######## riscv_exec_pipe ########
### Supply network, riscv_exec_pipe

(2 px per um) Pins as bars on the die edge. Tap cells in grey.
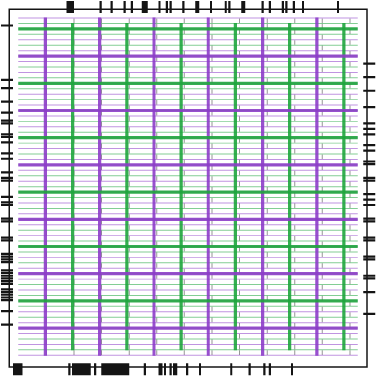

File: config.mk
export PLATFORM = sky130hd
export DESIGN_NAME = riscv_exec_pipe
export DESIGN_NICKNAME = d
export VERILOG_FILES = /design/src/rtl/riscv_exec_pkg.sv /design/src/rtl/riscv_alu.sv /design/src/rtl/riscv_exec_pipe.sv
export SDC_FILE = /design/constraint.sdc
export NUM_CORES = 1
export LEC_CHECK = 0
export CAP_MARGIN = 20
export CORE_MARGIN = 4
export CORE_UTILIZATION = 43
export CTS_CLUSTER_SIZE = 10
export DETAILED_ROUTE_END_ITERATION = 10
export PLACE_DENSITY_LB_ADDON = 0.15
export REMOVE_ABC_BUFFERS = 1
export SKIP_CTS_REPAIR_TIMING = 1
export SLEW_MARGIN = 30
export SYNTH_ARGS = -nofsm -noshare
export SYNTH_HDL_FRONTEND = slang
export SYNTH_HIERARCHICAL = 1
export SYNTH_SLANG_ARGS = --single-unit
File: constraint.sdc
create_clock -name clk -period 12.48 [get_ports clk]
set_clock_uncertainty 0.15 [all_clocks]
set_input_delay 2.496 -clock clk [delete_from_list [all_inputs] [get_ports clk]]
set_output_delay 2.496 -clock clk [all_outputs]
set_load 0.01 [all_outputs]
File: src/rtl/riscv_exec_pkg.sv
// Shared opcode/funct constants and the ALU operation encoding for the
// integer execute pipe.
package riscv_exec_pkg;

  localparam logic [6:0] OPC_OP     = 7'b0110011;
  localparam logic [6:0] OPC_OP_IMM = 7'b0010011;

  localparam logic [2:0] F3_ADD_SUB = 3'b000;
  localparam logic [2:0] F3_SLL     = 3'b001;
  localparam logic [2:0] F3_SLT     = 3'b010;
  localparam logic [2:0] F3_SLTU    = 3'b011;
  localparam logic [2:0] F3_XOR     = 3'b100;
  localparam logic [2:0] F3_SRL_SRA = 3'b101;
  localparam logic [2:0] F3_OR      = 3'b110;
  localparam logic [2:0] F3_AND     = 3'b111;

  localparam logic [6:0] F7_BASE = 7'b0000000;
  localparam logic [6:0] F7_ALT  = 7'b0100000;

  typedef enum logic [3:0] {
    ALU_ADD,
    ALU_SUB,
    ALU_SLL,
    ALU_SLT,
    ALU_SLTU,
    ALU_XOR,
    ALU_SRL,
    ALU_SRA,
    ALU_OR,
    ALU_AND
  } alu_op_e;

  // Operation selected by funct3 when the alternate funct7 bit is clear.
  function automatic alu_op_e base_op(input logic [2:0] f3);
    alu_op_e op;
    case (f3)
      F3_ADD_SUB: op = ALU_ADD;
      F3_SLL:     op = ALU_SLL;
      F3_SLT:     op = ALU_SLT;
      F3_SLTU:    op = ALU_SLTU;
      F3_XOR:     op = ALU_XOR;
      F3_SRL_SRA: op = ALU_SRL;
      F3_OR:      op = ALU_OR;
      default:    op = ALU_AND;
    endcase
    return op;
  endfunction

endpackage

File: src/rtl/riscv_alu.sv
// Combinational RV32I/RV64I integer ALU; shift amount is the low SHW bits of b.
module riscv_alu
  import riscv_exec_pkg::*;
#(
  parameter int XLEN = 32
) (
  input  alu_op_e         op,
  input  logic [XLEN-1:0] a,
  input  logic [XLEN-1:0] b,
  output logic [XLEN-1:0] y
);

  localparam int SHW = $clog2(XLEN);

  logic [SHW-1:0] shamt;
  assign shamt = b[SHW-1:0];

  always_comb begin
    y = '0;
    case (op)
      ALU_ADD:  y = a + b;
      ALU_SUB:  y = a - b;
      ALU_SLL:  y = a << shamt;
      ALU_SLT:  y = {{(XLEN-1){1'b0}}, ($signed(a) < $signed(b))};
      ALU_SLTU: y = {{(XLEN-1){1'b0}}, (a < b)};
      ALU_XOR:  y = a ^ b;
      ALU_SRL:  y = a >> shamt;
      ALU_SRA:  y = $signed(a) >>> shamt;
      ALU_OR:   y = a | b;
      ALU_AND:  y = a & b;
      default:  y = '0;
    endcase
  end

endmodule

File: src/rtl/riscv_exec_pipe.sv
// Two-stage OP/OP-IMM execute pipe: S1 holds decoded operands, S2 holds the
// registered ALU result. Valid/ready on both sides with full-throughput stalls.
module riscv_exec_pipe
  import riscv_exec_pkg::*;
#(
  parameter int XLEN = 32
) (
  input  logic            clk,
  input  logic            rst_n,
  input  logic            in_valid,
  output logic            in_ready,
  input  logic [31:0]     instr,
  input  logic [XLEN-1:0] rs1_data,
  input  logic [XLEN-1:0] rs2_data,
  output logic            out_valid,
  input  logic            out_ready,
  output logic [XLEN-1:0] result,
  output logic [4:0]      rd_addr,
  output logic            illegal
);

  localparam int SHW = $clog2(XLEN);

  logic [6:0] opcode;
  logic [2:0] f3;
  logic [6:0] f7;
  assign opcode = instr[6:0];
  assign f3     = instr[14:12];
  assign f7     = instr[31:25];

  // rs1 index is resolved by the register file upstream.
  logic unused_rs1_field;
  assign unused_rs1_field = ^instr[19:15];

  alu_op_e         dec_op;
  logic [XLEN-1:0] dec_b;
  logic            dec_illegal;

  always_comb begin
    dec_op      = ALU_ADD;
    dec_b       = rs2_data;
    dec_illegal = 1'b0;
    case (opcode)
      OPC_OP: begin
        if (f7 == F7_BASE) begin
          dec_op = base_op(f3);
        end else if (f7 == F7_ALT && f3 == F3_ADD_SUB) begin
          dec_op = ALU_SUB;
        end else if (f7 == F7_ALT && f3 == F3_SRL_SRA) begin
          dec_op = ALU_SRA;
        end else begin
          dec_illegal = 1'b1;
        end
      end
      OPC_OP_IMM: begin
        dec_b = {{(XLEN-12){instr[31]}}, instr[31:20]};
        case (f3)
          F3_SLL: begin
            dec_op      = ALU_SLL;
            dec_illegal = (instr[31:20+SHW] != '0);
          end
          // Bit 30 is the only permitted high immediate bit; it selects SRAI.
          F3_SRL_SRA: begin
            dec_op      = instr[30] ? ALU_SRA : ALU_SRL;
            dec_illegal = instr[31] || (instr[29:20+SHW] != '0);
          end
          default: dec_op = base_op(f3);
        endcase
      end
      default: dec_illegal = 1'b1;
    endcase
  end

  logic            s1_valid_reg;
  alu_op_e         s1_op_reg;
  logic [XLEN-1:0] s1_a_reg;
  logic [XLEN-1:0] s1_b_reg;
  logic [4:0]      s1_rd_reg;
  logic            s1_illegal_reg;

  logic            out_valid_reg;
  logic [XLEN-1:0] result_reg;
  logic [4:0]      rd_addr_reg;
  logic            illegal_reg;

  logic s2_free;
  logic s1_free;
  logic accept;
  assign s2_free  = !out_valid_reg || out_ready;
  assign s1_free  = !s1_valid_reg || s2_free;
  assign in_ready = rst_n && s1_free;
  assign accept   = in_valid && in_ready;

  logic [XLEN-1:0] alu_y;
  logic [XLEN-1:0] result_next;

  riscv_alu #(.XLEN(XLEN)) u_alu (
    .op (s1_op_reg),
    .a  (s1_a_reg),
    .b  (s1_b_reg),
    .y  (alu_y)
  );

  // Illegal ops and writes to x0 both report a zero result.
  assign result_next = (s1_illegal_reg || s1_rd_reg == 5'd0) ? '0 : alu_y;

  always_ff @(posedge clk) begin
    if (!rst_n) begin
      s1_valid_reg   <= 1'b0;
      s1_op_reg      <= ALU_ADD;
      s1_a_reg       <= '0;
      s1_b_reg       <= '0;
      s1_rd_reg      <= '0;
      s1_illegal_reg <= 1'b0;
      out_valid_reg  <= 1'b0;
      result_reg     <= '0;
      rd_addr_reg    <= '0;
      illegal_reg    <= 1'b0;
    end else begin
      if (s2_free) begin
        out_valid_reg <= s1_valid_reg;
        if (s1_valid_reg) begin
          result_reg  <= result_next;
          rd_addr_reg <= s1_rd_reg;
          illegal_reg <= s1_illegal_reg;
        end
      end
      if (s1_free) begin
        s1_valid_reg <= accept;
        if (accept) begin
          s1_op_reg      <= dec_op;
          s1_a_reg       <= rs1_data;
          s1_b_reg       <= dec_b;
          s1_rd_reg      <= instr[11:7];
          s1_illegal_reg <= dec_illegal;
        end
      end
    end
  end

  assign out_valid = out_valid_reg;
  assign result    = result_reg;
  assign rd_addr   = rd_addr_reg;
  assign illegal   = illegal_reg;

endmodule

######## dmem_arbiter_flat ########
`src/rtl/dmem_arb_pkg.sv`:
```
// Shared types and default widths for the data-memory arbiter slice.
package dmem_arb_pkg;

  localparam int unsigned ADDR_W_DEF        = 32;
  localparam int unsigned DATA_W_DEF        = 32;
  localparam int unsigned MAX_CPU_BURST_DEF = 8;

  typedef enum logic [1:0] {
    IDLE = 2'd0,
    CPU  = 2'd1,
    DMA  = 2'd2
  } arbState_t;

  localparam logic OWNER_CPU = 1'b0;
  localparam logic OWNER_DMA = 1'b1;

endpackage

```
`src/rtl/dmem_arbiter_if.sv`:
```
// Bus bundle between the CPU memory stage, the DMA/debug master and the data memory.
interface dmem_arbiter_if
  import dmem_arb_pkg::*;
#(
  parameter int unsigned ADDR_W = ADDR_W_DEF,
  parameter int unsigned DATA_W = DATA_W_DEF
) ();

  logic              cpu_req;
  logic              cpu_we;
  logic [ADDR_W-1:0] cpu_addr;
  logic [DATA_W-1:0] cpu_wdata;
  logic              cpu_stall;
  logic [DATA_W-1:0] cpu_rdata;
  logic              cpu_rvalid;

  logic              dma_valid;
  logic              dma_ready;
  logic              dma_we;
  logic [ADDR_W-1:0] dma_addr;
  logic [DATA_W-1:0] dma_wdata;
  logic              dma_last;
  logic [DATA_W-1:0] dma_rdata;
  logic              dma_rvalid;

  logic              mem_en;
  logic              mem_we;
  logic [ADDR_W-1:0] mem_addr;
  logic [DATA_W-1:0] mem_wdata;
  logic [DATA_W-1:0] mem_rdata;

  // Arbiter side
  modport slave (
    input  cpu_req, cpu_we, cpu_addr, cpu_wdata,
    output cpu_stall, cpu_rdata, cpu_rvalid,
    input  dma_valid, dma_we, dma_addr, dma_wdata, dma_last,
    output dma_ready, dma_rdata, dma_rvalid,
    output mem_en, mem_we, mem_addr, mem_wdata,
    input  mem_rdata
  );

  // Requesters and memory side
  modport master (
    output cpu_req, cpu_we, cpu_addr, cpu_wdata,
    input  cpu_stall, cpu_rdata, cpu_rvalid,
    output dma_valid, dma_we, dma_addr, dma_wdata, dma_last,
    input  dma_ready, dma_rdata, dma_rvalid,
    input  mem_en, mem_we, mem_addr, mem_wdata,
    output mem_rdata
  );

endinterface

```
`src/rtl/dmem_rd_return.sv`:
```
// One-stage read return: remembers who issued a load and steers mem_rdata back to that requester.
module dmem_rd_return
  import dmem_arb_pkg::*;
#(
  parameter int unsigned DATA_W = DATA_W_DEF
) (
  input  logic              clk,
  input  logic              reset,
  input  logic              issueRead,
  input  logic              issueOwner,
  input  logic [DATA_W-1:0] memRdata,
  output logic [DATA_W-1:0] cpuRdata,
  output logic              cpuRvalid,
  output logic [DATA_W-1:0] dmaRdata,
  output logic              dmaRvalid
);

  logic              rdPending;
  logic              rdOwner;
  logic [DATA_W-1:0] cpuHold;
  logic [DATA_W-1:0] dmaHold;

  // Reset is folded in so a read caught by reset never returns
  assign cpuRvalid = !reset && rdPending && (rdOwner == OWNER_CPU);
  assign dmaRvalid = !reset && rdPending && (rdOwner == OWNER_DMA);
  assign cpuRdata  = cpuRvalid ? memRdata : cpuHold;
  assign dmaRdata  = dmaRvalid ? memRdata : dmaHold;

  always_ff @(posedge clk) begin
    if (reset) begin
      rdPending <= 1'b0;
      rdOwner   <= OWNER_CPU;
      cpuHold   <= '0;
      dmaHold   <= '0;
    end else begin
      rdPending <= issueRead;
      rdOwner   <= issueOwner;
      if (cpuRvalid) cpuHold <= memRdata;
      if (dmaRvalid) dmaHold <= memRdata;
    end
  end

endmodule

```
`src/rtl/dmem_arbiter.sv`:
```
// Shares the single-port data memory between the CPU memory stage and a DMA/debug master.
// Define DMEM_ARB_FAIRNESS_EN to force a waiting DMA in after MAX_CPU_BURST consecutive CPU grants.
module dmem_arbiter
  import dmem_arb_pkg::*;
#(
  parameter int unsigned ADDR_W = ADDR_W_DEF,
  parameter int unsigned DATA_W = DATA_W_DEF
`ifdef DMEM_ARB_FAIRNESS_EN
  ,
  parameter int unsigned MAX_CPU_BURST = MAX_CPU_BURST_DEF
`endif
) (
  input  logic           clk,
  input  logic           reset,
  dmem_arbiter_if.slave  bus
);

  arbState_t         state;
  logic              grantCpu;
  logic              grantDma;
  logic              fairForce;
  logic [ADDR_W-1:0] grantAddr;
  logic [DATA_W-1:0] grantWdata;
  logic [DATA_W-1:0] cpuRdata;
  logic [DATA_W-1:0] dmaRdata;
  logic              cpuRvalid;
  logic              dmaRvalid;

`ifdef DMEM_ARB_FAIRNESS_EN
  localparam int unsigned RUN_W = $clog2(MAX_CPU_BURST + 1);
  logic [RUN_W-1:0] cpuRun;

  assign fairForce = (cpuRun == RUN_W'(MAX_CPU_BURST));

  // Saturating count of CPU grants that made a waiting DMA wait
  always_ff @(posedge clk) begin
    if (reset) begin
      cpuRun <= '0;
    end else if (grantDma) begin
      cpuRun <= '0;
    end else if (grantCpu && bus.dma_valid && !fairForce) begin
      cpuRun <= cpuRun + RUN_W'(1);
    end
  end
`else
  assign fairForce = 1'b0;
`endif

  // Grant decode from current state and requests; nothing is granted while in reset
  always_comb begin
    grantCpu = 1'b0;
    grantDma = 1'b0;
    if (!reset) begin
      case (state)
        DMA: grantDma = bus.dma_valid;
        default: begin
          if (bus.cpu_req && !(bus.dma_valid && fairForce)) grantCpu = 1'b1;
          else if (bus.dma_valid)                            grantDma = 1'b1;
        end
      endcase
    end
  end

  assign grantAddr  = grantDma ? bus.dma_addr  : bus.cpu_addr;
  assign grantWdata = grantDma ? bus.dma_wdata : bus.cpu_wdata;

  assign bus.cpu_stall = !reset && bus.cpu_req && !grantCpu;
  assign bus.dma_ready = grantDma;
  assign bus.mem_en    = grantCpu || grantDma;
  assign bus.mem_we    = (grantCpu && bus.cpu_we) || (grantDma && bus.dma_we);
  assign bus.mem_addr  = grantAddr;
  assign bus.mem_wdata = grantWdata;

  // DMA keeps the memory until its last beat is accepted
  always_ff @(posedge clk) begin
    if (reset) begin
      state <= IDLE;
    end else begin
      case (state)
        DMA: begin
          if (bus.dma_valid && bus.dma_last) state <= IDLE;
        end
        default: begin
          if (grantCpu)      state <= CPU;
          else if (grantDma) state <= bus.dma_last ? IDLE : DMA;
          else               state <= IDLE;
        end
      endcase
    end
  end

  dmem_rd_return #(.DATA_W(DATA_W)) uRdReturn (
    .clk        (clk),
    .reset      (reset),
    .issueRead  (bus.mem_en && !bus.mem_we),
    .issueOwner (grantDma ? OWNER_DMA : OWNER_CPU),
    .memRdata   (bus.mem_rdata),
    .cpuRdata   (cpuRdata),
    .cpuRvalid  (cpuRvalid),
    .dmaRdata   (dmaRdata),
    .dmaRvalid  (dmaRvalid)
  );

  assign bus.cpu_rdata  = cpuRdata;
  assign bus.cpu_rvalid = cpuRvalid;
  assign bus.dma_rdata  = dmaRdata;
  assign bus.dma_rvalid = dmaRvalid;

endmodule

```
`src/flat_wrapper.sv`:
```
// flat-port wrapper written by rule: the top's interface ports become plain ports
module dmem_arbiter_flat import dmem_arb_pkg::*;
#(
  parameter int unsigned ADDR_W = ADDR_W_DEF,
  parameter int unsigned DATA_W = DATA_W_DEF

)
  (clk, reset, bus_cpu_req, bus_cpu_we, bus_cpu_addr, bus_cpu_wdata, bus_cpu_stall, bus_cpu_rdata, bus_cpu_rvalid, bus_dma_valid, bus_dma_we, bus_dma_addr, bus_dma_wdata, bus_dma_last, bus_dma_ready, bus_dma_rdata, bus_dma_rvalid, bus_mem_en, bus_mem_we, bus_mem_addr, bus_mem_wdata, bus_mem_rdata);
  dmem_arbiter_if #(.ADDR_W(ADDR_W), .DATA_W(DATA_W)) bus_i ();
  input  logic clk;
  input  logic reset;
  input wire logic [$bits(bus_i.cpu_req)-1:0] bus_cpu_req;
  input wire logic [$bits(bus_i.cpu_we)-1:0] bus_cpu_we;
  input wire logic [$bits(bus_i.cpu_addr)-1:0] bus_cpu_addr;
  input wire logic [$bits(bus_i.cpu_wdata)-1:0] bus_cpu_wdata;
  output wire logic [$bits(bus_i.cpu_stall)-1:0] bus_cpu_stall;
  output wire logic [$bits(bus_i.cpu_rdata)-1:0] bus_cpu_rdata;
  output wire logic [$bits(bus_i.cpu_rvalid)-1:0] bus_cpu_rvalid;
  input wire logic [$bits(bus_i.dma_valid)-1:0] bus_dma_valid;
  input wire logic [$bits(bus_i.dma_we)-1:0] bus_dma_we;
  input wire logic [$bits(bus_i.dma_addr)-1:0] bus_dma_addr;
  input wire logic [$bits(bus_i.dma_wdata)-1:0] bus_dma_wdata;
  input wire logic [$bits(bus_i.dma_last)-1:0] bus_dma_last;
  output wire logic [$bits(bus_i.dma_ready)-1:0] bus_dma_ready;
  output wire logic [$bits(bus_i.dma_rdata)-1:0] bus_dma_rdata;
  output wire logic [$bits(bus_i.dma_rvalid)-1:0] bus_dma_rvalid;
  output wire logic [$bits(bus_i.mem_en)-1:0] bus_mem_en;
  output wire logic [$bits(bus_i.mem_we)-1:0] bus_mem_we;
  output wire logic [$bits(bus_i.mem_addr)-1:0] bus_mem_addr;
  output wire logic [$bits(bus_i.mem_wdata)-1:0] bus_mem_wdata;
  input wire logic [$bits(bus_i.mem_rdata)-1:0] bus_mem_rdata;
  assign bus_i.cpu_req = bus_cpu_req;
  assign bus_i.cpu_we = bus_cpu_we;
  assign bus_i.cpu_addr = bus_cpu_addr;
  assign bus_i.cpu_wdata = bus_cpu_wdata;
  assign bus_cpu_stall = bus_i.cpu_stall;
  assign bus_cpu_rdata = bus_i.cpu_rdata;
  assign bus_cpu_rvalid = bus_i.cpu_rvalid;
  assign bus_i.dma_valid = bus_dma_valid;
  assign bus_i.dma_we = bus_dma_we;
  assign bus_i.dma_addr = bus_dma_addr;
  assign bus_i.dma_wdata = bus_dma_wdata;
  assign bus_i.dma_last = bus_dma_last;
  assign bus_dma_ready = bus_i.dma_ready;
  assign bus_dma_rdata = bus_i.dma_rdata;
  assign bus_dma_rvalid = bus_i.dma_rvalid;
  assign bus_mem_en = bus_i.mem_en;
  assign bus_mem_we = bus_i.mem_we;
  assign bus_mem_addr = bus_i.mem_addr;
  assign bus_mem_wdata = bus_i.mem_wdata;
  assign bus_i.mem_rdata = bus_mem_rdata;
  dmem_arbiter #(.ADDR_W(ADDR_W), .DATA_W(DATA_W)) u_core (.clk(clk), .reset(reset), .bus(bus_i));
endmodule
```
`config.mk`:
```
export PLATFORM = sky130hd
export DESIGN_NAME = dmem_arbiter_flat
export DESIGN_NICKNAME = d
export VERILOG_FILES = /design/src/rtl/dmem_arb_pkg.sv /design/src/rtl/dmem_arbiter_if.sv /design/src/rtl/dmem_rd_return.sv /design/src/rtl/dmem_arbiter.sv /design/src/flat_wrapper.sv
export SDC_FILE = /design/constraint.sdc
export NUM_CORES = 1
export LEC_CHECK = 0
export CORE_AREA = 2 2 115 117
export CTS_CLUSTER_SIZE = 24
export DETAILED_ROUTE_END_ITERATION = 16
export DIE_AREA = 0 0 117 119
export MAX_ROUTING_LAYER = met4
export PLACE_DENSITY = 0.9
export SLEW_MARGIN = 15
export SYNTH_ARGS = -nofsm -noshare
export SYNTH_HDL_FRONTEND = slang
export SYNTH_HIERARCHICAL = 1
export SYNTH_SLANG_ARGS = --single-unit
```
`constraint.sdc`:
```
create_clock -name clk -period 3.2 [get_ports clk]
set_input_delay 0.64 -clock clk [delete_from_list [all_inputs] [get_ports clk]]
set_output_delay 0.64 -clock clk [all_outputs]
set_load 0.02 [all_outputs]
```
######## dom_and_scheduler_flat ########
--- src/rtl/dom_and_scheduler_pkg.sv ---
// Shared definitions for the masked-AND scheduler: FSM encoding, legal
// GAP settings and the requester-index width helper.
package dom_and_scheduler_pkg;

  typedef enum logic {
    ST_ISSUE = 1'b0,
    ST_GAP   = 1'b1
  } state_e;

  localparam int GAP_NONE = 0;
  localparam int GAP_ONE  = 1;

  localparam int N_DEF = 4;
  localparam int W_DEF = 8;

  // Width of a requester index; never narrower than one bit.
  function automatic int tag_w(input int n);
    return (n > 1) ? $clog2(n) : 1;
  endfunction

  localparam int TAG_W_DEF = tag_w(N_DEF);

endpackage

--- src/rtl/dom_and_scheduler_if.sv ---
// Request/operand/response bundle between the requesters and the scheduler.
interface dom_and_scheduler_if #(
  parameter int N = 4,
  parameter int W = 8
);

  logic [N-1:0]   req;
  logic [N*W-1:0] a0;
  logic [N*W-1:0] a1;
  logic [N*W-1:0] b0;
  logic [N*W-1:0] b1;
  logic [W-1:0]   z;
  logic           z_valid;
  logic           z_ack;
  logic [N-1:0]   gnt;
  logic [N-1:0]   rsp_valid;
  logic [W-1:0]   q0;
  logic [W-1:0]   q1;
  logic           busy;

  modport master (
    output req, a0, a1, b0, b1, z, z_valid,
    input  z_ack, gnt, rsp_valid, q0, q1, busy
  );

  modport slave (
    input  req, a0, a1, b0, b1, z, z_valid,
    output z_ack, gnt, rsp_valid, q0, q1, busy
  );

endinterface

--- src/rtl/dom_and_unit.sv ---
// Two-share domain-oriented-masking AND gate, two register stages.
// Shares are only ever combined across domains through the fresh mask z.
module dom_and_unit #(
  parameter int W = 8
) (
  input  logic         clk_i,
  input  logic         rst_i,
  input  logic         en1_i,
  input  logic         en2_i,
  input  logic [W-1:0] a0_i,
  input  logic [W-1:0] a1_i,
  input  logic [W-1:0] b0_i,
  input  logic [W-1:0] b1_i,
  input  logic [W-1:0] z_i,
  output logic [W-1:0] q0_o,
  output logic [W-1:0] q1_o
);

  logic [W-1:0] p00_d, p11_d, p01_d, p10_d;
  logic [W-1:0] p00_q, p11_q, p01_q, p10_q;
  logic [W-1:0] q0_d, q1_d;
  logic [W-1:0] q0_q, q1_q;

  // Cross-domain products are re-masked before they are registered.
  assign p00_d = a0_i & b0_i;
  assign p11_d = a1_i & b1_i;
  assign p01_d = (a0_i & b1_i) ^ z_i;
  assign p10_d = (a1_i & b0_i) ^ z_i;

  assign q0_d = p00_q ^ p01_q;
  assign q1_d = p11_q ^ p10_q;

  // NOTE: every stage register is cleared on reset, not just the control bits,
  // so no share material from before reset can reappear on q0/q1.
  always_ff @(posedge clk_i) begin
    if (rst_i) begin
      p00_q <= '0;
      p11_q <= '0;
      p01_q <= '0;
      p10_q <= '0;
      q0_q  <= '0;
      q1_q  <= '0;
    end else begin
      // NOTE: non-blocking assignments so every register samples pre-edge values.
      if (en1_i) begin
        p00_q <= p00_d;
        p11_q <= p11_d;
        p01_q <= p01_d;
        p10_q <= p10_d;
      end
      if (en2_i) begin
        q0_q <= q0_d;
        q1_q <= q1_d;
      end
    end
  end

  assign q0_o = q0_q;
  assign q1_o = q1_q;

endmodule

--- src/rtl/dom_and_scheduler.sv ---
// Round-robin scheduler sharing one masked AND unit among N requesters,
// with an optional forced idle cycle between issues and a 2-deep tag pipeline.
module dom_and_scheduler
  import dom_and_scheduler_pkg::*;
#(
  parameter int N   = N_DEF,
  parameter int W   = W_DEF,
  parameter int GAP = GAP_ONE
) (
  input  logic                C,
  input  logic                R,
  dom_and_scheduler_if.slave  bus
);

  localparam int TAG_W = tag_w(N);

  state_e           state_q, state_d;
  logic [TAG_W-1:0] ptr_q, ptr_d;
  logic [TAG_W-1:0] winner;
  logic             found;
  logic             issue;

  logic             v1_q, v2_q;
  logic [TAG_W-1:0] tag1_q, tag2_q;

  logic [W-1:0]     a0_sel, a1_sel, b0_sel, b1_sel;

  // NOTE: every variable gets a default at the top of the block, so no
  // path through it can leave a value unassigned and infer a latch.
  always_comb begin
    logic [TAG_W-1:0] idx;
    found  = 1'b0;
    winner = '0;
    idx    = '0;
    for (int i = 0; i < N; i++) begin
      idx = TAG_W'((int'(ptr_q) + i) % N);
      if (!found && bus.req[idx]) begin
        found  = 1'b1;
        winner = idx;
      end
    end
  end

  assign issue = !R && (state_q == ST_ISSUE) && found && bus.z_valid;

  // Only the winner's shares are steered into the unit; shares stay separate.
  always_comb begin
    a0_sel = '0;
    a1_sel = '0;
    b0_sel = '0;
    b1_sel = '0;
    for (int i = 0; i < N; i++) begin
      if (winner == TAG_W'(i)) begin
        a0_sel = bus.a0[i*W +: W];
        a1_sel = bus.a1[i*W +: W];
        b0_sel = bus.b0[i*W +: W];
        b1_sel = bus.b1[i*W +: W];
      end
    end
  end

  always_comb begin
    state_d = state_q;
    ptr_d   = ptr_q;
    unique case (state_q)
      ST_ISSUE: if (issue && GAP == GAP_ONE) state_d = ST_GAP;
      ST_GAP:   state_d = ST_ISSUE;
      default:  state_d = ST_ISSUE;
    endcase
    if (issue) begin
      ptr_d = (winner == TAG_W'(N - 1)) ? '0 : winner + 1'b1;
    end
  end

  always_ff @(posedge C) begin
    if (R) begin
      state_q <= ST_ISSUE;
      ptr_q   <= '0;
      v1_q    <= 1'b0;
      v2_q    <= 1'b0;
      tag1_q  <= '0;
      tag2_q  <= '0;
    end else begin
      state_q <= state_d;
      ptr_q   <= ptr_d;
      v1_q    <= issue;
      v2_q    <= v1_q;
      if (issue) tag1_q <= winner;
      if (v1_q)  tag2_q <= tag1_q;
    end
  end

  assign bus.gnt       = issue ? (N'(1) << winner) : '0;
  assign bus.z_ack     = issue;
  assign bus.rsp_valid = (!R && v2_q) ? (N'(1) << tag2_q) : '0;
  assign bus.busy      = !R && (v1_q || v2_q);

  // Stage 2 only advances behind a valid stage 1, so q0/q1 hold between results.
  dom_and_unit #(.W(W)) u_unit (
    .clk_i (C),
    .rst_i (R),
    .en1_i (issue),
    .en2_i (v1_q),
    .a0_i  (a0_sel),
    .a1_i  (a1_sel),
    .b0_i  (b0_sel),
    .b1_i  (b1_sel),
    .z_i   (bus.z),
    .q0_o  (bus.q0),
    .q1_o  (bus.q1)
  );

endmodule

--- src/flat_wrapper.sv ---
// flat-port wrapper written by rule: the top's interface ports become plain ports
module dom_and_scheduler_flat import dom_and_scheduler_pkg::*;
#(
  parameter int N   = N_DEF,
  parameter int W   = W_DEF,
  parameter int GAP = GAP_ONE
)
  (C, R, bus_req, bus_a0, bus_a1, bus_b0, bus_b1, bus_z, bus_z_valid, bus_z_ack, bus_gnt, bus_rsp_valid, bus_q0, bus_q1, bus_busy);
  dom_and_scheduler_if #(.N(N), .W(W)) bus_i ();
  input  logic C;
  input  logic R;
  input wire logic [$bits(bus_i.req)-1:0] bus_req;
  input wire logic [$bits(bus_i.a0)-1:0] bus_a0;
  input wire logic [$bits(bus_i.a1)-1:0] bus_a1;
  input wire logic [$bits(bus_i.b0)-1:0] bus_b0;
  input wire logic [$bits(bus_i.b1)-1:0] bus_b1;
  input wire logic [$bits(bus_i.z)-1:0] bus_z;
  input wire logic [$bits(bus_i.z_valid)-1:0] bus_z_valid;
  output wire logic [$bits(bus_i.z_ack)-1:0] bus_z_ack;
  output wire logic [$bits(bus_i.gnt)-1:0] bus_gnt;
  output wire logic [$bits(bus_i.rsp_valid)-1:0] bus_rsp_valid;
  output wire logic [$bits(bus_i.q0)-1:0] bus_q0;
  output wire logic [$bits(bus_i.q1)-1:0] bus_q1;
  output wire logic [$bits(bus_i.busy)-1:0] bus_busy;
  assign bus_i.req = bus_req;
  assign bus_i.a0 = bus_a0;
  assign bus_i.a1 = bus_a1;
  assign bus_i.b0 = bus_b0;
  assign bus_i.b1 = bus_b1;
  assign bus_i.z = bus_z;
  assign bus_i.z_valid = bus_z_valid;
  assign bus_z_ack = bus_i.z_ack;
  assign bus_gnt = bus_i.gnt;
  assign bus_rsp_valid = bus_i.rsp_valid;
  assign bus_q0 = bus_i.q0;
  assign bus_q1 = bus_i.q1;
  assign bus_busy = bus_i.busy;
  dom_and_scheduler #(.N(N), .W(W), .GAP(GAP)) u_core (.C(C), .R(R), .bus(bus_i));
endmodule
--- config.mk ---
export PLATFORM = sky130hd
export DESIGN_NAME = dom_and_scheduler_flat
export DESIGN_NICKNAME = d
export VERILOG_FILES = /design/src/rtl/dom_and_scheduler_pkg.sv /design/src/rtl/dom_and_scheduler_if.sv /design/src/rtl/dom_and_unit.sv /design/src/rtl/dom_and_scheduler.sv /design/src/flat_wrapper.sv
export SDC_FILE = /design/constraint.sdc
export NUM_CORES = 1
export LEC_CHECK = 0
export CAP_MARGIN = 5
export CORE_MARGIN = 2
export CORE_UTILIZATION = 35
export DETAILED_ROUTE_END_ITERATION = 10
export PLACE_DENSITY = 0.78
export SLEW_MARGIN = 30
export SYNTH_ARGS = -nofsm -noshare
export SYNTH_HDL_FRONTEND = slang
export SYNTH_SLANG_ARGS = --single-unit
--- constraint.sdc ---
create_clock -name C -period 3.75 [get_ports C]
set_input_delay 0.9375 -clock C [delete_from_list [all_inputs] [get_ports C]]
set_output_delay 0.9375 -clock C [all_outputs]
set_load 0.01 [all_outputs]
######## ps2_rx ########
===== config.mk =====
export PLATFORM = sky130hd
export DESIGN_NAME = ps2_rx
export DESIGN_NICKNAME = d
export VERILOG_FILES = /design/src/rtl/ps2_rx.sv
export SDC_FILE = /design/constraint.sdc
export NUM_CORES = 1
export LEC_CHECK = 0
export ABC_AREA = 1
export CAP_MARGIN = 0
export CORE_MARGIN = 8
export CORE_UTILIZATION = 50
export CTS_CLUSTER_DIAMETER = 100
export CTS_CLUSTER_SIZE = 12
export DETAILED_ROUTE_END_ITERATION = 8
export PLACE_DENSITY = 0.69
export SLEW_MARGIN = 25
export SYNTH_ARGS = -nofsm -noshare
export SYNTH_HDL_FRONTEND = slang
export SYNTH_SLANG_ARGS = --single-unit

===== constraint.sdc =====
create_clock -name clk -period 1.8 [get_ports clk]
set_input_delay 0.27 -clock clk [delete_from_list [all_inputs] [get_ports clk]]
set_output_delay 0.27 -clock clk [all_outputs]
set_load 0.02 [all_outputs]

===== src/rtl/ps2_rx.sv =====
// PS/2 device-to-host receiver: synchronizes and deglitches the PS/2 pins,
// deframes 11-bit frames (start, 8 data LSB first, odd parity, stop) and flags bad frames.
module ps2_rx #(
    parameter int FILTER_LEN = 8,
    parameter int TIMEOUT    = 200000
) (
    input  logic       clk,
    input  logic       reset,
    input  logic       ps2_clk,
    input  logic       ps2_data,
    output logic [7:0] code,
    output logic       code_stb,
    output logic       parity_err,
    output logic       frame_err,
    output logic       busy
);

    localparam int FW = $clog2(FILTER_LEN + 1);
    localparam int TW = $clog2(TIMEOUT + 1);

    localparam logic [1:0] ST_IDLE   = 2'd0;  // waiting for a start bit
    localparam logic [1:0] ST_DATA   = 2'd1;  // shifting in 8 data bits
    localparam logic [1:0] ST_PARITY = 2'd2;  // capturing the parity bit
    localparam logic [1:0] ST_STOP   = 2'd3;  // capturing the stop bit, then classify

    logic [1:0]    clk_sync;
    logic [1:0]    data_sync;
    logic [FW-1:0] filt_cnt;
    logic          clk_filt;
    logic          clk_filt_d;
    logic          fall_evt;
    logic          bit_val;
    logic [1:0]    state;
    logic [7:0]    shift;
    logic [2:0]    bit_cnt;
    logic          par_bit;
    logic [TW-1:0] to_cnt;
    logic          timed_out;

    always_ff @(posedge clk or posedge reset) begin
        if (reset) begin
            clk_sync  <= 2'b11;
            data_sync <= 2'b11;
        end else begin
            clk_sync  <= {clk_sync[0], ps2_clk};
            data_sync <= {data_sync[0], ps2_data};
        end
    end

    // The filtered clock only follows the pin after FILTER_LEN consecutive disagreeing samples.
    always_ff @(posedge clk or posedge reset) begin
        if (reset) begin
            filt_cnt   <= '0;
            clk_filt   <= 1'b1;
            clk_filt_d <= 1'b1;
            fall_evt   <= 1'b0;
            bit_val    <= 1'b0;
        end else begin
            clk_filt_d <= clk_filt;
            fall_evt   <= clk_filt_d & ~clk_filt;
            bit_val    <= data_sync[1];
            if (clk_sync[1] != clk_filt) begin
                if (filt_cnt == FW'(FILTER_LEN - 1)) begin
                    clk_filt <= clk_sync[1];
                    filt_cnt <= '0;
                end else begin
                    filt_cnt <= filt_cnt + 1'b1;
                end
            end else begin
                filt_cnt <= '0;
            end
        end
    end

    assign timed_out = (to_cnt == TW'(TIMEOUT - 1));
    assign busy      = (state != ST_IDLE);

    always_ff @(posedge clk or posedge reset) begin
        if (reset) begin
            state      <= ST_IDLE;
            shift      <= '0;
            bit_cnt    <= '0;
            par_bit    <= 1'b0;
            to_cnt     <= '0;
            code       <= 8'h00;
            code_stb   <= 1'b0;
            parity_err <= 1'b0;
            frame_err  <= 1'b0;
        end else begin
            code_stb   <= 1'b0;
            parity_err <= 1'b0;
            frame_err  <= 1'b0;

            if (state == ST_IDLE || fall_evt) begin
                to_cnt <= '0;
            end else begin
                to_cnt <= to_cnt + 1'b1;
            end

            case (state)
                ST_IDLE: begin
                    if (fall_evt && !bit_val) begin
                        state   <= ST_DATA;
                        bit_cnt <= '0;
                    end
                end
                ST_DATA: begin
                    if (fall_evt) begin
                        shift   <= {bit_val, shift[7:1]};
                        bit_cnt <= bit_cnt + 1'b1;
                        if (bit_cnt == 3'd7) begin
                            state <= ST_PARITY;
                        end
                    end
                end
                ST_PARITY: begin
                    if (fall_evt) begin
                        par_bit <= bit_val;
                        state   <= ST_STOP;
                    end
                end
                ST_STOP: begin
                    if (fall_evt) begin
                        state <= ST_IDLE;
                        if (!bit_val) begin
                            frame_err <= 1'b1;
                        end else if (^{shift, par_bit}) begin
                            code     <= shift;
                            code_stb <= 1'b1;
                        end else begin
                            parity_err <= 1'b1;
                        end
                    end
                end
                default: state <= ST_IDLE;
            endcase

            // A fall arriving in the expiry cycle keeps the frame alive.
            if (state != ST_IDLE && !fall_evt && timed_out) begin
                state     <= ST_IDLE;
                frame_err <= 1'b1;
            end
        end
    end

endmodule


### Metal layers overlaid, ps2_rx

(4 px per um)
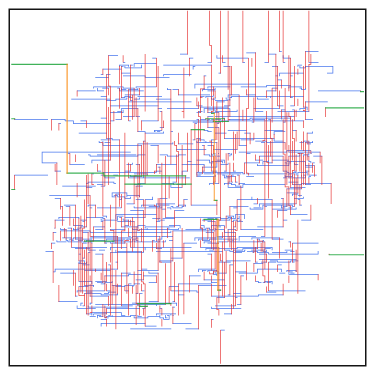
colour	layer	wire length
green	metal 3	115 um
blue	metal 1	2,210 um
orange	metal 4	66.6 um
red	metal 2	2,350 um

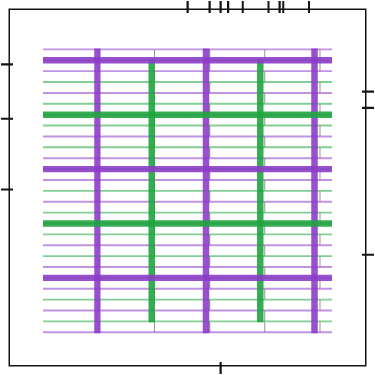
*Supply network, ps2_rx*
(4 px per um) Pins as bars on the die edge. Tap cells in grey.
colour	net
green	VDD
purple	VSS
met4 straps	5
signal pins	16
met5 straps	5
met1 rails	27
die height: 88.7 um
Die X: 88.7 um
core area: 5110 sq um
VDD IR-drop max: 668 uV

==> impl_metrics.tcl, ps2_rx <==
# implementation run metrics
set metrics [dict create \
    dp.cells 377 \
    n_fill_cell 469 \
    synthXorXnorAreaFrac_pct 2.98 \
    place_ws_ps 132 \
    layout_top_cells "75 x nand2_1, 49 x dfrtp_1, 28 x inv_1" \
    startpoint_type "register" \
    intPower_mw 2.33 \
    fin_tns_setup_ps 0 \
    power_top_consumer "registers" \
    wl_met2_um 2350 \
    fin_cells 388 \
    vias 1922 \
    swShare_pct 37.8 \
    status "completed" \
    ys_seq_share_pct 52.3 \
    clock_area_share_pct 3.63 \
    area_leaders "dfrtp_1 46%, nand2_1 11%, dfstp_2 6.0%" \
    finalInstanceArea_sq_um 3030 \
    cts.htree.levels 2 \
    nNetsFinal 329 \
    required_ps 1530 \
    ant_nets 0 \
]
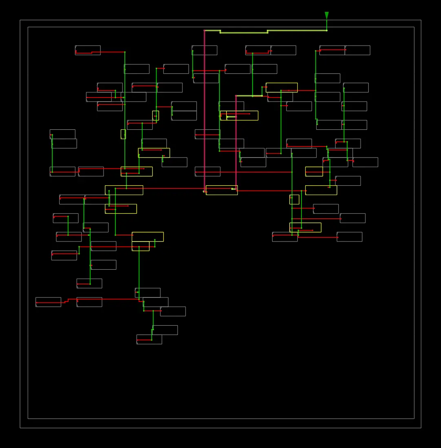
*The clock network, dmem_arbiter_flat*
cts bufs inserted: 9
P_clk: 0.995 mW
CLK BUF: 12
Layout Skew: 6.93 ps

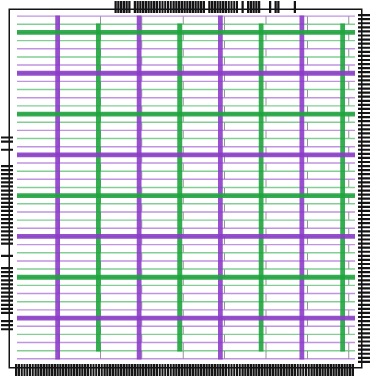
*Supply network, dmem_arbiter_flat*
(3 px per um) Pins as bars on the die edge. Tap cells in grey.
colour	net
purple	VSS
green	VDD
rows	42
met5 straps	8
met1 rails	43
met4 straps	8
tap cells	176
VDD IR-drop max: 192 uV
Die X: 117 um
core area: 12,900 sq um
die height: 119 um

==> impl_metrics.tcl, dmem_arbiter_flat <==
# implementation run metrics
set metrics [dict create \
    comb_area_share_pct 33.7 \
    simple_gate_area_share_pct 14.7 \
    signal_buffers 323 \
    finalWirelength_um 16700 \
    grt_util_met1_pct 29.0 \
    synth.distinct_cells 25 \
    area_leaders "dfxtp_1 32%, mux2_2 21%, mux2_4 17%" \
    path_depth 6 \
    grt_util_met3_pct 5.75 \
    drive_gt1_share_pct 23.1 \
    top_layer "met4" \
    rsz0062_at_grt "false" \
    final-hold-violation-count 0 \
    cts_max_path_buffers 2 \
    viasPerCell 4.77 \
    insertion_delay_ps 320 \
    dp.cells 912 \
    bufAreaShareNonClock_pct 41.8 \
    vias 4431 \
    status "completed" \
    layout.cells.most_common "clkdlybuf4s50_1" \
    maxSlewViolCount 0 \
    reg2reg_depth 4 \
    p_comb_mw 0.718 \
    fin_crit_sh_pct 98.6 \
    cts_sinks 68 \
    place_ws_ps -31.9 \
    cts-resized-gates 46 \
    io_pins 301 \
    nNetsFinal 914 \
    p_seq_share_pct 33.7 \
    edf_count 0 \
    layout_top_cells "240 x clkdlybuf4s50_1, 129 x nand2_1, 78 x mux2_2" \
    hp-start "u_core/uRdReturn/cpuHold[17]" \
    critPathArrivalTime_ps 2510 \
]
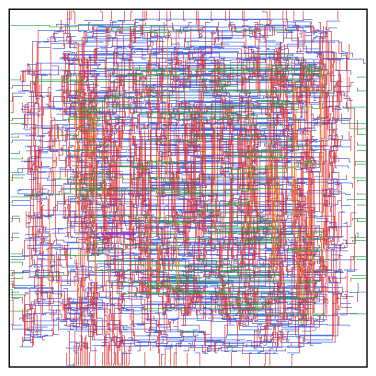
*Metal layers overlaid, riscv_exec_pipe*
(2 px per um)
colour	layer	wire length
green	metal 3	4,440 um
red	metal 2	22.1 mm
orange	metal 4	1,660 um
purple	metal 5	13.8 um
blue	metal 1	23.3 mm
Total GRT Usage: 32.0%
Via Count: 13,852

## Picture notes: 'Supply network' of riscv_exec_pipe
colour	net
purple	VSS
green	VDD
met5 straps	12
met4 straps	12
signal pins	140

==> impl_metrics.tcl, riscv_exec_pipe <==
# implementation run metrics
set metrics [dict create \
    synth.distinct_cells 83 \
    hp-start "s1_b_reg[24]" \
    grt_util_met1_pct 46.1 \
    drc_errors 0 \
    swShare_pct 38.7 \
    drive_gt1_share_pct 6.31 \
    finalInstanceArea_sq_um 14500 \
    flop_cell "dfxtp_1" \
    ys_cells 1786 \
    ys_top_cells_by_count "188 x nor2_1, 180 x nand2_1, 151 x a21oi_1" \
    async_reset_ff_share_pct 0 \
    crit_chain "clkdlybuf4s50_1, nand3b_1, and2_1, clkdlybuf4s50_1" \
    ant_nets 0 \
    top_area_cell "dfxtp_1" \
    die_w_um 178 \
    combPwrFrac_pct 36.4 \
    status "completed" \
    grt_most_used_layer "met2" \
    grt_max_degree 71 \
    clockBufferCount 18 \
    signal_buffers 163 \
    gr-total-overflow 0 \
    reg2reg_depth 15 \
    dp.cells 2191 \
    cts_max_path_buffers 2 \
    fin_util_pct 50.8 \
    viasPerCell 6.23 \
    wl_met2_um 22100 \
    fin_tns_setup_ps 0 \
    holdPathStages 2 \
]
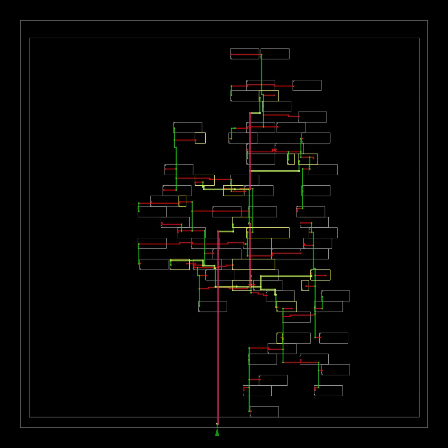
*The clock network, dom_and_scheduler_flat*
CLK BUF: 10
Flop Count: 57

==> impl_metrics.tcl, dom_and_scheduler_flat <==
# implementation run metrics
set metrics [dict create \
    status "completed" \
    critical_path.top_delay_family "buffers and inverters" \
    bufAreaShareNonClock_pct 33.4 \
    logic_area_sq_um 2240 \
    p_leak_nw 1.95 \
    synth-warning-count 0 \
    gr-total-overflow 0 \
    cts_tree "done" \
    cpMaxStageDelayCell "clkdlybuf4s50_1" \
    p_comb_mw 0.774 \
    viasPerCell 5.33 \
    rrSetupSlack_ps 860 \
    top_layer "met4" \
    cts-resized-gates 12 \
    total_power_mw 2.05 \
    cts_root_buf "clkbuf_8" \
    setup_viol 0 \
    grt_pass1_wl_um 18500 \
    power.switching_mw 0.644 \
    async_reset_ff_share_pct 0 \
    ir_drop_uv 174 \
    netlist_instances 408 \
    ant_nets 0 \
    startpoint_type "input pin" \
    top_area_cell "dfxtp_1" \
    syn_avg_cell_area_sq_um 8.79 \
    drc_errors 0 \
    layout_top_cells "163 x clkdlybuf4s50_1, 57 x dfxtp_1, 40 x nor2_1" \
    wl_met2_um 5750 \
    largest_cell_class "logic gates" \
    clockPowerShare_pct 29.7 \
    endpoint "bus_gnt[3]" \
    inverters 8 \
    intPower_mw 1.41 \
]

## Gallery

Metal 2.
(a)
(2 px per um)
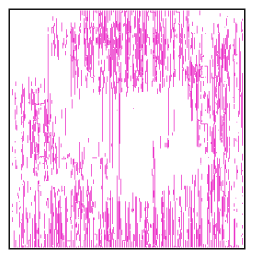
(b)
(3 px per um)
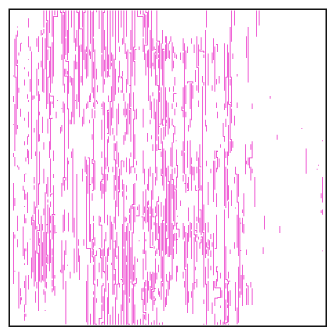
(c)
(3 px per um)
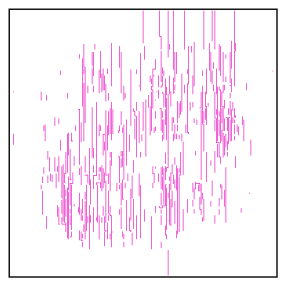
(d)
(1.5 px per um)
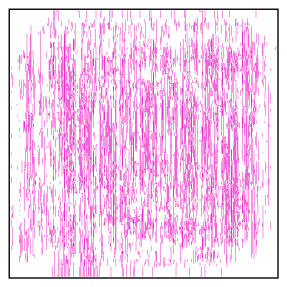
(b) -> dom_and_scheduler_flat
(d) -> riscv_exec_pipe
(a) -> dmem_arbiter_flat
(c) -> ps2_rx

Key to (b):
longest straight run	48.6 um
share of all routed wire	49%
wire length on this layer	5,750 um
main direction	vertical


######## cbchk_delay ########
## src/rtl/cbchk_pkg.sv

```systemverilog
// rtl/cbchk_pkg.sv - shared types and constants for the code-block stream checker
//
// Purpose : FSM state encoding, default code-block sizes and the legal
//           reference-ROM latency range used by cb_stream_checker.
// Ports   : none (package).
package cbchk_pkg;

  typedef enum logic [1:0] {
    ST_IDLE  = 2'd0,
    ST_RUN   = 2'd1,
    ST_DRAIN = 2'd2,
    ST_DONE  = 2'd3
  } cbchk_state_e;

  localparam int CB_SIZE_L_DEF = 6144;
  localparam int CB_SIZE_S_DEF = 1056;

  localparam int REF_LAT_MIN = 1;
  localparam int REF_LAT_MAX = 4;

  function automatic bit ref_lat_legal(input int lat);
    return (lat >= REF_LAT_MIN) && (lat <= REF_LAT_MAX);
  endfunction

endpackage

```

## src/rtl/cbchk_delay.sv

```systemverilog
// rtl/cbchk_delay.sv - REF_LAT-deep {valid, data} delay line
//
// Purpose : Delays each received bit together with its valid tag so that it
//           lines up with the reference bit coming back from the ROM.
// Ports   : clk, reset (async, active-high), clr (sync clear),
//           shift_valid/shift_data (stage-0 input),
//           tap_valid/tap_data (output after DEPTH cycles).
module cbchk_delay
  import cbchk_pkg::*;
#(
  parameter int DEPTH = 2
) (
  input  logic clk,
  input  logic reset,
  input  logic clr,
  input  logic shift_valid,
  input  logic shift_data,
  output logic tap_valid,
  output logic tap_data
);

  logic [DEPTH-1:0] valid_sr;
  logic [DEPTH-1:0] data_sr;

  always_ff @(posedge clk or posedge reset) begin
    if (reset) begin
      valid_sr <= '0;
      data_sr  <= '0;
    end else if (clr) begin
      valid_sr <= '0;
      data_sr  <= '0;
    end else begin
      // Concatenate then truncate so a depth of 1 needs no special case.
      valid_sr <= DEPTH'({valid_sr, shift_valid});
      data_sr  <= DEPTH'({data_sr, shift_data});
    end
  end

  assign tap_valid = valid_sr[DEPTH-1];
  assign tap_data  = data_sr[DEPTH-1];

endmodule

```

## config.mk

```make
export PLATFORM = sky130hd
export DESIGN_NAME = cbchk_delay
export DESIGN_NICKNAME = d
export VERILOG_FILES = /design/src/rtl/cbchk_pkg.sv /design/src/rtl/cbchk_delay.sv
export SDC_FILE = /design/constraint.sdc
export NUM_CORES = 1
export LEC_CHECK = 0
export ABC_CLOCK_PERIOD_IN_PS = 1700
export CORE_AREA = 2 2 39 41
export CTS_BUF_LIST = sky130_fd_sc_hd__clkbuf_2
export DETAILED_ROUTE_END_ITERATION = 6
export DIE_AREA = 0 0 41 43
export PLACE_DENSITY = 0.3
export SLEW_MARGIN = 20
export SYNTH_ARGS = -nofsm -noshare
export SYNTH_HDL_FRONTEND = slang
export SYNTH_SLANG_ARGS = --single-unit
```

## constraint.sdc

```tcl
create_clock -name clk -period 1.7 [get_ports clk]
set_input_delay 0.51 -clock clk [delete_from_list [all_inputs] [get_ports clk]]
set_output_delay 0.51 -clock clk [all_outputs]
set_load 0.1 [all_outputs]
```

######## board_ctrl_flat ########
<file path="config.mk">
export PLATFORM = sky130hd
export DESIGN_NAME = board_ctrl_flat
export DESIGN_NICKNAME = d
export VERILOG_FILES = /design/src/rtl/board_if.sv /design/src/rtl/board_ctrl.sv /design/src/flat_wrapper.sv
export SDC_FILE = /design/constraint.sdc
export NUM_CORES = 1
export LEC_CHECK = 0
export CAP_MARGIN = 20
export CELL_PAD_IN_SITES_DETAIL_PLACEMENT = 1
export CELL_PAD_IN_SITES_GLOBAL_PLACEMENT = 1
export CORE_UTILIZATION = 35
export CTS_CLUSTER_SIZE = 10
export DETAILED_ROUTE_END_ITERATION = 7
export PLACE_DENSITY = 0.8
export RECOVER_POWER = 100
export SLEW_MARGIN = 20
export SYNTH_ARGS = -nofsm -noshare
export SYNTH_HDL_FRONTEND = slang
export SYNTH_SLANG_ARGS = --single-unit
</file>
<file path="constraint.sdc">
create_clock -name clk -period 2.5 [get_ports clk]
set_input_delay 0.375 -clock clk [delete_from_list [all_inputs] [get_ports clk]]
set_output_delay 0.375 -clock clk [all_outputs]
set_load 0.02 [all_outputs]
</file>
<file path="src/rtl/board_if.sv">
// Board controller bus: player status and vsync in, board/transition status out.
interface board_if;
  logic        vsync_in;
  logic [11:0] xpos_L;
  logic [11:0] xpos_R;
  logic        alive_L;
  logic        alive_R;
  logic [2:0]  board;
  logic        trans_busy;
  logic        game_over;
  logic        winner_L;
  logic        winner_R;
  logic        respawn;

  modport master (
    output vsync_in, xpos_L, xpos_R, alive_L, alive_R,
    input  board, trans_busy, game_over, winner_L, winner_R, respawn
  );

  modport slave (
    input  vsync_in, xpos_L, xpos_R, alive_L, alive_R,
    output board, trans_busy, game_over, winner_L, winner_R, respawn
  );
endinterface

</file>
<file path="src/rtl/board_ctrl.sv">
// Board/level controller: walks players across boards 1..5 on frame ticks,
// runs timed board transitions and the win screen, then restarts the game.
module board_ctrl #(
  parameter int TRANS_FRAMES = 30,
  parameter int OVER_FRAMES  = 300,
  parameter int START_BOARD  = 3
) (
  input  logic   clk,
  input  logic   reset,
  board_if.slave bus
);

  typedef enum logic [1:0] {
    PLAY  = 2'd0,
    TRANS = 2'd1,
    OVER  = 2'd2
  } state_e;

  localparam logic [2:0] START_B    = 3'(START_BOARD);
  localparam logic [8:0] TRANS_LAST = 9'(TRANS_FRAMES - 1);
  localparam logic [8:0] OVER_LAST  = 9'(OVER_FRAMES - 1);

  state_e      state_q, state_d;
  logic [2:0]  board_q, board_d;
  logic [8:0]  cnt_q, cnt_d;
  logic        vs_now_q, vs_now_d;
  logic        vs_prev_q, vs_prev_d;
  logic        trans_busy_q, trans_busy_d;
  logic        game_over_q, game_over_d;
  logic        winner_l_q, winner_l_d;
  logic        winner_r_q, winner_r_d;
  logic        respawn_q, respawn_d;

  logic frame_tick_s;
  logic win_r_s, win_l_s, adv_l_s, adv_r_s;

  // Rising edge of the registered vsync history; one cycle wide by construction.
  assign frame_tick_s = vs_now_q & ~vs_prev_q;

  assign win_r_s = (board_q == 3'd1) && bus.alive_R && (bus.xpos_R < 12'd200);
  assign win_l_s = (board_q == 3'd5) && bus.alive_L && (bus.xpos_L > 12'd760);
  assign adv_l_s = (board_q < 3'd5) && bus.alive_L && !bus.alive_R && (bus.xpos_L >= 12'd960);
  assign adv_r_s = (board_q > 3'd1) && bus.alive_R && !bus.alive_L && (bus.xpos_R < 12'd4);

  // Next-state, board, counter and output computation.
  always_comb begin
    state_d    = state_q;
    board_d    = board_q;
    cnt_d      = cnt_q;
    winner_l_d = winner_l_q;
    winner_r_d = winner_r_q;
    respawn_d  = 1'b0;
    vs_now_d   = bus.vsync_in;
    vs_prev_d  = vs_now_q;

    if (frame_tick_s) begin
      case (state_q)
        PLAY: begin
          if (win_r_s) begin
            state_d    = OVER;
            winner_r_d = 1'b1;
            cnt_d      = 9'd0;
          end else if (win_l_s) begin
            state_d    = OVER;
            winner_l_d = 1'b1;
            cnt_d      = 9'd0;
          end else if (adv_l_s) begin
            state_d = TRANS;
            board_d = board_q + 3'd1;
            cnt_d   = 9'd0;
          end else if (adv_r_s) begin
            state_d = TRANS;
            board_d = board_q - 3'd1;
            cnt_d   = 9'd0;
          end else begin
            state_d = PLAY;
          end
        end
        TRANS: begin
          if (cnt_q == TRANS_LAST) begin
            state_d   = PLAY;
            respawn_d = 1'b1;
            cnt_d     = 9'd0;
          end else begin
            cnt_d = cnt_q + 9'd1;
          end
        end
        OVER: begin
          if (cnt_q == OVER_LAST) begin
            state_d    = PLAY;
            board_d    = START_B;
            winner_l_d = 1'b0;
            winner_r_d = 1'b0;
            respawn_d  = 1'b1;
            cnt_d      = 9'd0;
          end else begin
            cnt_d = cnt_q + 9'd1;
          end
        end
        default: begin
          state_d = PLAY;
          cnt_d   = 9'd0;
        end
      endcase
    end else begin
      state_d = state_q;
    end

    // Status flags follow the next state so they change on the transition edge.
    trans_busy_d = (state_d == TRANS);
    game_over_d  = (state_d == OVER);
  end

  // State and output registers with synchronous reset.
  always_ff @(posedge clk) begin
    if (reset) begin
      state_q      <= PLAY;
      board_q      <= START_B;
      cnt_q        <= 9'd0;
      vs_now_q     <= 1'b0;
      vs_prev_q    <= 1'b0;
      trans_busy_q <= 1'b0;
      game_over_q  <= 1'b0;
      winner_l_q   <= 1'b0;
      winner_r_q   <= 1'b0;
      respawn_q    <= 1'b0;
    end else begin
      state_q      <= state_d;
      board_q      <= board_d;
      cnt_q        <= cnt_d;
      vs_now_q     <= vs_now_d;
      vs_prev_q    <= vs_prev_d;
      trans_busy_q <= trans_busy_d;
      game_over_q  <= game_over_d;
      winner_l_q   <= winner_l_d;
      winner_r_q   <= winner_r_d;
      respawn_q    <= respawn_d;
    end
  end

  assign bus.board      = board_q;
  assign bus.trans_busy = trans_busy_q;
  assign bus.game_over  = game_over_q;
  assign bus.winner_L   = winner_l_q;
  assign bus.winner_R   = winner_r_q;
  assign bus.respawn    = respawn_q;

endmodule

</file>
<file path="src/flat_wrapper.sv">
// flat-port wrapper written by rule: the top's interface ports become plain ports
module board_ctrl_flat 
#(
  parameter int TRANS_FRAMES = 30,
  parameter int OVER_FRAMES  = 300,
  parameter int START_BOARD  = 3
)
  (clk, reset, bus_vsync_in, bus_xpos_L, bus_xpos_R, bus_alive_L, bus_alive_R, bus_board, bus_trans_busy, bus_game_over, bus_winner_L, bus_winner_R, bus_respawn);
  board_if bus_i ();
  input  logic clk;
  input  logic reset;
  input wire logic [$bits(bus_i.vsync_in)-1:0] bus_vsync_in;
  input wire logic [$bits(bus_i.xpos_L)-1:0] bus_xpos_L;
  input wire logic [$bits(bus_i.xpos_R)-1:0] bus_xpos_R;
  input wire logic [$bits(bus_i.alive_L)-1:0] bus_alive_L;
  input wire logic [$bits(bus_i.alive_R)-1:0] bus_alive_R;
  output wire logic [$bits(bus_i.board)-1:0] bus_board;
  output wire logic [$bits(bus_i.trans_busy)-1:0] bus_trans_busy;
  output wire logic [$bits(bus_i.game_over)-1:0] bus_game_over;
  output wire logic [$bits(bus_i.winner_L)-1:0] bus_winner_L;
  output wire logic [$bits(bus_i.winner_R)-1:0] bus_winner_R;
  output wire logic [$bits(bus_i.respawn)-1:0] bus_respawn;
  assign bus_i.vsync_in = bus_vsync_in;
  assign bus_i.xpos_L = bus_xpos_L;
  assign bus_i.xpos_R = bus_xpos_R;
  assign bus_i.alive_L = bus_alive_L;
  assign bus_i.alive_R = bus_alive_R;
  assign bus_board = bus_i.board;
  assign bus_trans_busy = bus_i.trans_busy;
  assign bus_game_over = bus_i.game_over;
  assign bus_winner_L = bus_i.winner_L;
  assign bus_winner_R = bus_i.winner_R;
  assign bus_respawn = bus_i.respawn;
  board_ctrl #(.TRANS_FRAMES(TRANS_FRAMES), .OVER_FRAMES(OVER_FRAMES), .START_BOARD(START_BOARD)) u_core (.clk(clk), .reset(reset), .bus(bus_i));
endmodule
</file>
######## ldpc_forest_scheduler ########
<file path="config.mk">
export PLATFORM = sky130hd
export DESIGN_NAME = ldpc_forest_scheduler
export DESIGN_NICKNAME = d
export VERILOG_FILES = /design/src/rtl/ldpc_forest_scheduler.sv
export SDC_FILE = /design/constraint.sdc
export NUM_CORES = 2
export LEC_CHECK = 0
export ABC_AREA = 1
export CAP_MARGIN = 15
export CORE_UTILIZATION = 40
export DETAILED_ROUTE_END_ITERATION = 10
export GPL_TIMING_DRIVEN = 0
export HOLD_SLACK_MARGIN = 0.12
export MAX_ROUTING_LAYER = met4
export PLACE_DENSITY = 0.54
export SLEW_MARGIN = 20
export SYNTH_ARGS = -nofsm -noshare
export SYNTH_HDL_FRONTEND = slang
export SYNTH_SLANG_ARGS = --single-unit
</file>
<file path="constraint.sdc">
create_clock -name i_clock -period 9.3 [get_ports i_clock]
set_input_delay 1.395 -clock i_clock [delete_from_list [all_inputs] [get_ports i_clock]]
set_output_delay 1.395 -clock i_clock [all_outputs]
set_load 0.005 [all_outputs]
</file>
<file path="src/rtl/ldpc_forest_scheduler.sv">
// Beat sequencer for the 8-input LDPC mux forest. It walks a programmable base-matrix entry table
// and, on each beat, issues 8 lanes of {row offset, RAM index, branch} for one expansion row.
module ldpc_forest_scheduler #(
  parameter int unsigned NUM_RAMS         = 24,
  parameter int unsigned EXPANSION_FACTOR = 96,
  parameter int unsigned MAX_ENTRIES      = 64,
  parameter int unsigned LANES            = 8,
  localparam int unsigned RW = $clog2(NUM_RAMS),
  localparam int unsigned OW = $clog2(EXPANSION_FACTOR),
  localparam int unsigned AW = $clog2(MAX_ENTRIES),
  localparam int unsigned BW = 3,
  localparam int unsigned DW = RW + OW + BW
) (
  input  logic                i_clock,
  input  logic                i_reset_n,
  input  logic                i_cfg_we,
  input  logic [AW-1:0]       i_cfg_addr,
  input  logic [DW-1:0]       i_cfg_data,
  output logic                o_cfg_err,
  input  logic [AW:0]         i_num_entries,
  input  logic                i_start,
  input  logic                i_abort,
  output logic [LANES*OW-1:0] o_offset,
  output logic [LANES*RW-1:0] o_ram_addr,
  output logic [LANES*BW-1:0] o_to_branch,
  output logic [LANES-1:0]    o_lane_mask,
  output logic                o_valid,
  input  logic                i_ready,
  output logic                o_busy,
  output logic                o_done
);

  localparam int unsigned NG = (MAX_ENTRIES + LANES - 1) / LANES;
  localparam int unsigned GW = (NG > 1) ? $clog2(NG) : 1;
  localparam logic [OW:0]   ZW  = (OW+1)'(EXPANSION_FACTOR);
  localparam logic [OW-1:0] ZM1 = OW'(EXPANSION_FACTOR - 1);

  typedef enum logic [1:0] {StIdle, StRun, StDone} state_e;

  state_e                state_q, state_d;
  logic [DW-1:0]         table_q [MAX_ENTRIES];
  logic [AW:0]           num_q, num_d, num_clamped;
  logic [GW-1:0]         group_q, group_d, group_nxt;
  logic [OW-1:0]         row_q, row_d, row_nxt;
  logic                  valid_q, valid_d;
  logic                  last_row, last_group, accept;
  logic                  cfg_ok, cfg_err_q;
  logic [LANES*OW-1:0]   offset_q, offset_d, beat_offset;
  logic [LANES*RW-1:0]   ram_q, ram_d, beat_ram;
  logic [LANES*BW-1:0]   branch_q, branch_d, beat_branch;
  logic [LANES-1:0]      mask_q, mask_d, beat_mask;
  logic [GW+BW-1:0]      lane_e;
  logic [DW-1:0]         lane_ent;
  logic [OW:0]           lane_sum;

  // A write is only legal while idle and with fields inside the table's value range.
  assign cfg_ok = (state_q == StIdle) &&
                  ({1'b0, i_cfg_data[OW+BW-1:BW]} < ZW) &&
                  ({1'b0, i_cfg_data[DW-1:OW+BW]} < (RW+1)'(NUM_RAMS));

  assign num_clamped = (i_num_entries > (AW+1)'(MAX_ENTRIES)) ? (AW+1)'(MAX_ENTRIES)
                                                               : i_num_entries;

  assign last_row   = (row_q == ZM1);
  assign last_group = ((32'(group_q) + 32'd1) * LANES) >= 32'(num_q);
  assign accept     = valid_q & i_ready;

  // Position of the beat to present next: the current one until the first load, then advanced.
  always_comb begin
    row_nxt   = row_q;
    group_nxt = group_q;
    if (valid_q) begin
      if (last_row) begin
        row_nxt   = '0;
        group_nxt = group_q + GW'(1);
      end else begin
        row_nxt = row_q + OW'(1);
      end
    end
  end

  // Lane contents for the next beat; lanes past the entry count are zeroed.
  always_comb begin
    beat_offset = '0;
    beat_ram    = '0;
    beat_branch = '0;
    beat_mask   = '0;
    lane_e      = '0;
    lane_ent    = '0;
    lane_sum    = '0;
    for (int k = 0; k < LANES; k++) begin
      lane_e   = {group_nxt, BW'(k)};
      lane_ent = table_q[lane_e];
      lane_sum = {1'b0, lane_ent[OW+BW-1:BW]} + {1'b0, row_nxt};
      if (lane_sum >= ZW) lane_sum = lane_sum - ZW;
      if ((AW+1)'(lane_e) < num_q) begin
        beat_mask[k]             = 1'b1;
        beat_offset[k*OW +: OW]  = lane_sum[OW-1:0];
        beat_ram[k*RW +: RW]     = lane_ent[DW-1:OW+BW];
        beat_branch[k*BW +: BW]  = lane_ent[BW-1:0];
      end
    end
  end

  // Run control: start/abort, beat loading and completion.
  always_comb begin
    state_d  = state_q;
    num_d    = num_q;
    group_d  = group_q;
    row_d    = row_q;
    valid_d  = valid_q;
    offset_d = offset_q;
    ram_d    = ram_q;
    branch_d = branch_q;
    mask_d   = mask_q;
    if (i_abort) begin
      state_d  = StIdle;
      valid_d  = 1'b0;
      offset_d = '0;
      ram_d    = '0;
      branch_d = '0;
      mask_d   = '0;
    end else begin
      unique case (state_q)
        StIdle: begin
          if (i_start) begin
            num_d   = num_clamped;
            group_d = '0;
            row_d   = '0;
            state_d = (num_clamped == '0) ? StDone : StRun;
          end
        end
        StRun: begin
          if (!valid_q || accept) begin
            if (valid_q && last_row && last_group) begin
              state_d  = StDone;
              valid_d  = 1'b0;
              offset_d = '0;
              ram_d    = '0;
              branch_d = '0;
              mask_d   = '0;
            end else begin
              valid_d  = 1'b1;
              row_d    = row_nxt;
              group_d  = group_nxt;
              offset_d = beat_offset;
              ram_d    = beat_ram;
              branch_d = beat_branch;
              mask_d   = beat_mask;
            end
          end
        end
        StDone:  state_d = StIdle;
        default: state_d = StIdle;
      endcase
    end
  end

  // State and beat registers.
  always_ff @(posedge i_clock or negedge i_reset_n) begin
    if (!i_reset_n) begin
      state_q  <= StIdle;
      num_q    <= '0;
      group_q  <= '0;
      row_q    <= '0;
      valid_q  <= 1'b0;
      offset_q <= '0;
      ram_q    <= '0;
      branch_q <= '0;
      mask_q   <= '0;
    end else begin
      state_q  <= state_d;
      num_q    <= num_d;
      group_q  <= group_d;
      row_q    <= row_d;
      valid_q  <= valid_d;
      offset_q <= offset_d;
      ram_q    <= ram_d;
      branch_q <= branch_d;
      mask_q   <= mask_d;
    end
  end

  // Entry table and write-reject pulse.
  always_ff @(posedge i_clock or negedge i_reset_n) begin
    if (!i_reset_n) begin
      for (int i = 0; i < MAX_ENTRIES; i++) table_q[i] <= '0;
      cfg_err_q <= 1'b0;
    end else begin
      cfg_err_q <= i_cfg_we & ~cfg_ok;
      if (i_cfg_we && cfg_ok) table_q[i_cfg_addr] <= i_cfg_data;
    end
  end

  assign o_offset    = offset_q;
  assign o_ram_addr  = ram_q;
  assign o_to_branch = branch_q;
  assign o_lane_mask = mask_q;
  assign o_valid     = valid_q;
  assign o_busy      = (state_q == StRun);
  assign o_done      = (state_q == StDone);
  assign o_cfg_err   = cfg_err_q;

endmodule

</file>
######## bus_arbiter_rr ########
[src/rtl/bus_arbiter_rr.sv]
// Three-requester round-robin bus arbiter with registered one-hot grant, lock/hready-gated release
// and a one-cycle handover gap. Optional grant-hold timeout is enabled by defining ARB_TIMEOUT_EN.
module bus_arbiter_rr #(
    parameter int MAX_HOLD = 256
) (
    input  logic       clk,
    input  logic       rst,
    input  logic [2:0] req,
    input  logic [2:0] done,
    input  logic       lock,
    input  logic       hready,
    output logic [2:0] gnt,
    output logic [1:0] owner,
    output logic       busy,
    output logic       timeout,
    output logic [1:0] state_dbg
);

    // Handshake: req is a level held by each requester until served; gnt is registered and
    // one-hot, rising one cycle after req is sampled; done is a one-cycle end-of-transfer pulse
    // that only counts from the current owner; release needs hready=1 and lock=0 that cycle.

    localparam logic [1:0] IDLE     = 2'd0;
    localparam logic [1:0] GRANT    = 2'd1;
    localparam logic [1:0] HANDOVER = 2'd2;

    logic [1:0] state;
    logic [1:0] ptr;
    logic       pending;
    logic       owner_req;
    logic       owner_done;
    logic       rel_ok;
    logic       rel_normal;
    logic       force_rel;
    logic       release_now;
    logic       arb_start;
    logic [1:0] win_idx;

    function automatic logic [1:0] rr_pick(input logic [2:0] r, input logic [1:0] p);
        logic [1:0] a;
        logic [1:0] b;
        logic [1:0] c;
        a = p;
        b = (a == 2'd2) ? 2'd0 : a + 2'd1;
        c = (b == 2'd2) ? 2'd0 : b + 2'd1;
        if (r[a])      return a;
        else if (r[b]) return b;
        else           return c;
    endfunction

    always_comb begin
        owner_req   = |(req & gnt);
        owner_done  = |(done & gnt);
        rel_ok      = hready & ~lock;
        rel_normal  = (owner_done | pending | ~owner_req) & rel_ok;
        release_now = (state == GRANT) & (rel_normal | force_rel);
        arb_start   = ((state == IDLE) || (state == HANDOVER)) && (req != 3'b000);
        win_idx     = rr_pick(req, ptr);
    end

    always_ff @(posedge clk) begin
        if (rst) begin
            state   <= IDLE;
            gnt     <= 3'b000;
            owner   <= 2'd3;
            ptr     <= 2'd0;
            pending <= 1'b0;
        end else begin
            case (state)
                IDLE, HANDOVER: begin
                    // HANDOVER is the dead cycle; arbitration for the next owner happens on its edge.
                    if (arb_start) begin
                        state   <= GRANT;
                        gnt     <= 3'b001 << win_idx;
                        owner   <= win_idx;
                        pending <= 1'b0;
                    end else begin
                        state <= IDLE;
                        gnt   <= 3'b000;
                        owner <= 2'd3;
                    end
                end
                GRANT: begin
                    if (release_now) begin
                        state   <= HANDOVER;
                        gnt     <= 3'b000;
                        owner   <= 2'd3;
                        ptr     <= (owner == 2'd2) ? 2'd0 : owner + 2'd1;
                        pending <= 1'b0;
                    end else if (owner_done) begin
                        pending <= 1'b1;
                    end
                end
                default: begin
                    state <= IDLE;
                    gnt   <= 3'b000;
                    owner <= 2'd3;
                end
            endcase
        end
    end

`ifdef ARB_TIMEOUT_EN
    localparam int CW = (MAX_HOLD > 1) ? $clog2(MAX_HOLD) : 1;
    localparam logic [CW-1:0] HOLD_LAST = CW'(MAX_HOLD - 1);

    logic [CW-1:0] hold_cnt;
    logic          timeout_q;

    // Counter saturates at the limit so a locked owner is released as soon as lock drops.
    assign force_rel = (hold_cnt == HOLD_LAST) & rel_ok;

    always_ff @(posedge clk) begin
        if (rst) begin
            hold_cnt  <= '0;
            timeout_q <= 1'b0;
        end else begin
            if (arb_start)
                hold_cnt <= '0;
            else if ((state == GRANT) && (hold_cnt != HOLD_LAST))
                hold_cnt <= hold_cnt + 1'b1;
            timeout_q <= (state == GRANT) & force_rel & ~rel_normal;
        end
    end

    assign timeout = timeout_q;
`else
    assign force_rel = 1'b0;
    assign timeout   = 1'b0;
`endif

    assign busy      = (state == GRANT) || (state == HANDOVER);
    assign state_dbg = state;

endmodule

[config.mk]
export PLATFORM = sky130hd
export DESIGN_NAME = bus_arbiter_rr
export DESIGN_NICKNAME = d
export VERILOG_FILES = /design/src/rtl/bus_arbiter_rr.sv
export SDC_FILE = /design/constraint.sdc
export NUM_CORES = 1
export LEC_CHECK = 0
export CAP_MARGIN = 20
export CELL_PAD_IN_SITES_DETAIL_PLACEMENT = 1
export CELL_PAD_IN_SITES_GLOBAL_PLACEMENT = 2
export CORE_MARGIN = 4
export CORE_UTILIZATION = 26
export CTS_CLUSTER_SIZE = 8
export DETAILED_ROUTE_END_ITERATION = 7
export PLACE_DENSITY = 0.79
export RECOVER_POWER = 100
export SLEW_MARGIN = 20
export SYNTH_ARGS = -nofsm -noshare
export SYNTH_HDL_FRONTEND = slang
export SYNTH_SLANG_ARGS = --single-unit
[constraint.sdc]
create_clock -name clk -period 3.7 [get_ports clk]
set_clock_uncertainty 0.1 [all_clocks]
set_input_delay 0.74 -clock clk [delete_from_list [all_inputs] [get_ports clk]]
set_output_delay 0.74 -clock clk [all_outputs]
set_load 0.005 [all_outputs]

==> notes/layouts.md <==
Pictures saved along the way, in no particular order.

Metal 2.
image #1
(4 px per um)
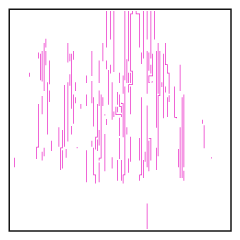
image #2
(4 px per um)
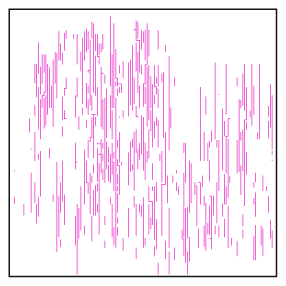
image #3
(1 px per um)
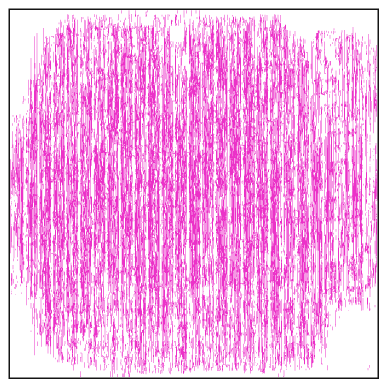
image #4
(6 px per um)
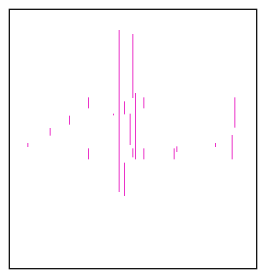
- bus_arbiter_rr = image #1
- board_ctrl_flat = image #2
- ldpc_forest_scheduler = image #3
- cbchk_delay = image #4

Key to image #4:
nets with wire on the layer	19
share of all routed wire	36%

### Metal layers overlaid, cbchk_delay

(8 px per um)
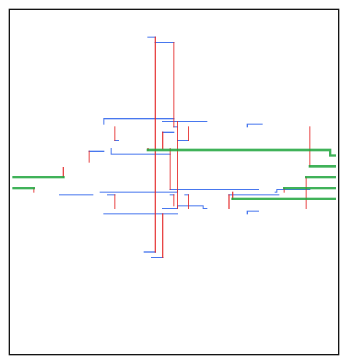
colour	layer	wire length
blue	metal 1	91.7 um
red	metal 2	84.2 um
green	metal 3	58.5 um

==> impl_metrics.tcl, cbchk_delay <==
# implementation run metrics
set metrics [dict create \
    status "completed" \
    ys_seq_share_pct 77.7 \
    power.switching_mw 0.0592 \
    synth-area-yosys_sq_um 129 \
    num_rows 14 \
    cts_buffers 3 \
    n_fill_cell 147 \
    place_congestion 0.520 \
    wl_met1_um 91 \
    critical_path.top_delay_family "flip-flops" \
    grt_util_met1_pct 3.87 \
    holdPathEnd "valid_sr[1]" \
    comb_area_share_pct 10.3 \
    inverters 1 \
    fp.dieH_um 43 \
    fin_ws_ps 425 \
    reg2reg_depth 1 \
    path_depth 1 \
    io_buffers 6 \
    critical-path-max-stage-delay_ps 390 \
    startpoint_type "register" \
    synth-warning-count 0 \
    path_clk_slew_ps 50 \
    flop_area_sq_um 100 \
    signal_buffers 6 \
    worstMarginPinSlew_ps 159 \
    ir_drop_uv 222 \
    fin_crit_ps 1280 \
    ys_cells 9 \
    critPathKind "register to primary output" \
    flop_cell "dfrtp_1" \
    syn_nets 14 \
    drtPass1Iterations 1 \
    required_ps 1190 \
    top_cell_area_share_pct 77.7 \
    critPathArrivalTime_ps 760 \
    top_regs "data_sr x2, valid_sr x2" \
    cpMaxStageDelayCell "dfrtp_1" \
    p_comb_mw 0.0363 \
    cts_hold_buf 0 \
    layout_top_cells "4 x nor2b_1, 4 x dfrtp_1, 4 x clkdlybuf4s50_1" \
    finalInstanceArea_sq_um 244 \
    flops 4 \
    top_layer "met3" \
    swShare_pct 26.5 \
    area_leaders "dfrtp_1 78%, nor2b_1 19%, inv_1 2.9%" \
    warning_count 26 \
    pg_clk_mw 0.0859 \
    syn_area_sq_um 129 \
    p_per_area_nw_per_um2 917 \
    final-hold-violation-count 0 \
    drc_errors 0 \
    grt_util_met3_pct 3.14 \
    vias 87 \
    cts-resized-gates 0 \
    logic_area_sq_um 25.0 \
    largest_cell_class "sequential cells" \
    area_delta_synth_final_pct 89.3 \
    power_top_consumer "registers" \
    p_seq_share_pct 45.4 \
    drv_cap 0 \
]
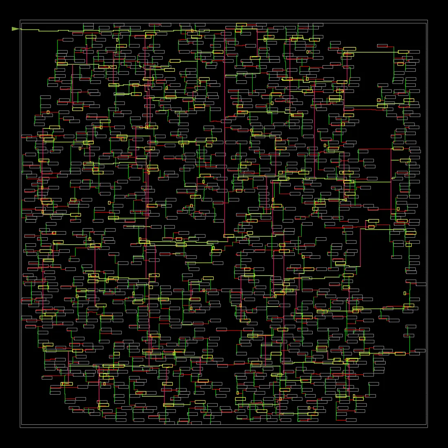
*The clock network, ldpc_forest_scheduler*
clk sinks: 1,109
Layout Skew: 37.8 ps
P_clk: 5.25 mW

==> impl_metrics.tcl, ldpc_forest_scheduler <==
# implementation run metrics
set metrics [dict create \
    status "completed" \
    num_rows 133 \
    flops 1109 \
    maxSlewViolCount 0 \
    grt_util_met3_pct 8.06 \
    synth.distinct_cells 36 \
    nNetsFinal 7186 \
    compound_area_share_pct 10.3 \
    mux_area_share_pct 0 \
    drt_iter0_drc 6739 \
    power.switching_mw 3.74 \
    grt_pass1_wl_um 365000 \
    wl_met1_um 102000 \
    min_path_type "register to register" \
    drc_errors 0 \
    fin_tns_setup_ps 0 \
    warning_count 50 \
    dieArea_sq_um 135000 \
    largest-register "table_q" \
    cpMaxStageDelayCell "clkinv_1" \
    clockPowerShare_pct 41.1 \
    critPathArrivalTime_ps 6990 \
    ys_cells 6765 \
    drive_gt1_share_pct 6.75 \
    top_cell_area_share_pct 52.0 \
    required_ps 9960 \
    io_buffers 165 \
    place_congestion 1.04 \
    top_area_cell "dfrtp_1" \
    reg2reg_from "row_q[1]" \
    ys_top_cells_by_count "2,156 x nand2_1, 1,109 x dfrtp_1, 1,027 x nand3_1" \
    flop_area_sq_um 27800 \
    layout.cells.most_common "nand2_1" \
    top_cell "nand2_1" \
    cts_tree "done" \
    ant_nets 0 \
    dp.cells 8699 \
    intPower_mw 9.01 \
    clockBufferCount 190 \
    bufAreaShareNonClock_pct 6.73 \
    holdPathStages 2 \
    placed_area_sq_um 57600 \
    fin_crit_ps 6330 \
    clock.fmax_mhz 158 \
    largest_cell_class "sequential cells" \
    largest_register_ffs 960 \
    clock_area_share_pct 6.89 \
    endpoint "o_to_branch[11]" \
    p_comb_mw 1.88 \
]
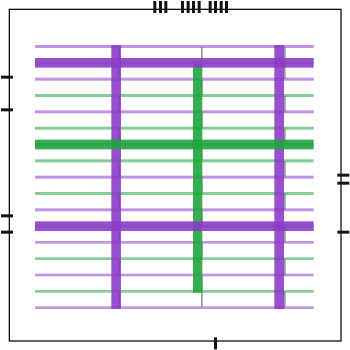
*Supply network, bus_arbiter_rr*
(6 px per um) Pins as bars on the die edge. Tap cells in grey.
colour	net
green	VDD
purple	VSS
met1 rails	17
met5 straps	3
core area: 2020 sq um
Die X: 55.1 um
VDD IR-drop max: 147 uV
die height: 55.1 um

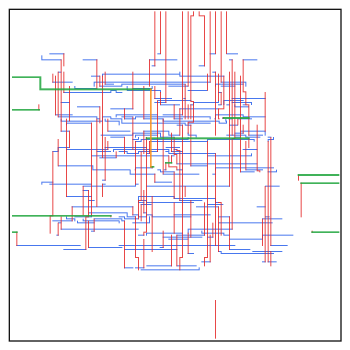
*Metal layers overlaid, bus_arbiter_rr*
(6 px per um)
colour	layer	wire length
red	metal 2	814 um
orange	metal 4	12.9 um
green	metal 3	86.0 um
blue	metal 1	820 um

==> impl_metrics.tcl, bus_arbiter_rr <==
# implementation run metrics
set metrics [dict create \
    rrSetupSlack_ps 1670 \
    ant_nets 0 \
    path_depth 5 \
    area_leaders "dfxtp_1 35%, a21oi_1 7.0%, ha_1 6.5%" \
    clock.fmax_mhz 366 \
    grt_util_all_layers_pct 12.3 \
    fin_util_pct 38.4 \
    r2r-end "gnt[1]" \
    status "completed" \
    pg_clk_mw 0.0709 \
    power.switching_mw 0.0860 \
    cts_tree "done" \
    fin_crit_ps 2730 \
    total_power_mw 0.280 \
    compound_area_share_pct 33.3 \
    crit_chain "dlygate4sd3_1, a22o_1, o31ai_1, a211o_2, a21oi_1" \
    inverters 3 \
    warning_count 28 \
    grt_util_met3_pct 4.56 \
    holdPathStages 2 \
    seq_power_mw 0.124 \
    clockPowerShare_pct 25.3 \
    largest-register "gnt" \
    flops 10 \
    final-hold-violation-count 0 \
    startpoint_type "input pin" \
    wl_met3_um 85 \
    drv_cap 0 \
    ys_ff 10 \
    seq_share_pct 25.8 \
    p_leak_nw 0.281 \
    cpMaxStageDelayCell "o31ai_1" \
    comb_area_share_pct 43.6 \
]
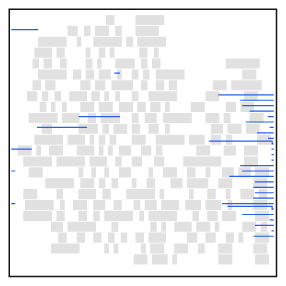
*Signal wires on met3, board_ctrl_flat*
(4 px per um) Cells faint in the background.
share of all routed wire	4.5%
nets with wire on the layer	32
longest straight run	15.6 um

==> impl_metrics.tcl, board_ctrl_flat <==
# implementation run metrics
set metrics [dict create \
    finalInstanceArea_sq_um 1950 \
    cp_max_fo 12 \
    grt_most_used_layer "met2" \
    top_layer "met4" \
    crit_chain "clkdlybuf4s50_1, nand4b_4, or2_4, o311ai_4, o31ai_1, buf_4, or4b_1, a21oi_1" \
    drv_cap 0 \
    critPathKind "input pin to register" \
    initCoreUtil_pct 36.3 \
    power.switching_mw 0.161 \
    n_antenna_cell 0 \
    grtUsageMet2_pct 35.6 \
    die_w_um 66.4 \
    largest_cell_class "logic gates" \
    drc_errors 0 \
    maxSlewViolCount 0 \
    edf_count 0 \
    bufAreaShareNonClock_pct 21.1 \
    async_reset_ff_share_pct 0 \
    combPwrFrac_pct 16.1 \
    nNetsFinal 252 \
    grt_pass1_vias 1567 \
    holdPathEnd "u_core.vs_prev_q" \
    routed_wire_length_per_instance_um 15.8 \
    holdPathStages 1 \
    fp.dieH_um 66.4 \
    path_clk_slew_ps 80 \
    layout.cells.most_common "clkdlybuf4s50_1" \
    flop_area_sq_um 420 \
    clockBufferCount 3 \
    cp-startpoint "bus_xpos_L[3]" \
    drtPass1Iterations 4 \
    fin_cells 263 \
    synthXorXnorAreaFrac_pct 0.603 \
    grt_util_met3_pct 2.93 \
    fin_crit_ps 2300 \
    synth.distinct_cells 50 \
    insertion_delay_ps 260 \
    status "completed" \
    syn_avg_cell_area_sq_um 8.60 \
    grt_max_degree 17 \
    clock.fmax_mhz 435 \
]

######## alu_sequencer ########
### Supply network, alu_sequencer

(4 px per um) Pins as bars on the die edge. Tap cells in grey.
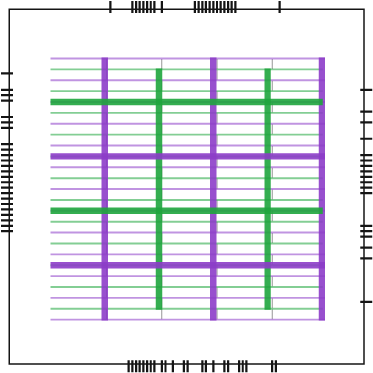

<file path="config.mk">
export PLATFORM = sky130hd
export DESIGN_NAME = alu_sequencer
export DESIGN_NICKNAME = d
export VERILOG_FILES = /design/src/rtl/alu_pkg.sv /design/src/rtl/alu_cond_eval.sv /design/src/rtl/alu_sequencer.sv
export SDC_FILE = /design/constraint.sdc
export NUM_CORES = 1
export LEC_CHECK = 0
export ABC_AREA = 1
export CAP_MARGIN = 20
export CORE_MARGIN = 10
export CORE_UTILIZATION = 45
export DETAILED_ROUTE_END_ITERATION = 10
export DONT_BUFFER_PORTS = 1
export MAX_ROUTING_LAYER = met4
export SETUP_SLACK_MARGIN = 0.3
export SLEW_MARGIN = 20
export SYNTH_ARGS = -nofsm -noshare
export SYNTH_HDL_FRONTEND = slang
export SYNTH_HIERARCHICAL = 1
export SYNTH_SLANG_ARGS = --single-unit
</file>
<file path="constraint.sdc">
create_clock -name clk -period 2.65 [get_ports clk]
set_input_delay 0.3975 -clock clk [delete_from_list [all_inputs] [get_ports clk]]
set_output_delay 0.3975 -clock clk [all_outputs]
set_load 0.005 [all_outputs]
</file>
<file path="src/rtl/alu_pkg.sv">
// alu_pkg: shared FSM states, ALU op codes, condition codes and flag indices
package alu_pkg;
  typedef enum logic [1:0] {IDLE, EXEC, RESP} state_t;
  localparam logic [2:0] OP_ADD = 3'b000;
  localparam logic [2:0] OP_SUB = 3'b010;
  localparam logic [2:0] OP_AND = 3'b100;
  localparam logic [2:0] OP_OR  = 3'b101;
  localparam logic [3:0] COND_EQ = 4'd0;
  localparam logic [3:0] COND_NE = 4'd1;
  localparam logic [3:0] COND_MI = 4'd2;
  localparam logic [3:0] COND_PL = 4'd3;
  localparam logic [3:0] COND_VS = 4'd4;
  localparam logic [3:0] COND_VC = 4'd5;
  localparam logic [3:0] COND_CS = 4'd6;
  localparam logic [3:0] COND_CC = 4'd7;
  localparam logic [3:0] COND_LT = 4'd8;
  localparam logic [3:0] COND_GE = 4'd9;
  localparam logic [3:0] COND_AL = 4'd10;
  localparam int N = 3;
  localparam int Z = 2;
  localparam int V = 1;
  localparam int C = 0;
endpackage

</file>
<file path="src/rtl/alu_cond_eval.sv">
// alu_cond_eval: evaluates a condition code against stored {N,Z,V,C} flags
module alu_cond_eval
  import alu_pkg::*;
(
  input  logic [3:0] cond,
  input  logic [3:0] flags,
  output logic       cond_true
);
  logic [15:0] tbl;
  always_comb begin
    tbl = {5'b0, 1'b1, ~(flags[N] ^ flags[V]), flags[N] ^ flags[V], ~flags[C], flags[C],
           ~flags[V], flags[V], ~flags[N], flags[N], ~flags[Z], flags[Z]};
    cond_true = tbl[cond];
  end
endmodule

</file>
<file path="src/rtl/alu_sequencer.sv">
// alu_sequencer: command/response controller driving an external ALU with accumulator and flags
module alu_sequencer
  import alu_pkg::*;
#(
  parameter int W     = 8,
  parameter int SEL_W = 3
) (
  input  logic             clk,
  input  logic             rst_n,
  input  logic             cmd_valid,
  output logic             cmd_ready,
  input  logic [SEL_W-1:0] cmd_op,
  input  logic [W-1:0]     cmd_a,
  input  logic [W-1:0]     cmd_b,
  input  logic             cmd_src_acc,
  input  logic             cmd_wr_acc,
  output logic             rsp_valid,
  input  logic             rsp_ready,
  output logic [W-1:0]     rsp_result,
  output logic [3:0]       rsp_nzvc,
  output logic [W-1:0]     alu_a,
  output logic [W-1:0]     alu_b,
  output logic [SEL_W-1:0] alu_sel,
  input  logic [W-1:0]     alu_result,
  input  logic [3:0]       alu_nzvc,
  output logic [W-1:0]     acc,
  output logic [3:0]       flags,
  input  logic [3:0]       cond,
  output logic             cond_true
);
  state_t state, state_nx;
  logic   wr_acc, accept;
  always_comb begin
    cmd_ready = state == IDLE;
    rsp_valid = state == RESP;
    accept    = cmd_ready && cmd_valid;
    state_nx  = accept ? EXEC : state == EXEC ? RESP : (rsp_valid && rsp_ready) ? IDLE : state;
  end
  always_ff @(posedge clk or negedge rst_n) begin
    if (!rst_n) state <= IDLE;
    else state <= state_nx;
  end
  always_ff @(posedge clk or negedge rst_n) begin
    if (!rst_n) begin
      alu_a      <= '0;
      alu_b      <= '0;
      alu_sel    <= '0;
      wr_acc     <= 1'b0;
      acc        <= '0;
      flags      <= '0;
      rsp_result <= '0;
      rsp_nzvc   <= '0;
    end else begin
      if (accept) begin
        alu_a   <= cmd_src_acc ? acc : cmd_a;
        alu_b   <= cmd_b;
        alu_sel <= cmd_op;
        wr_acc  <= cmd_wr_acc;
      end
      if (state == EXEC) begin
        rsp_result <= alu_result;
        rsp_nzvc   <= alu_nzvc;
        flags      <= alu_nzvc;
        if (wr_acc) acc <= alu_result;
      end
    end
  end
  alu_cond_eval u_cond (
    .cond     (cond),
    .flags    (flags),
    .cond_true(cond_true)
  );
endmodule
</file>
######## pattern_history_table ########
## src/rtl/pattern_history_table.sv

```systemverilog
// Gshare-style pattern history table: 8 two-bit saturating counters indexed by ghr ^ pc[4:2],
// with one-cycle registered prediction, same-cycle update bypass and a saturating mispredict counter.
module pattern_history_table #(
    parameter int unsigned CNT_W = 16
) (
    input  logic             clk,
    input  logic             reset,
    input  logic             lookup_valid,
    input  logic [31:0]      lookup_pc,
    input  logic [2:0]       ghr,
    output logic             predict_valid,
    output logic             predict_taken,
    output logic [2:0]       pred_index,
    input  logic             update_valid,
    input  logic [2:0]       update_index,
    input  logic             update_taken,
    input  logic             update_mispredict,
    output logic [CNT_W-1:0] mispredict_count
);
    localparam int unsigned ENTRIES = 8;
    localparam int unsigned IDX_W   = 3;
    localparam int unsigned CTR_W   = 2;
    localparam logic [CTR_W-1:0] CTR_MIN = 2'b00;
    localparam logic [CTR_W-1:0] CTR_MAX = 2'b11;
    localparam logic [CTR_W-1:0] WEAK_NT = 2'b01;
    localparam logic [CNT_W-1:0] CNT_MAX = '1;

    logic [CTR_W-1:0] table_q [ENTRIES];
    logic [IDX_W-1:0] lookup_index_c;
    logic [CTR_W-1:0] upd_cur_c;
    logic [CTR_W-1:0] upd_next_c;
    logic [CTR_W-1:0] lookup_ctr_c;
    logic             unused_pc_bits;

    // Only pc[4:2] participates in indexing.
    assign unused_pc_bits = ^{lookup_pc[31:5], lookup_pc[1:0]};
    assign lookup_index_c = ghr ^ lookup_pc[4:2];

    // Saturating next value of the entry being updated.
    always_comb begin
        upd_cur_c  = table_q[update_index];
        upd_next_c = upd_cur_c;
        if (update_taken) begin
            if (upd_cur_c != CTR_MAX) upd_next_c = upd_cur_c + CTR_W'(1);
        end else begin
            if (upd_cur_c != CTR_MIN) upd_next_c = upd_cur_c - CTR_W'(1);
        end
    end

    // Write-before-read: a same-index update in this cycle is forwarded to the lookup.
    always_comb begin
        lookup_ctr_c = table_q[lookup_index_c];
        if (update_valid && (update_index == lookup_index_c)) lookup_ctr_c = upd_next_c;
    end

    always_ff @(posedge clk or negedge reset) begin
        if (!reset) begin
            for (int unsigned i = 0; i < ENTRIES; i++) table_q[IDX_W'(i)] <= WEAK_NT;
        end else if (update_valid) begin
            table_q[update_index] <= upd_next_c;
        end
    end

    // Prediction register; taken/index hold when no lookup is presented.
    always_ff @(posedge clk or negedge reset) begin
        if (!reset) begin
            predict_valid <= 1'b0;
            predict_taken <= 1'b0;
            pred_index    <= '0;
        end else begin
            predict_valid <= lookup_valid;
            if (lookup_valid) begin
                predict_taken <= lookup_ctr_c[CTR_W-1];
                pred_index    <= lookup_index_c;
            end
        end
    end

    always_ff @(posedge clk or negedge reset) begin
        if (!reset) begin
            mispredict_count <= '0;
        end else if (update_valid && update_mispredict && (mispredict_count != CNT_MAX)) begin
            mispredict_count <= mispredict_count + CNT_W'(1);
        end
    end

endmodule

```

## config.mk

```make
export PLATFORM = sky130hd
export DESIGN_NAME = pattern_history_table
export DESIGN_NICKNAME = d
export VERILOG_FILES = /design/src/rtl/pattern_history_table.sv
export SDC_FILE = /design/constraint.sdc
export NUM_CORES = 1
export LEC_CHECK = 0
export CAP_MARGIN = 30
export CORE_MARGIN = 5
export CORE_UTILIZATION = 48
export CTS_CLUSTER_DIAMETER = 120
export CTS_CLUSTER_SIZE = 25
export DETAILED_ROUTE_END_ITERATION = 8
export PLACE_DENSITY_LB_ADDON = 0.3
export SKIP_LAST_GASP = 1
export SLEW_MARGIN = 20
export SYNTH_ARGS = -nofsm -noshare
export SYNTH_HDL_FRONTEND = slang
export SYNTH_SLANG_ARGS = --single-unit
```

## constraint.sdc

```tcl
create_clock -name clk -period 2.8 [get_ports clk]
set_clock_uncertainty 0.1 [all_clocks]
set_input_delay 0.84 -clock clk [delete_from_list [all_inputs] [get_ports clk]]
set_output_delay 0.84 -clock clk [all_outputs]
set_load 0.005 [all_outputs]
```

######## if_fetch_stage ########
File: config.mk
export PLATFORM = sky130hd
export DESIGN_NAME = if_fetch_stage
export DESIGN_NICKNAME = d
export VERILOG_FILES = /design/src/rtl/if_fetch_stage.sv
export SDC_FILE = /design/constraint.sdc
export NUM_CORES = 1
export LEC_CHECK = 0
export CAP_MARGIN = 40
export CORE_UTILIZATION = 51
export CTS_CLUSTER_DIAMETER = 150
export DETAILED_ROUTE_END_ITERATION = 7
export PLACE_DENSITY = 0.88
export REMOVE_ABC_BUFFERS = 1
export SYNTH_ARGS = -nofsm -noshare
export SYNTH_HDL_FRONTEND = slang
export SYNTH_SLANG_ARGS = --single-unit
File: constraint.sdc
create_clock -name clk -period 5 [get_ports clk]
set_input_delay 1.25 -clock clk [delete_from_list [all_inputs] [get_ports clk]]
set_output_delay 1.25 -clock clk [all_outputs]
set_load 0.05 [all_outputs]
File: src/rtl/if_fetch_stage.sv
// Instruction-fetch stage: drives the word fetch address to the L1 icache,
// registers accepted instructions into the IF/ID pipeline register, and
// handles decode stall, flush and branch redirects. A redirect that arrives
// during an icache miss is parked in pend_addr until the miss completes,
// because the icache needs a stable address for the whole miss.
module if_fetch_stage #(
    parameter logic [29:0] RESET_PC = 30'h0,
    parameter logic [31:0] NOP_INSN = 32'h0000_0013,
    parameter int          CNT_W    = 16
) (
    input  logic             clk,
    input  logic             rst,
    input  logic             stall,
    input  logic             flush,
    input  logic             br_taken,
    input  logic [29:0]      br_addr,
    input  logic [31:0]      insn,
    input  logic             data_rdy,
    input  logic             if_busy,
    output logic [29:0]      if_pc,
    output logic [31:0]      id_insn,
    output logic [29:0]      id_pc,
    output logic             id_en,
    output logic             redir_pend,
    output logic [CNT_W-1:0] miss_cnt
);

    typedef enum logic [0:0] {
        FETCH      = 1'b0,
        REDIR_WAIT = 1'b1
    } fetch_state_t;

    localparam logic [CNT_W-1:0] CNT_MAX = {CNT_W{1'b1}};
    localparam logic [CNT_W-1:0] CNT_ONE = {{(CNT_W-1){1'b0}}, 1'b1};

    fetch_state_t state_r;
    fetch_state_t state_next_s;
    logic [29:0]  pend_addr_r;
    logic [29:0]  pend_next_s;
    logic [29:0]  pc_next_s;
    logic         accept_s;
    logic         id_bubble_s;
    logic         id_load_s;

    // A hit is taken only in FETCH with nothing else competing for IF/ID.
    always_comb begin
        accept_s = 1'b0;
        if ((state_r == FETCH) && data_rdy && !if_busy && !stall &&
            !flush && !br_taken) begin
            accept_s = 1'b1;
        end else begin
            accept_s = 1'b0;
        end
    end

    // Next fetch address, next state and parked redirect target.
    always_comb begin
        pc_next_s    = if_pc;
        state_next_s = state_r;
        pend_next_s  = pend_addr_r;
        case (state_r)
            FETCH: begin
                if (br_taken) begin
                    if (if_busy) begin
                        // Miss in flight: keep if_pc stable, park the target.
                        pend_next_s  = br_addr;
                        state_next_s = REDIR_WAIT;
                    end else begin
                        pc_next_s = br_addr;
                    end
                end else if (accept_s) begin
                    // 30-bit add wraps 30'h3FFF_FFFF to zero naturally.
                    pc_next_s = if_pc + 30'd1;
                end else begin
                    pc_next_s = if_pc;
                end
            end
            REDIR_WAIT: begin
                if (!if_busy) begin
                    // A same-cycle redirect is the newest and wins.
                    if (br_taken) begin
                        pc_next_s = br_addr;
                    end else begin
                        pc_next_s = pend_addr_r;
                    end
                    state_next_s = FETCH;
                end else begin
                    if (br_taken) begin
                        pend_next_s = br_addr;
                    end else begin
                        pend_next_s = pend_addr_r;
                    end
                end
            end
            default: begin
                state_next_s = FETCH;
            end
        endcase
    end

    // IF/ID update selection: flush and redirect force a bubble over stall;
    // otherwise stall holds, and an unaccepted cycle inserts a bubble.
    always_comb begin
        id_bubble_s = 1'b0;
        id_load_s   = 1'b0;
        if (flush || br_taken) begin
            id_bubble_s = 1'b1;
        end else if (stall) begin
            id_bubble_s = 1'b0;
        end else if (accept_s) begin
            id_load_s = 1'b1;
        end else begin
            id_bubble_s = 1'b1;
        end
    end

    // Fetch FSM with registered if_pc, parked target and redir_pend flag.
    always_ff @(posedge clk) begin
        if (rst) begin
            state_r     <= FETCH;
            pend_addr_r <= 30'h0;
            if_pc       <= RESET_PC;
            redir_pend  <= 1'b0;
        end else begin
            state_r     <= state_next_s;
            pend_addr_r <= pend_next_s;
            if_pc       <= pc_next_s;
            redir_pend  <= (state_next_s == REDIR_WAIT);
        end
    end

    // IF/ID pipeline register; a bubble keeps id_pc for debug visibility.
    always_ff @(posedge clk) begin
        if (rst) begin
            id_insn <= NOP_INSN;
            id_pc   <= 30'h0;
            id_en   <= 1'b0;
        end else if (id_load_s) begin
            id_insn <= insn;
            id_pc   <= if_pc;
            id_en   <= 1'b1;
        end else if (id_bubble_s) begin
            id_insn <= NOP_INSN;
            id_pc   <= id_pc;
            id_en   <= 1'b0;
        end else begin
            id_insn <= id_insn;
            id_pc   <= id_pc;
            id_en   <= id_en;
        end
    end

    // Saturating count of icache miss cycles, cleared only by reset.
    always_ff @(posedge clk) begin
        if (rst) begin
            miss_cnt <= {CNT_W{1'b0}};
        end else if (if_busy && (miss_cnt != CNT_MAX)) begin
            miss_cnt <= miss_cnt + CNT_ONE;
        end else begin
            miss_cnt <= miss_cnt;
        end
    end

endmodule

######## maxpool_index_writer ########
### src/rtl/maxpool_index_writer.sv
`default_nettype none
// ============================================================================
// Module      : maxpool_index_writer
// Description : Consumes 2x2 binary activation windows, emits the pooled bit
//               (OR of the window) and packs the argmax index of each window
//               MSB-first into words written to the pooling-index SRAM.
// Revision    : 1.0 - initial release
// ============================================================================
module maxpool_index_writer #(
  parameter int  IDX_WIDTH     = 2,
  parameter int  WR_DATA_WIDTH = 4,
  parameter int  WR_DATA_DEPTH = 65536,
  localparam int WR_ADDR_WIDTH = $clog2(WR_DATA_DEPTH),
  localparam int LANES         = WR_DATA_WIDTH / IDX_WIDTH
) (
  input  logic                     clk,
  input  logic                     rst,
  input  logic                     start,
  input  logic [WR_ADDR_WIDTH-1:0] base_addr,
  input  logic                     in_valid,
  output logic                     in_ready,
  input  logic [3:0]               win,
  input  logic                     in_last,
  output logic                     pool_valid,
  output logic                     pool_out,
  output logic                     wr,
  output logic [WR_ADDR_WIDTH-1:0] wr_addr,
  output logic [WR_DATA_WIDTH-1:0] data_in,
  output logic [WR_ADDR_WIDTH:0]   word_count,
  output logic                     busy,
  output logic                     done,
  output logic                     overflow
);

  localparam int LANE_W = (LANES > 1) ? $clog2(LANES) : 1;

  typedef enum logic [1:0] {
    IDLE = 2'd0,
    RUN  = 2'd1,
    DONE = 2'd2
  } state_t;

  state_t                   state_q, state_d;
  logic [WR_ADDR_WIDTH-1:0] addr_q, addr_d;
  logic [LANE_W-1:0]        lane_q, lane_d;
  logic [WR_DATA_WIDTH-1:0] pack_q, pack_d;
  logic [WR_ADDR_WIDTH:0]   word_count_q, word_count_d;
  logic                     overflow_q, overflow_d;
  logic                     pool_valid_q, pool_valid_d;
  logic                     pool_out_q, pool_out_d;
  logic                     wr_q, wr_d;
  logic [WR_ADDR_WIDTH-1:0] wr_addr_q, wr_addr_d;
  logic [WR_DATA_WIDTH-1:0] data_in_q, data_in_d;
  logic                     done_q, done_d;

  logic [IDX_WIDTH-1:0]     idx;
  logic [WR_DATA_WIDTH-1:0] merged;
  logic                     accept;
  logic                     emit;

  assign accept = (state_q == RUN) && in_valid;
  assign emit   = accept && ((lane_q == LANE_W'(LANES - 1)) || in_last);

  // Argmax = lowest set position; merge it into the current lane of the word
  always_comb begin
    idx = '0;
    if      (win[0]) idx = IDX_WIDTH'(0);
    else if (win[1]) idx = IDX_WIDTH'(1);
    else if (win[2]) idx = IDX_WIDTH'(2);
    else if (win[3]) idx = IDX_WIDTH'(3);
    merged = pack_q;
    for (int l = 0; l < LANES; l++) begin
      if (lane_q == LANE_W'(l)) begin
        merged[WR_DATA_WIDTH-1-l*IDX_WIDTH -: IDX_WIDTH] = idx;
      end
    end
  end

  // Next-state, packing and write-port logic
  always_comb begin
    state_d      = state_q;
    addr_d       = addr_q;
    lane_d       = lane_q;
    pack_d       = pack_q;
    word_count_d = word_count_q;
    overflow_d   = overflow_q;
    pool_valid_d = 1'b0;
    pool_out_d   = pool_out_q;
    wr_d         = 1'b0;
    wr_addr_d    = wr_addr_q;
    data_in_d    = data_in_q;
    done_d       = 1'b0;
    case (state_q)
      IDLE: begin
        if (start) begin
          addr_d       = base_addr;
          lane_d       = '0;
          pack_d       = '0;
          word_count_d = '0;
          overflow_d   = 1'b0;
          state_d      = RUN;
        end
      end
      RUN: begin
        if (accept) begin
          pool_valid_d = 1'b1;
          pool_out_d   = |win;
          if (emit) begin
            wr_d         = 1'b1;
            wr_addr_d    = addr_q;
            data_in_d    = merged;
            word_count_d = word_count_q + (WR_ADDR_WIDTH+1)'(1);
            lane_d       = '0;
            pack_d       = '0;
            // Non-power-of-two depths need an explicit wrap point
            if (addr_q == WR_ADDR_WIDTH'(WR_DATA_DEPTH - 1)) begin
              addr_d     = '0;
              overflow_d = 1'b1;
            end else begin
              addr_d     = addr_q + WR_ADDR_WIDTH'(1);
            end
          end else begin
            lane_d = lane_q + LANE_W'(1);
            pack_d = merged;
          end
          if (in_last) begin
            state_d = DONE;
          end
        end
      end
      DONE: begin
        // done is registered, so it pulses the cycle after the final write
        done_d  = 1'b1;
        state_d = IDLE;
      end
      default: begin
        state_d = IDLE;
      end
    endcase
  end

  // State and output registers with synchronous reset
  always_ff @(posedge clk) begin
    if (rst) begin
      state_q      <= IDLE;
      addr_q       <= '0;
      lane_q       <= '0;
      pack_q       <= '0;
      word_count_q <= '0;
      overflow_q   <= 1'b0;
      pool_valid_q <= 1'b0;
      pool_out_q   <= 1'b0;
      wr_q         <= 1'b0;
      wr_addr_q    <= '0;
      data_in_q    <= '0;
      done_q       <= 1'b0;
    end else begin
      state_q      <= state_d;
      addr_q       <= addr_d;
      lane_q       <= lane_d;
      pack_q       <= pack_d;
      word_count_q <= word_count_d;
      overflow_q   <= overflow_d;
      pool_valid_q <= pool_valid_d;
      pool_out_q   <= pool_out_d;
      wr_q         <= wr_d;
      wr_addr_q    <= wr_addr_d;
      data_in_q    <= data_in_d;
      done_q       <= done_d;
    end
  end

  assign in_ready   = (state_q == RUN);
  assign busy       = (state_q == RUN);
  assign pool_valid = pool_valid_q;
  assign pool_out   = pool_out_q;
  assign wr         = wr_q;
  assign wr_addr    = wr_addr_q;
  assign data_in    = data_in_q;
  assign word_count = word_count_q;
  assign done       = done_q;
  assign overflow   = overflow_q;

endmodule
`default_nettype wire

### config.mk
export PLATFORM = sky130hd
export DESIGN_NAME = maxpool_index_writer
export DESIGN_NICKNAME = d
export VERILOG_FILES = /design/src/rtl/maxpool_index_writer.sv
export SDC_FILE = /design/constraint.sdc
export NUM_CORES = 1
export LEC_CHECK = 0
export ABC_AREA = 1
export CAP_MARGIN = 20
export CORE_AREA = 4 4 81 83
export DETAILED_ROUTE_END_ITERATION = 8
export DIE_AREA = 0 0 85 87
export PLACE_DENSITY = 0.84
export SLEW_MARGIN = 40
export SYNTH_ARGS = -nofsm -noshare
export SYNTH_HDL_FRONTEND = slang
export SYNTH_SLANG_ARGS = --single-unit
### constraint.sdc
create_clock -name clk -period 3 [get_ports clk]
set_input_delay 0.9 -clock clk [delete_from_list [all_inputs] [get_ports clk]]
set_output_delay 0.9 -clock clk [all_outputs]
set_load 0.005 [all_outputs]
### Signal wires on met3, maxpool_index_writer

(3 px per um) Cells faint in the background.
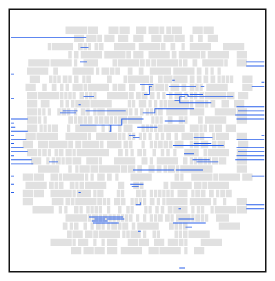
wire length on this layer	465 um
main direction	horizontal
share of all routed wire	5.7%
longest straight run	24.8 um
nets with wire on the layer	65
met3 GRT Util: 4.16%
Via Count: 3,270
DRT Wirelength: 8220 um

==> impl_metrics.tcl, maxpool_index_writer <==
# implementation run metrics
set metrics [dict create \
    top_area_cell "dfxtp_1" \
    gr-total-overflow 0 \
    power.switching_mw 0.540 \
    cts_root_buf "clkbuf_8" \
    path_depth 3 \
    grt_util_all_layers_pct 22.7 \
    routed_wire_length_per_instance_um 13.5 \
    synth-area-yosys_sq_um 3180 \
    endpoint "busy" \
    swShare_pct 26.2 \
    syn_nets 489 \
    grt_pass1_vias 3090 \
    netlist_instances 462 \
    cp-startpoint "state_q[0]" \
    wl_met2_um 4020 \
    tap_cells 75 \
    inverters 53 \
    crit_chain "inv_2, nor2_4, clkdlybuf4s50_1" \
    cp_max_fo 4 \
    top_cell_area_share_pct 41.0 \
    async_reset_ff_share_pct 0 \
    pg_clk_mw 0.833 \
    placed_area_sq_um 3890 \
    p_seq_share_pct 45.7 \
    cts_max_path_buffers 2 \
    flop_area_sq_um 1300 \
    fin_crit_sh_pct 77.3 \
    cts_setup_buffers 0 \
    top_layer "met4" \
    ant_nets 0 \
    rsz0062_at_grt "false" \
    status "completed" \
    grt_max_degree 32 \
    drive_gt1_share_pct 6.37 \
    n_antenna_cell 0 \
    max_slew_margin_pct 48.0 \
    cts_sinks 65 \
    bufAreaShareNonClock_pct 17.5 \
    fin_tns_setup_ps 0 \
    drtPass1Iterations 5 \
]
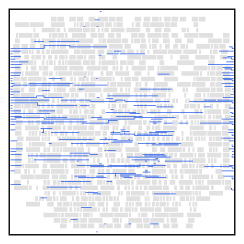
*Signal wires on met3, if_fetch_stage*
(2 px per um) Cells faint in the background.
nets with wire on the layer	138
share of all routed wire	8.4%
main direction	horizontal
wire length on this layer	1,520 um
DRT Wirelength: 18,200 um
met3 GRT Util: 7.35%
Via Count: 6,398

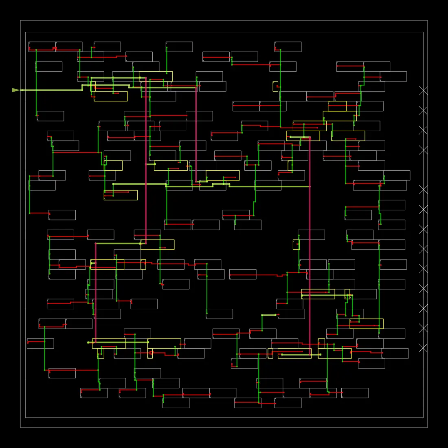
*The clock network, if_fetch_stage*
CLK BUF: 26
cts bufs inserted: 17
Layout Skew: 4.00 ps
clk latency late pin: 410 ps
Flop Count: 140

==> impl_metrics.tcl, if_fetch_stage <==
# implementation run metrics
set metrics [dict create \
    status "complete, but fails checks" \
    violations "design-rule violations" \
    p_seq_share_pct 45.7 \
    cts_setup_buffers 0 \
    cts_hold_buf 0 \
    fin_ws_ps 1570 \
    drc_errors 13 \
    grt_max_degree 77 \
    drv_cap 0 \
    n_fill_cell 916 \
    top_area_cell "dfxtp_1" \
    place_congestion 0.876 \
    routed_wire_length_per_instance_um 16.7 \
    endpoint "id_pc[6]" \
    area_leaders "dfxtp_1 45%, nand2_1 10%, a21oi_1 7.7%" \
    ant_nets 0 \
    fin_cells 1095 \
    grt_pass1_wl_um 29400 \
    clock.fmax_mhz 291 \
    cts-resized-gates 0 \
    ys_seq_share_pct 45.4 \
    ys_cells 788 \
    critPathKind "input pin to register" \
    initCoreUtil_pct 53.1 \
    comb_area_share_pct 36.4 \
    maxSlewViolCount 0 \
    core-area_sq_um 11600 \
    area_delta_synth_final_pct 38.4 \
]
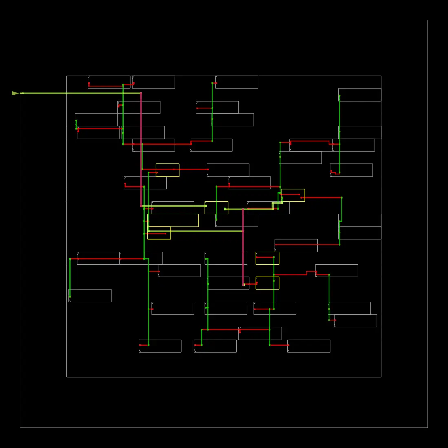
*The clock network, alu_sequencer*
cts bufs inserted: 5
clk latency late pin: 280 ps
P_clk: 0.507 mW
Flop Count: 42
CLK BUF: 6

About 'Supply network' of alu_sequencer:
colour	net
purple	VSS
green	VDD
signal pins	87
met4 straps	5
rows	24
tap cells	52
met1 rails	25

==> impl_metrics.tcl, alu_sequencer <==
# implementation run metrics
set metrics [dict create \
    worstSetupEndpointType "register" \
    dieArea_sq_um 7790 \
    drt_iter0_drc 76 \
    edf_count 0 \
    critical_path.top_delay_family "simple AND/OR/NAND/NOR gates" \
    synth-warning-count 6 \
    io_buffers 0 \
    endpoint "alu_a[7]" \
    crit_chain "nor2_2, nand2_4, nand2_1, nand2_1" \
    core-area_sq_um 4440 \
    cp-startpoint "state[1]" \
    drc_errors 0 \
    required_ps 2830 \
    drtPass1Iterations 4 \
    p_leak_nw 1.10 \
    cts_root_buf "clkbuf_8" \
    maxSlewViolCount 0 \
    seq_share_pct 47.6 \
    status "completed" \
    intPower_mw 0.964 \
    power.switching_mw 0.240 \
    signal_buffers 2 \
    cts.htree.levels 2 \
    ys_top_cells_by_count "106 x nand2_1, 42 x dfrtp_1, 20 x nand2_2, 20 x nand2_4, 17 x nand3_1" \
    hp-start "rsp_ready" \
    clock.fmax_mhz 547 \
    reg2reg_from "state[1]" \
    r2r-end "alu_a[7]" \
    cpMaxStageDelayCell "nor2_2" \
]
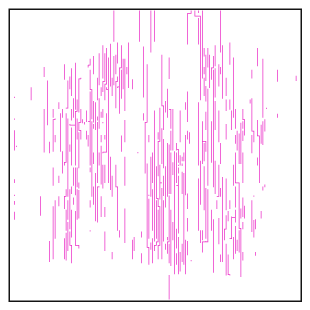
*Metal 2, pattern_history_table*
(4 px per um)
wire length on this layer	2,110 um
share of all routed wire	50%
nets with wire on the layer	217
longest straight run	32.6 um
DRT Wirelength: 4250 um
Via Count: 1,479
grt met2 use: 30.3%

==> impl_metrics.tcl, pattern_history_table <==
# implementation run metrics
set metrics [dict create \
    intPower_mw 1.20 \
    p_per_area_nw_per_um2 704 \
    fp.dieH_um 72.6 \
    syn_area_sq_um 1880 \
    ant_nets 0 \
    cts_max_path_buffers 2 \
    critPathArrivalTime_ps 2790 \
    antenna_found_initial 0 \
    io_buffers 35 \
    grt_util_met3_pct 5.79 \
    flop_area_sq_um 936 \
    syn_nets 220 \
    worstSetupEndpointType "register" \
    bufAreaShareNonClock_pct 17.8 \
    maxSlewViolCount 0 \
    cts_buffers 5 \
    place_hpwl_um 3170 \
    async_reset_ff_share_pct 100 \
    cp_max_fo 9 \
    gr-total-overflow 0 \
    power_top_consumer "registers" \
    fin_ws_ps 108 \
    top_area_cell "dfrtp_1" \
    tap_cells 48 \
    grt_util_met1_pct 21.0 \
    startpoint_type "input pin" \
    status "completed" \
    ir_drop_uv 405 \
    layout.cells.most_common "clkdlybuf4s50_1" \
    signal_buffers 46 \
    pg_clk_mw 0.378 \
    clock_area_share_pct 3.70 \
    placed_area_sq_um 2350 \
    rrSetupSlack_ps 740 \
    cts_sinks 37 \
    finalInstanceArea_sq_um 2440 \
    ys_ff 37 \
    reg2reg_from "mispredict_count[0]" \
    area_leaders "dfrtp_1 39%, dfstp_2 11%, mux2_2 5.4%" \
    wl_met1_um 1800 \
    hp-start "mispredict_count[6]" \
    area_delta_synth_final_pct 29.5 \
    synth.distinct_cells 38 \
    p_leak_nw 1.01 \
    p_comb_mw 0.492 \
    ys_top_cells_by_count "29 x dfrtp_1, 19 x nand2_1, 16 x nor2_1" \
    viasPerCell 5.42 \
    synth-area-yosys_sq_um 1880 \
    top_regs "mispredict_count x16, table_q x16, pred_index x3" \
    edf_count 0 \
    seq_share_pct 38.4 \
    top_cell "dfrtp_1" \
    min_path_type "register to register" \
    clockBufferCount 8 \
    max_slew_margin_pct 63.1 \
    synth.logic.top_family "simple AND/OR/NAND/NOR gates" \
    warning_count 56 \
    logic_area_sq_um 907 \
    drt_iter0_drc 60 \
    n_fill_cell 297 \
]

######## vram_arbiter ########
### Supply network, vram_arbiter

(3 px per um) Pins as bars on the die edge. Tap cells in grey.
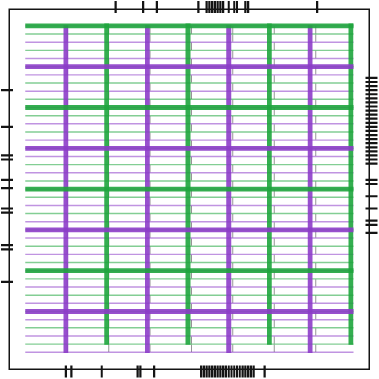
### Metal layers overlaid, vram_arbiter

(3 px per um)
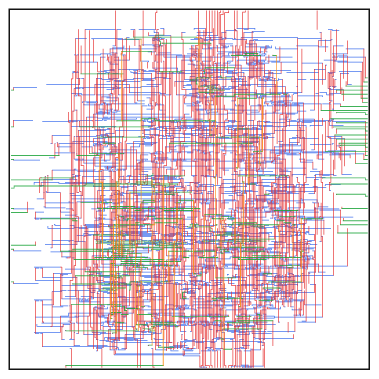
<file path="config.mk">
export PLATFORM = sky130hd
export DESIGN_NAME = vram_arbiter
export DESIGN_NICKNAME = d
export VERILOG_FILES = /design/src/rtl/vram_arbiter.sv
export SDC_FILE = /design/constraint.sdc
export NUM_CORES = 1
export LEC_CHECK = 0
export ABC_AREA = 1
export CORE_MARGIN = 5
export CORE_UTILIZATION = 49
export CTS_CLUSTER_SIZE = 40
export DETAILED_ROUTE_END_ITERATION = 16
export PLACE_DENSITY = 0.83
export SETUP_SLACK_MARGIN = 0.5
export SYNTH_ARGS = -nofsm -noshare
export SYNTH_HDL_FRONTEND = slang
export SYNTH_SLANG_ARGS = --single-unit
</file>
<file path="constraint.sdc">
create_clock -name clock -period 1.89 [get_ports clock]
set_input_delay 0.567 -clock clock [delete_from_list [all_inputs] [get_ports clock]]
set_output_delay 0.567 -clock clock [all_outputs]
set_load 0.005 [all_outputs]
</file>
<file path="src/rtl/vram_arbiter.sv">
// rtl/vram_arbiter.sv - single-port character RAM arbiter: display fetch, host write FIFO, clear engine
module vram_arbiter #(
    parameter int ADDR_W     = 11,
    parameter int DATA_W     = 8,
    parameter int FIFO_DEPTH = 4,
    parameter int CLEAR_LEN  = 2000
) (
    input  logic              clock,
    input  logic              reset_n,
    input  logic              disp_req,
    input  logic [ADDR_W-1:0] disp_addr,
    output logic              disp_valid,
    output logic [DATA_W-1:0] disp_data,
    input  logic              host_valid,
    output logic              host_ready,
    input  logic [ADDR_W-1:0] host_addr,
    input  logic [DATA_W-1:0] host_wdata,
    input  logic              clr_start,
    input  logic [DATA_W-1:0] clr_value,
    output logic              clr_busy,
    output logic              clr_done,
    output logic              ram_en,
    output logic              ram_we,
    output logic [ADDR_W-1:0] ram_addr,
    output logic [DATA_W-1:0] ram_wdata,
    input  logic [DATA_W-1:0] ram_rdata
);

    localparam int PTR_W = (FIFO_DEPTH > 1) ? $clog2(FIFO_DEPTH) : 1;
    localparam int CNT_W = PTR_W + 1;
    localparam logic [ADDR_W-1:0] CLR_LAST = ADDR_W'(CLEAR_LEN - 1);
    localparam logic [CNT_W-1:0]  FIFO_FULL = CNT_W'(FIFO_DEPTH);

    typedef enum logic [1:0] {
        CLR_IDLE = 2'd0,
        CLR_FILL = 2'd1,
        CLR_DONE = 2'd2
    } clr_state_t;

    logic [ADDR_W-1:0] fifo_addr_q [FIFO_DEPTH];
    logic [DATA_W-1:0] fifo_data_q [FIFO_DEPTH];
    logic [PTR_W-1:0]  wr_ptr_q, rd_ptr_q;
    logic [CNT_W-1:0]  count_q, count_d;
    logic              push, pop;

    clr_state_t        state_q, state_d;
    logic [ADDR_W-1:0] clr_cnt_q, clr_cnt_d;
    logic [DATA_W-1:0] clr_val_q, clr_val_d;

    logic              clr_gnt, host_gnt;
    logic              ram_en_q, ram_en_d, ram_we_q, ram_we_d;
    logic [ADDR_W-1:0] ram_addr_q, ram_addr_d;
    logic [DATA_W-1:0] ram_wdata_q, ram_wdata_d;

    logic [1:0]        rd_vld_q;
    logic              disp_valid_q;
    logic [DATA_W-1:0] disp_data_q;

    // Full means not ready even if the head pops this cycle.
    assign host_ready = (count_q < FIFO_FULL);
    assign push       = host_valid & host_ready;
    assign pop        = host_gnt;

    always_comb begin
        count_d = count_q;
        case ({push, pop})
            2'b10:   count_d = count_q + CNT_W'(1);
            2'b01:   count_d = count_q - CNT_W'(1);
            default: count_d = count_q;
        endcase
    end

    always_ff @(posedge clock) begin
        if (push) begin
            fifo_addr_q[wr_ptr_q] <= host_addr;
            fifo_data_q[wr_ptr_q] <= host_wdata;
        end
    end

    always_ff @(posedge clock or negedge reset_n) begin
        if (!reset_n) begin
            wr_ptr_q <= '0;
            rd_ptr_q <= '0;
            count_q  <= '0;
        end else begin
            if (push) wr_ptr_q <= wr_ptr_q + PTR_W'(1);
            if (pop)  rd_ptr_q <= rd_ptr_q + PTR_W'(1);
            count_q <= count_d;
        end
    end

    // Display always wins; host pops are held off for the whole clear, including DONE.
    always_comb begin
        state_d   = state_q;
        clr_cnt_d = clr_cnt_q;
        clr_val_d = clr_val_q;
        clr_gnt   = 1'b0;
        host_gnt  = 1'b0;
        case (state_q)
            CLR_IDLE: begin
                host_gnt = !disp_req && (count_q != '0);
                if (clr_start && (count_q == '0)) begin
                    state_d   = CLR_FILL;
                    clr_cnt_d = '0;
                    clr_val_d = clr_value;
                end
            end
            CLR_FILL: begin
                if (!disp_req) begin
                    clr_gnt   = 1'b1;
                    clr_cnt_d = clr_cnt_q + ADDR_W'(1);
                    if (clr_cnt_q == CLR_LAST) state_d = CLR_DONE;
                end
            end
            CLR_DONE: state_d = CLR_IDLE;
            default:  state_d = CLR_IDLE;
        endcase
    end

    always_comb begin
        ram_en_d    = disp_req | clr_gnt | host_gnt;
        ram_we_d    = clr_gnt | host_gnt;
        ram_addr_d  = ram_addr_q;
        ram_wdata_d = ram_wdata_q;
        if (disp_req) begin
            ram_addr_d = disp_addr;
        end else if (clr_gnt) begin
            ram_addr_d  = clr_cnt_q;
            ram_wdata_d = clr_val_q;
        end else if (host_gnt) begin
            ram_addr_d  = fifo_addr_q[rd_ptr_q];
            ram_wdata_d = fifo_data_q[rd_ptr_q];
        end
    end

    always_ff @(posedge clock or negedge reset_n) begin
        if (!reset_n) begin
            state_q      <= CLR_IDLE;
            clr_cnt_q    <= '0;
            clr_val_q    <= '0;
            ram_en_q     <= 1'b0;
            ram_we_q     <= 1'b0;
            ram_addr_q   <= '0;
            ram_wdata_q  <= '0;
            rd_vld_q     <= 2'b00;
            disp_valid_q <= 1'b0;
            disp_data_q  <= '0;
        end else begin
            state_q      <= state_d;
            clr_cnt_q    <= clr_cnt_d;
            clr_val_q    <= clr_val_d;
            ram_en_q     <= ram_en_d;
            ram_we_q     <= ram_we_d;
            ram_addr_q   <= ram_addr_d;
            ram_wdata_q  <= ram_wdata_d;
            rd_vld_q     <= {rd_vld_q[0], disp_req};
            disp_valid_q <= rd_vld_q[1];
            if (rd_vld_q[1]) disp_data_q <= ram_rdata;
        end
    end

    assign ram_en     = ram_en_q;
    assign ram_we     = ram_we_q;
    assign ram_addr   = ram_addr_q;
    assign ram_wdata  = ram_wdata_q;
    assign disp_valid = disp_valid_q;
    assign disp_data  = disp_data_q;
    assign clr_busy   = (state_q == CLR_FILL);
    assign clr_done   = (state_q == CLR_DONE);

endmodule

</file>
==> impl_metrics.tcl <==
# implementation run metrics
set metrics [dict create \
    fin_ws_ps -70.0 \
    die_w_um 120 \
    final-hold-violation-count 0 \
    top_cell "nand2_1" \
    cts_tree "done" \
    path_clk_slew_ps 70 \
    largest_cell_class "sequential cells" \
    fin_tns_setup_ps -70.0 \
    cts_hold_buf 0 \
    status "complete, but fails checks" \
    drtPass1Iterations 5 \
    violations "negative setup slack" \
    p_leak_nw 3.95 \
    fin_crit_sh_pct 104 \
    setup_viol 1 \
    critical-path-max-stage-delay_ps 410 \
    min_path_type "input pin to async pin" \
    skew_ps 10.4 \
    clockPowerShare_pct 37.7 \
    required_ps 2200 \
]
Notes on 'Supply network' of vram_arbiter above:
colour	net
purple	VSS
green	VDD
met4 straps	8
rows	40
signal pins	84
tap cells	147

Notes on 'Metal layers overlaid' of vram_arbiter above:
colour	layer	wire length
red	metal 2	10,100 um
orange	metal 4	889 um
green	metal 3	1,700 um
blue	metal 1	7,010 um
WL per Instance: 21.5 um
Total GRT Usage: 23.0%



==> screenshots <==
Metal 2.
panel A
(2 px per um)
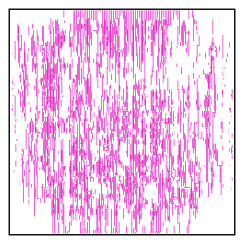
panel B
(3 px per um)
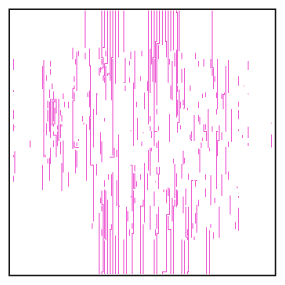
panel C
(3 px per um)
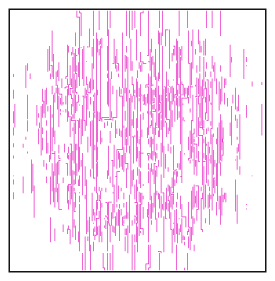
panel D
(2 px per um)
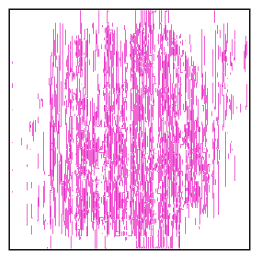
if_fetch_stage is panel A.
vram_arbiter is panel D.
maxpool_index_writer is panel C.
alu_sequencer is panel B.

Key to panel B:
wire length on this layer	2,230 um
share of all routed wire	48%
main direction	vertical


==> layout pictures side by side <==
Signal wires on met3.
Plate I
(3 px per um) Cells faint in the background.
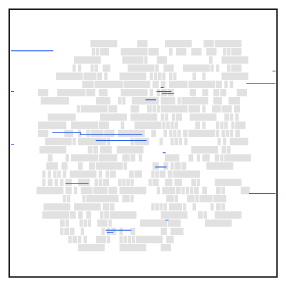
Plate II
(2 px per um) Cells faint in the background.
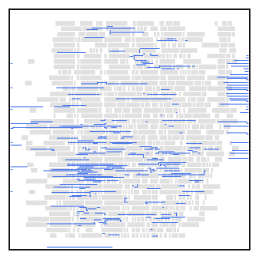
Plate III
(4 px per um) Cells faint in the background.
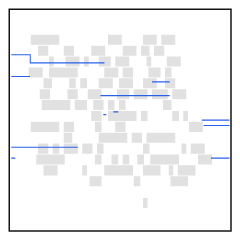
Plate IV
(1 px per um) Cells faint in the background.
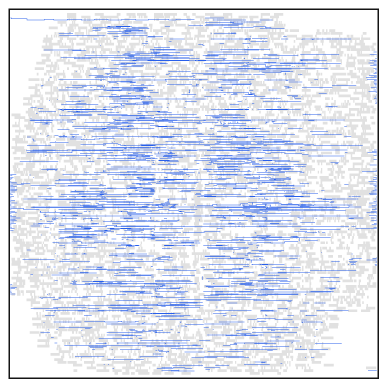
Plate V
(3 px per um) Cells faint in the background.
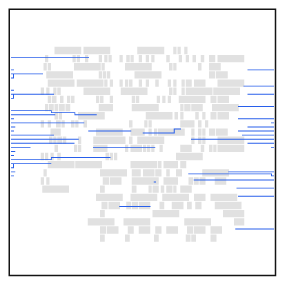
Plate VI
(1.5 px per um) Cells faint in the background.
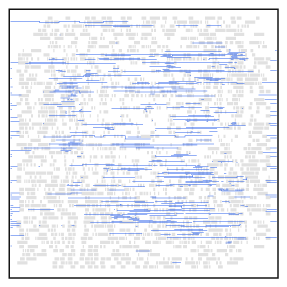
Plate V comes from alu_sequencer.
Plate III comes from bus_arbiter_rr.
Plate I comes from ps2_rx.
Plate IV comes from ldpc_forest_scheduler.
Plate II comes from vram_arbiter.
Plate VI comes from riscv_exec_pipe.
The one with the largest die is Plate IV.
The one with the smallest die is Plate III.

Power figures rest on the tool's default switching activity, not on a simulated workload.
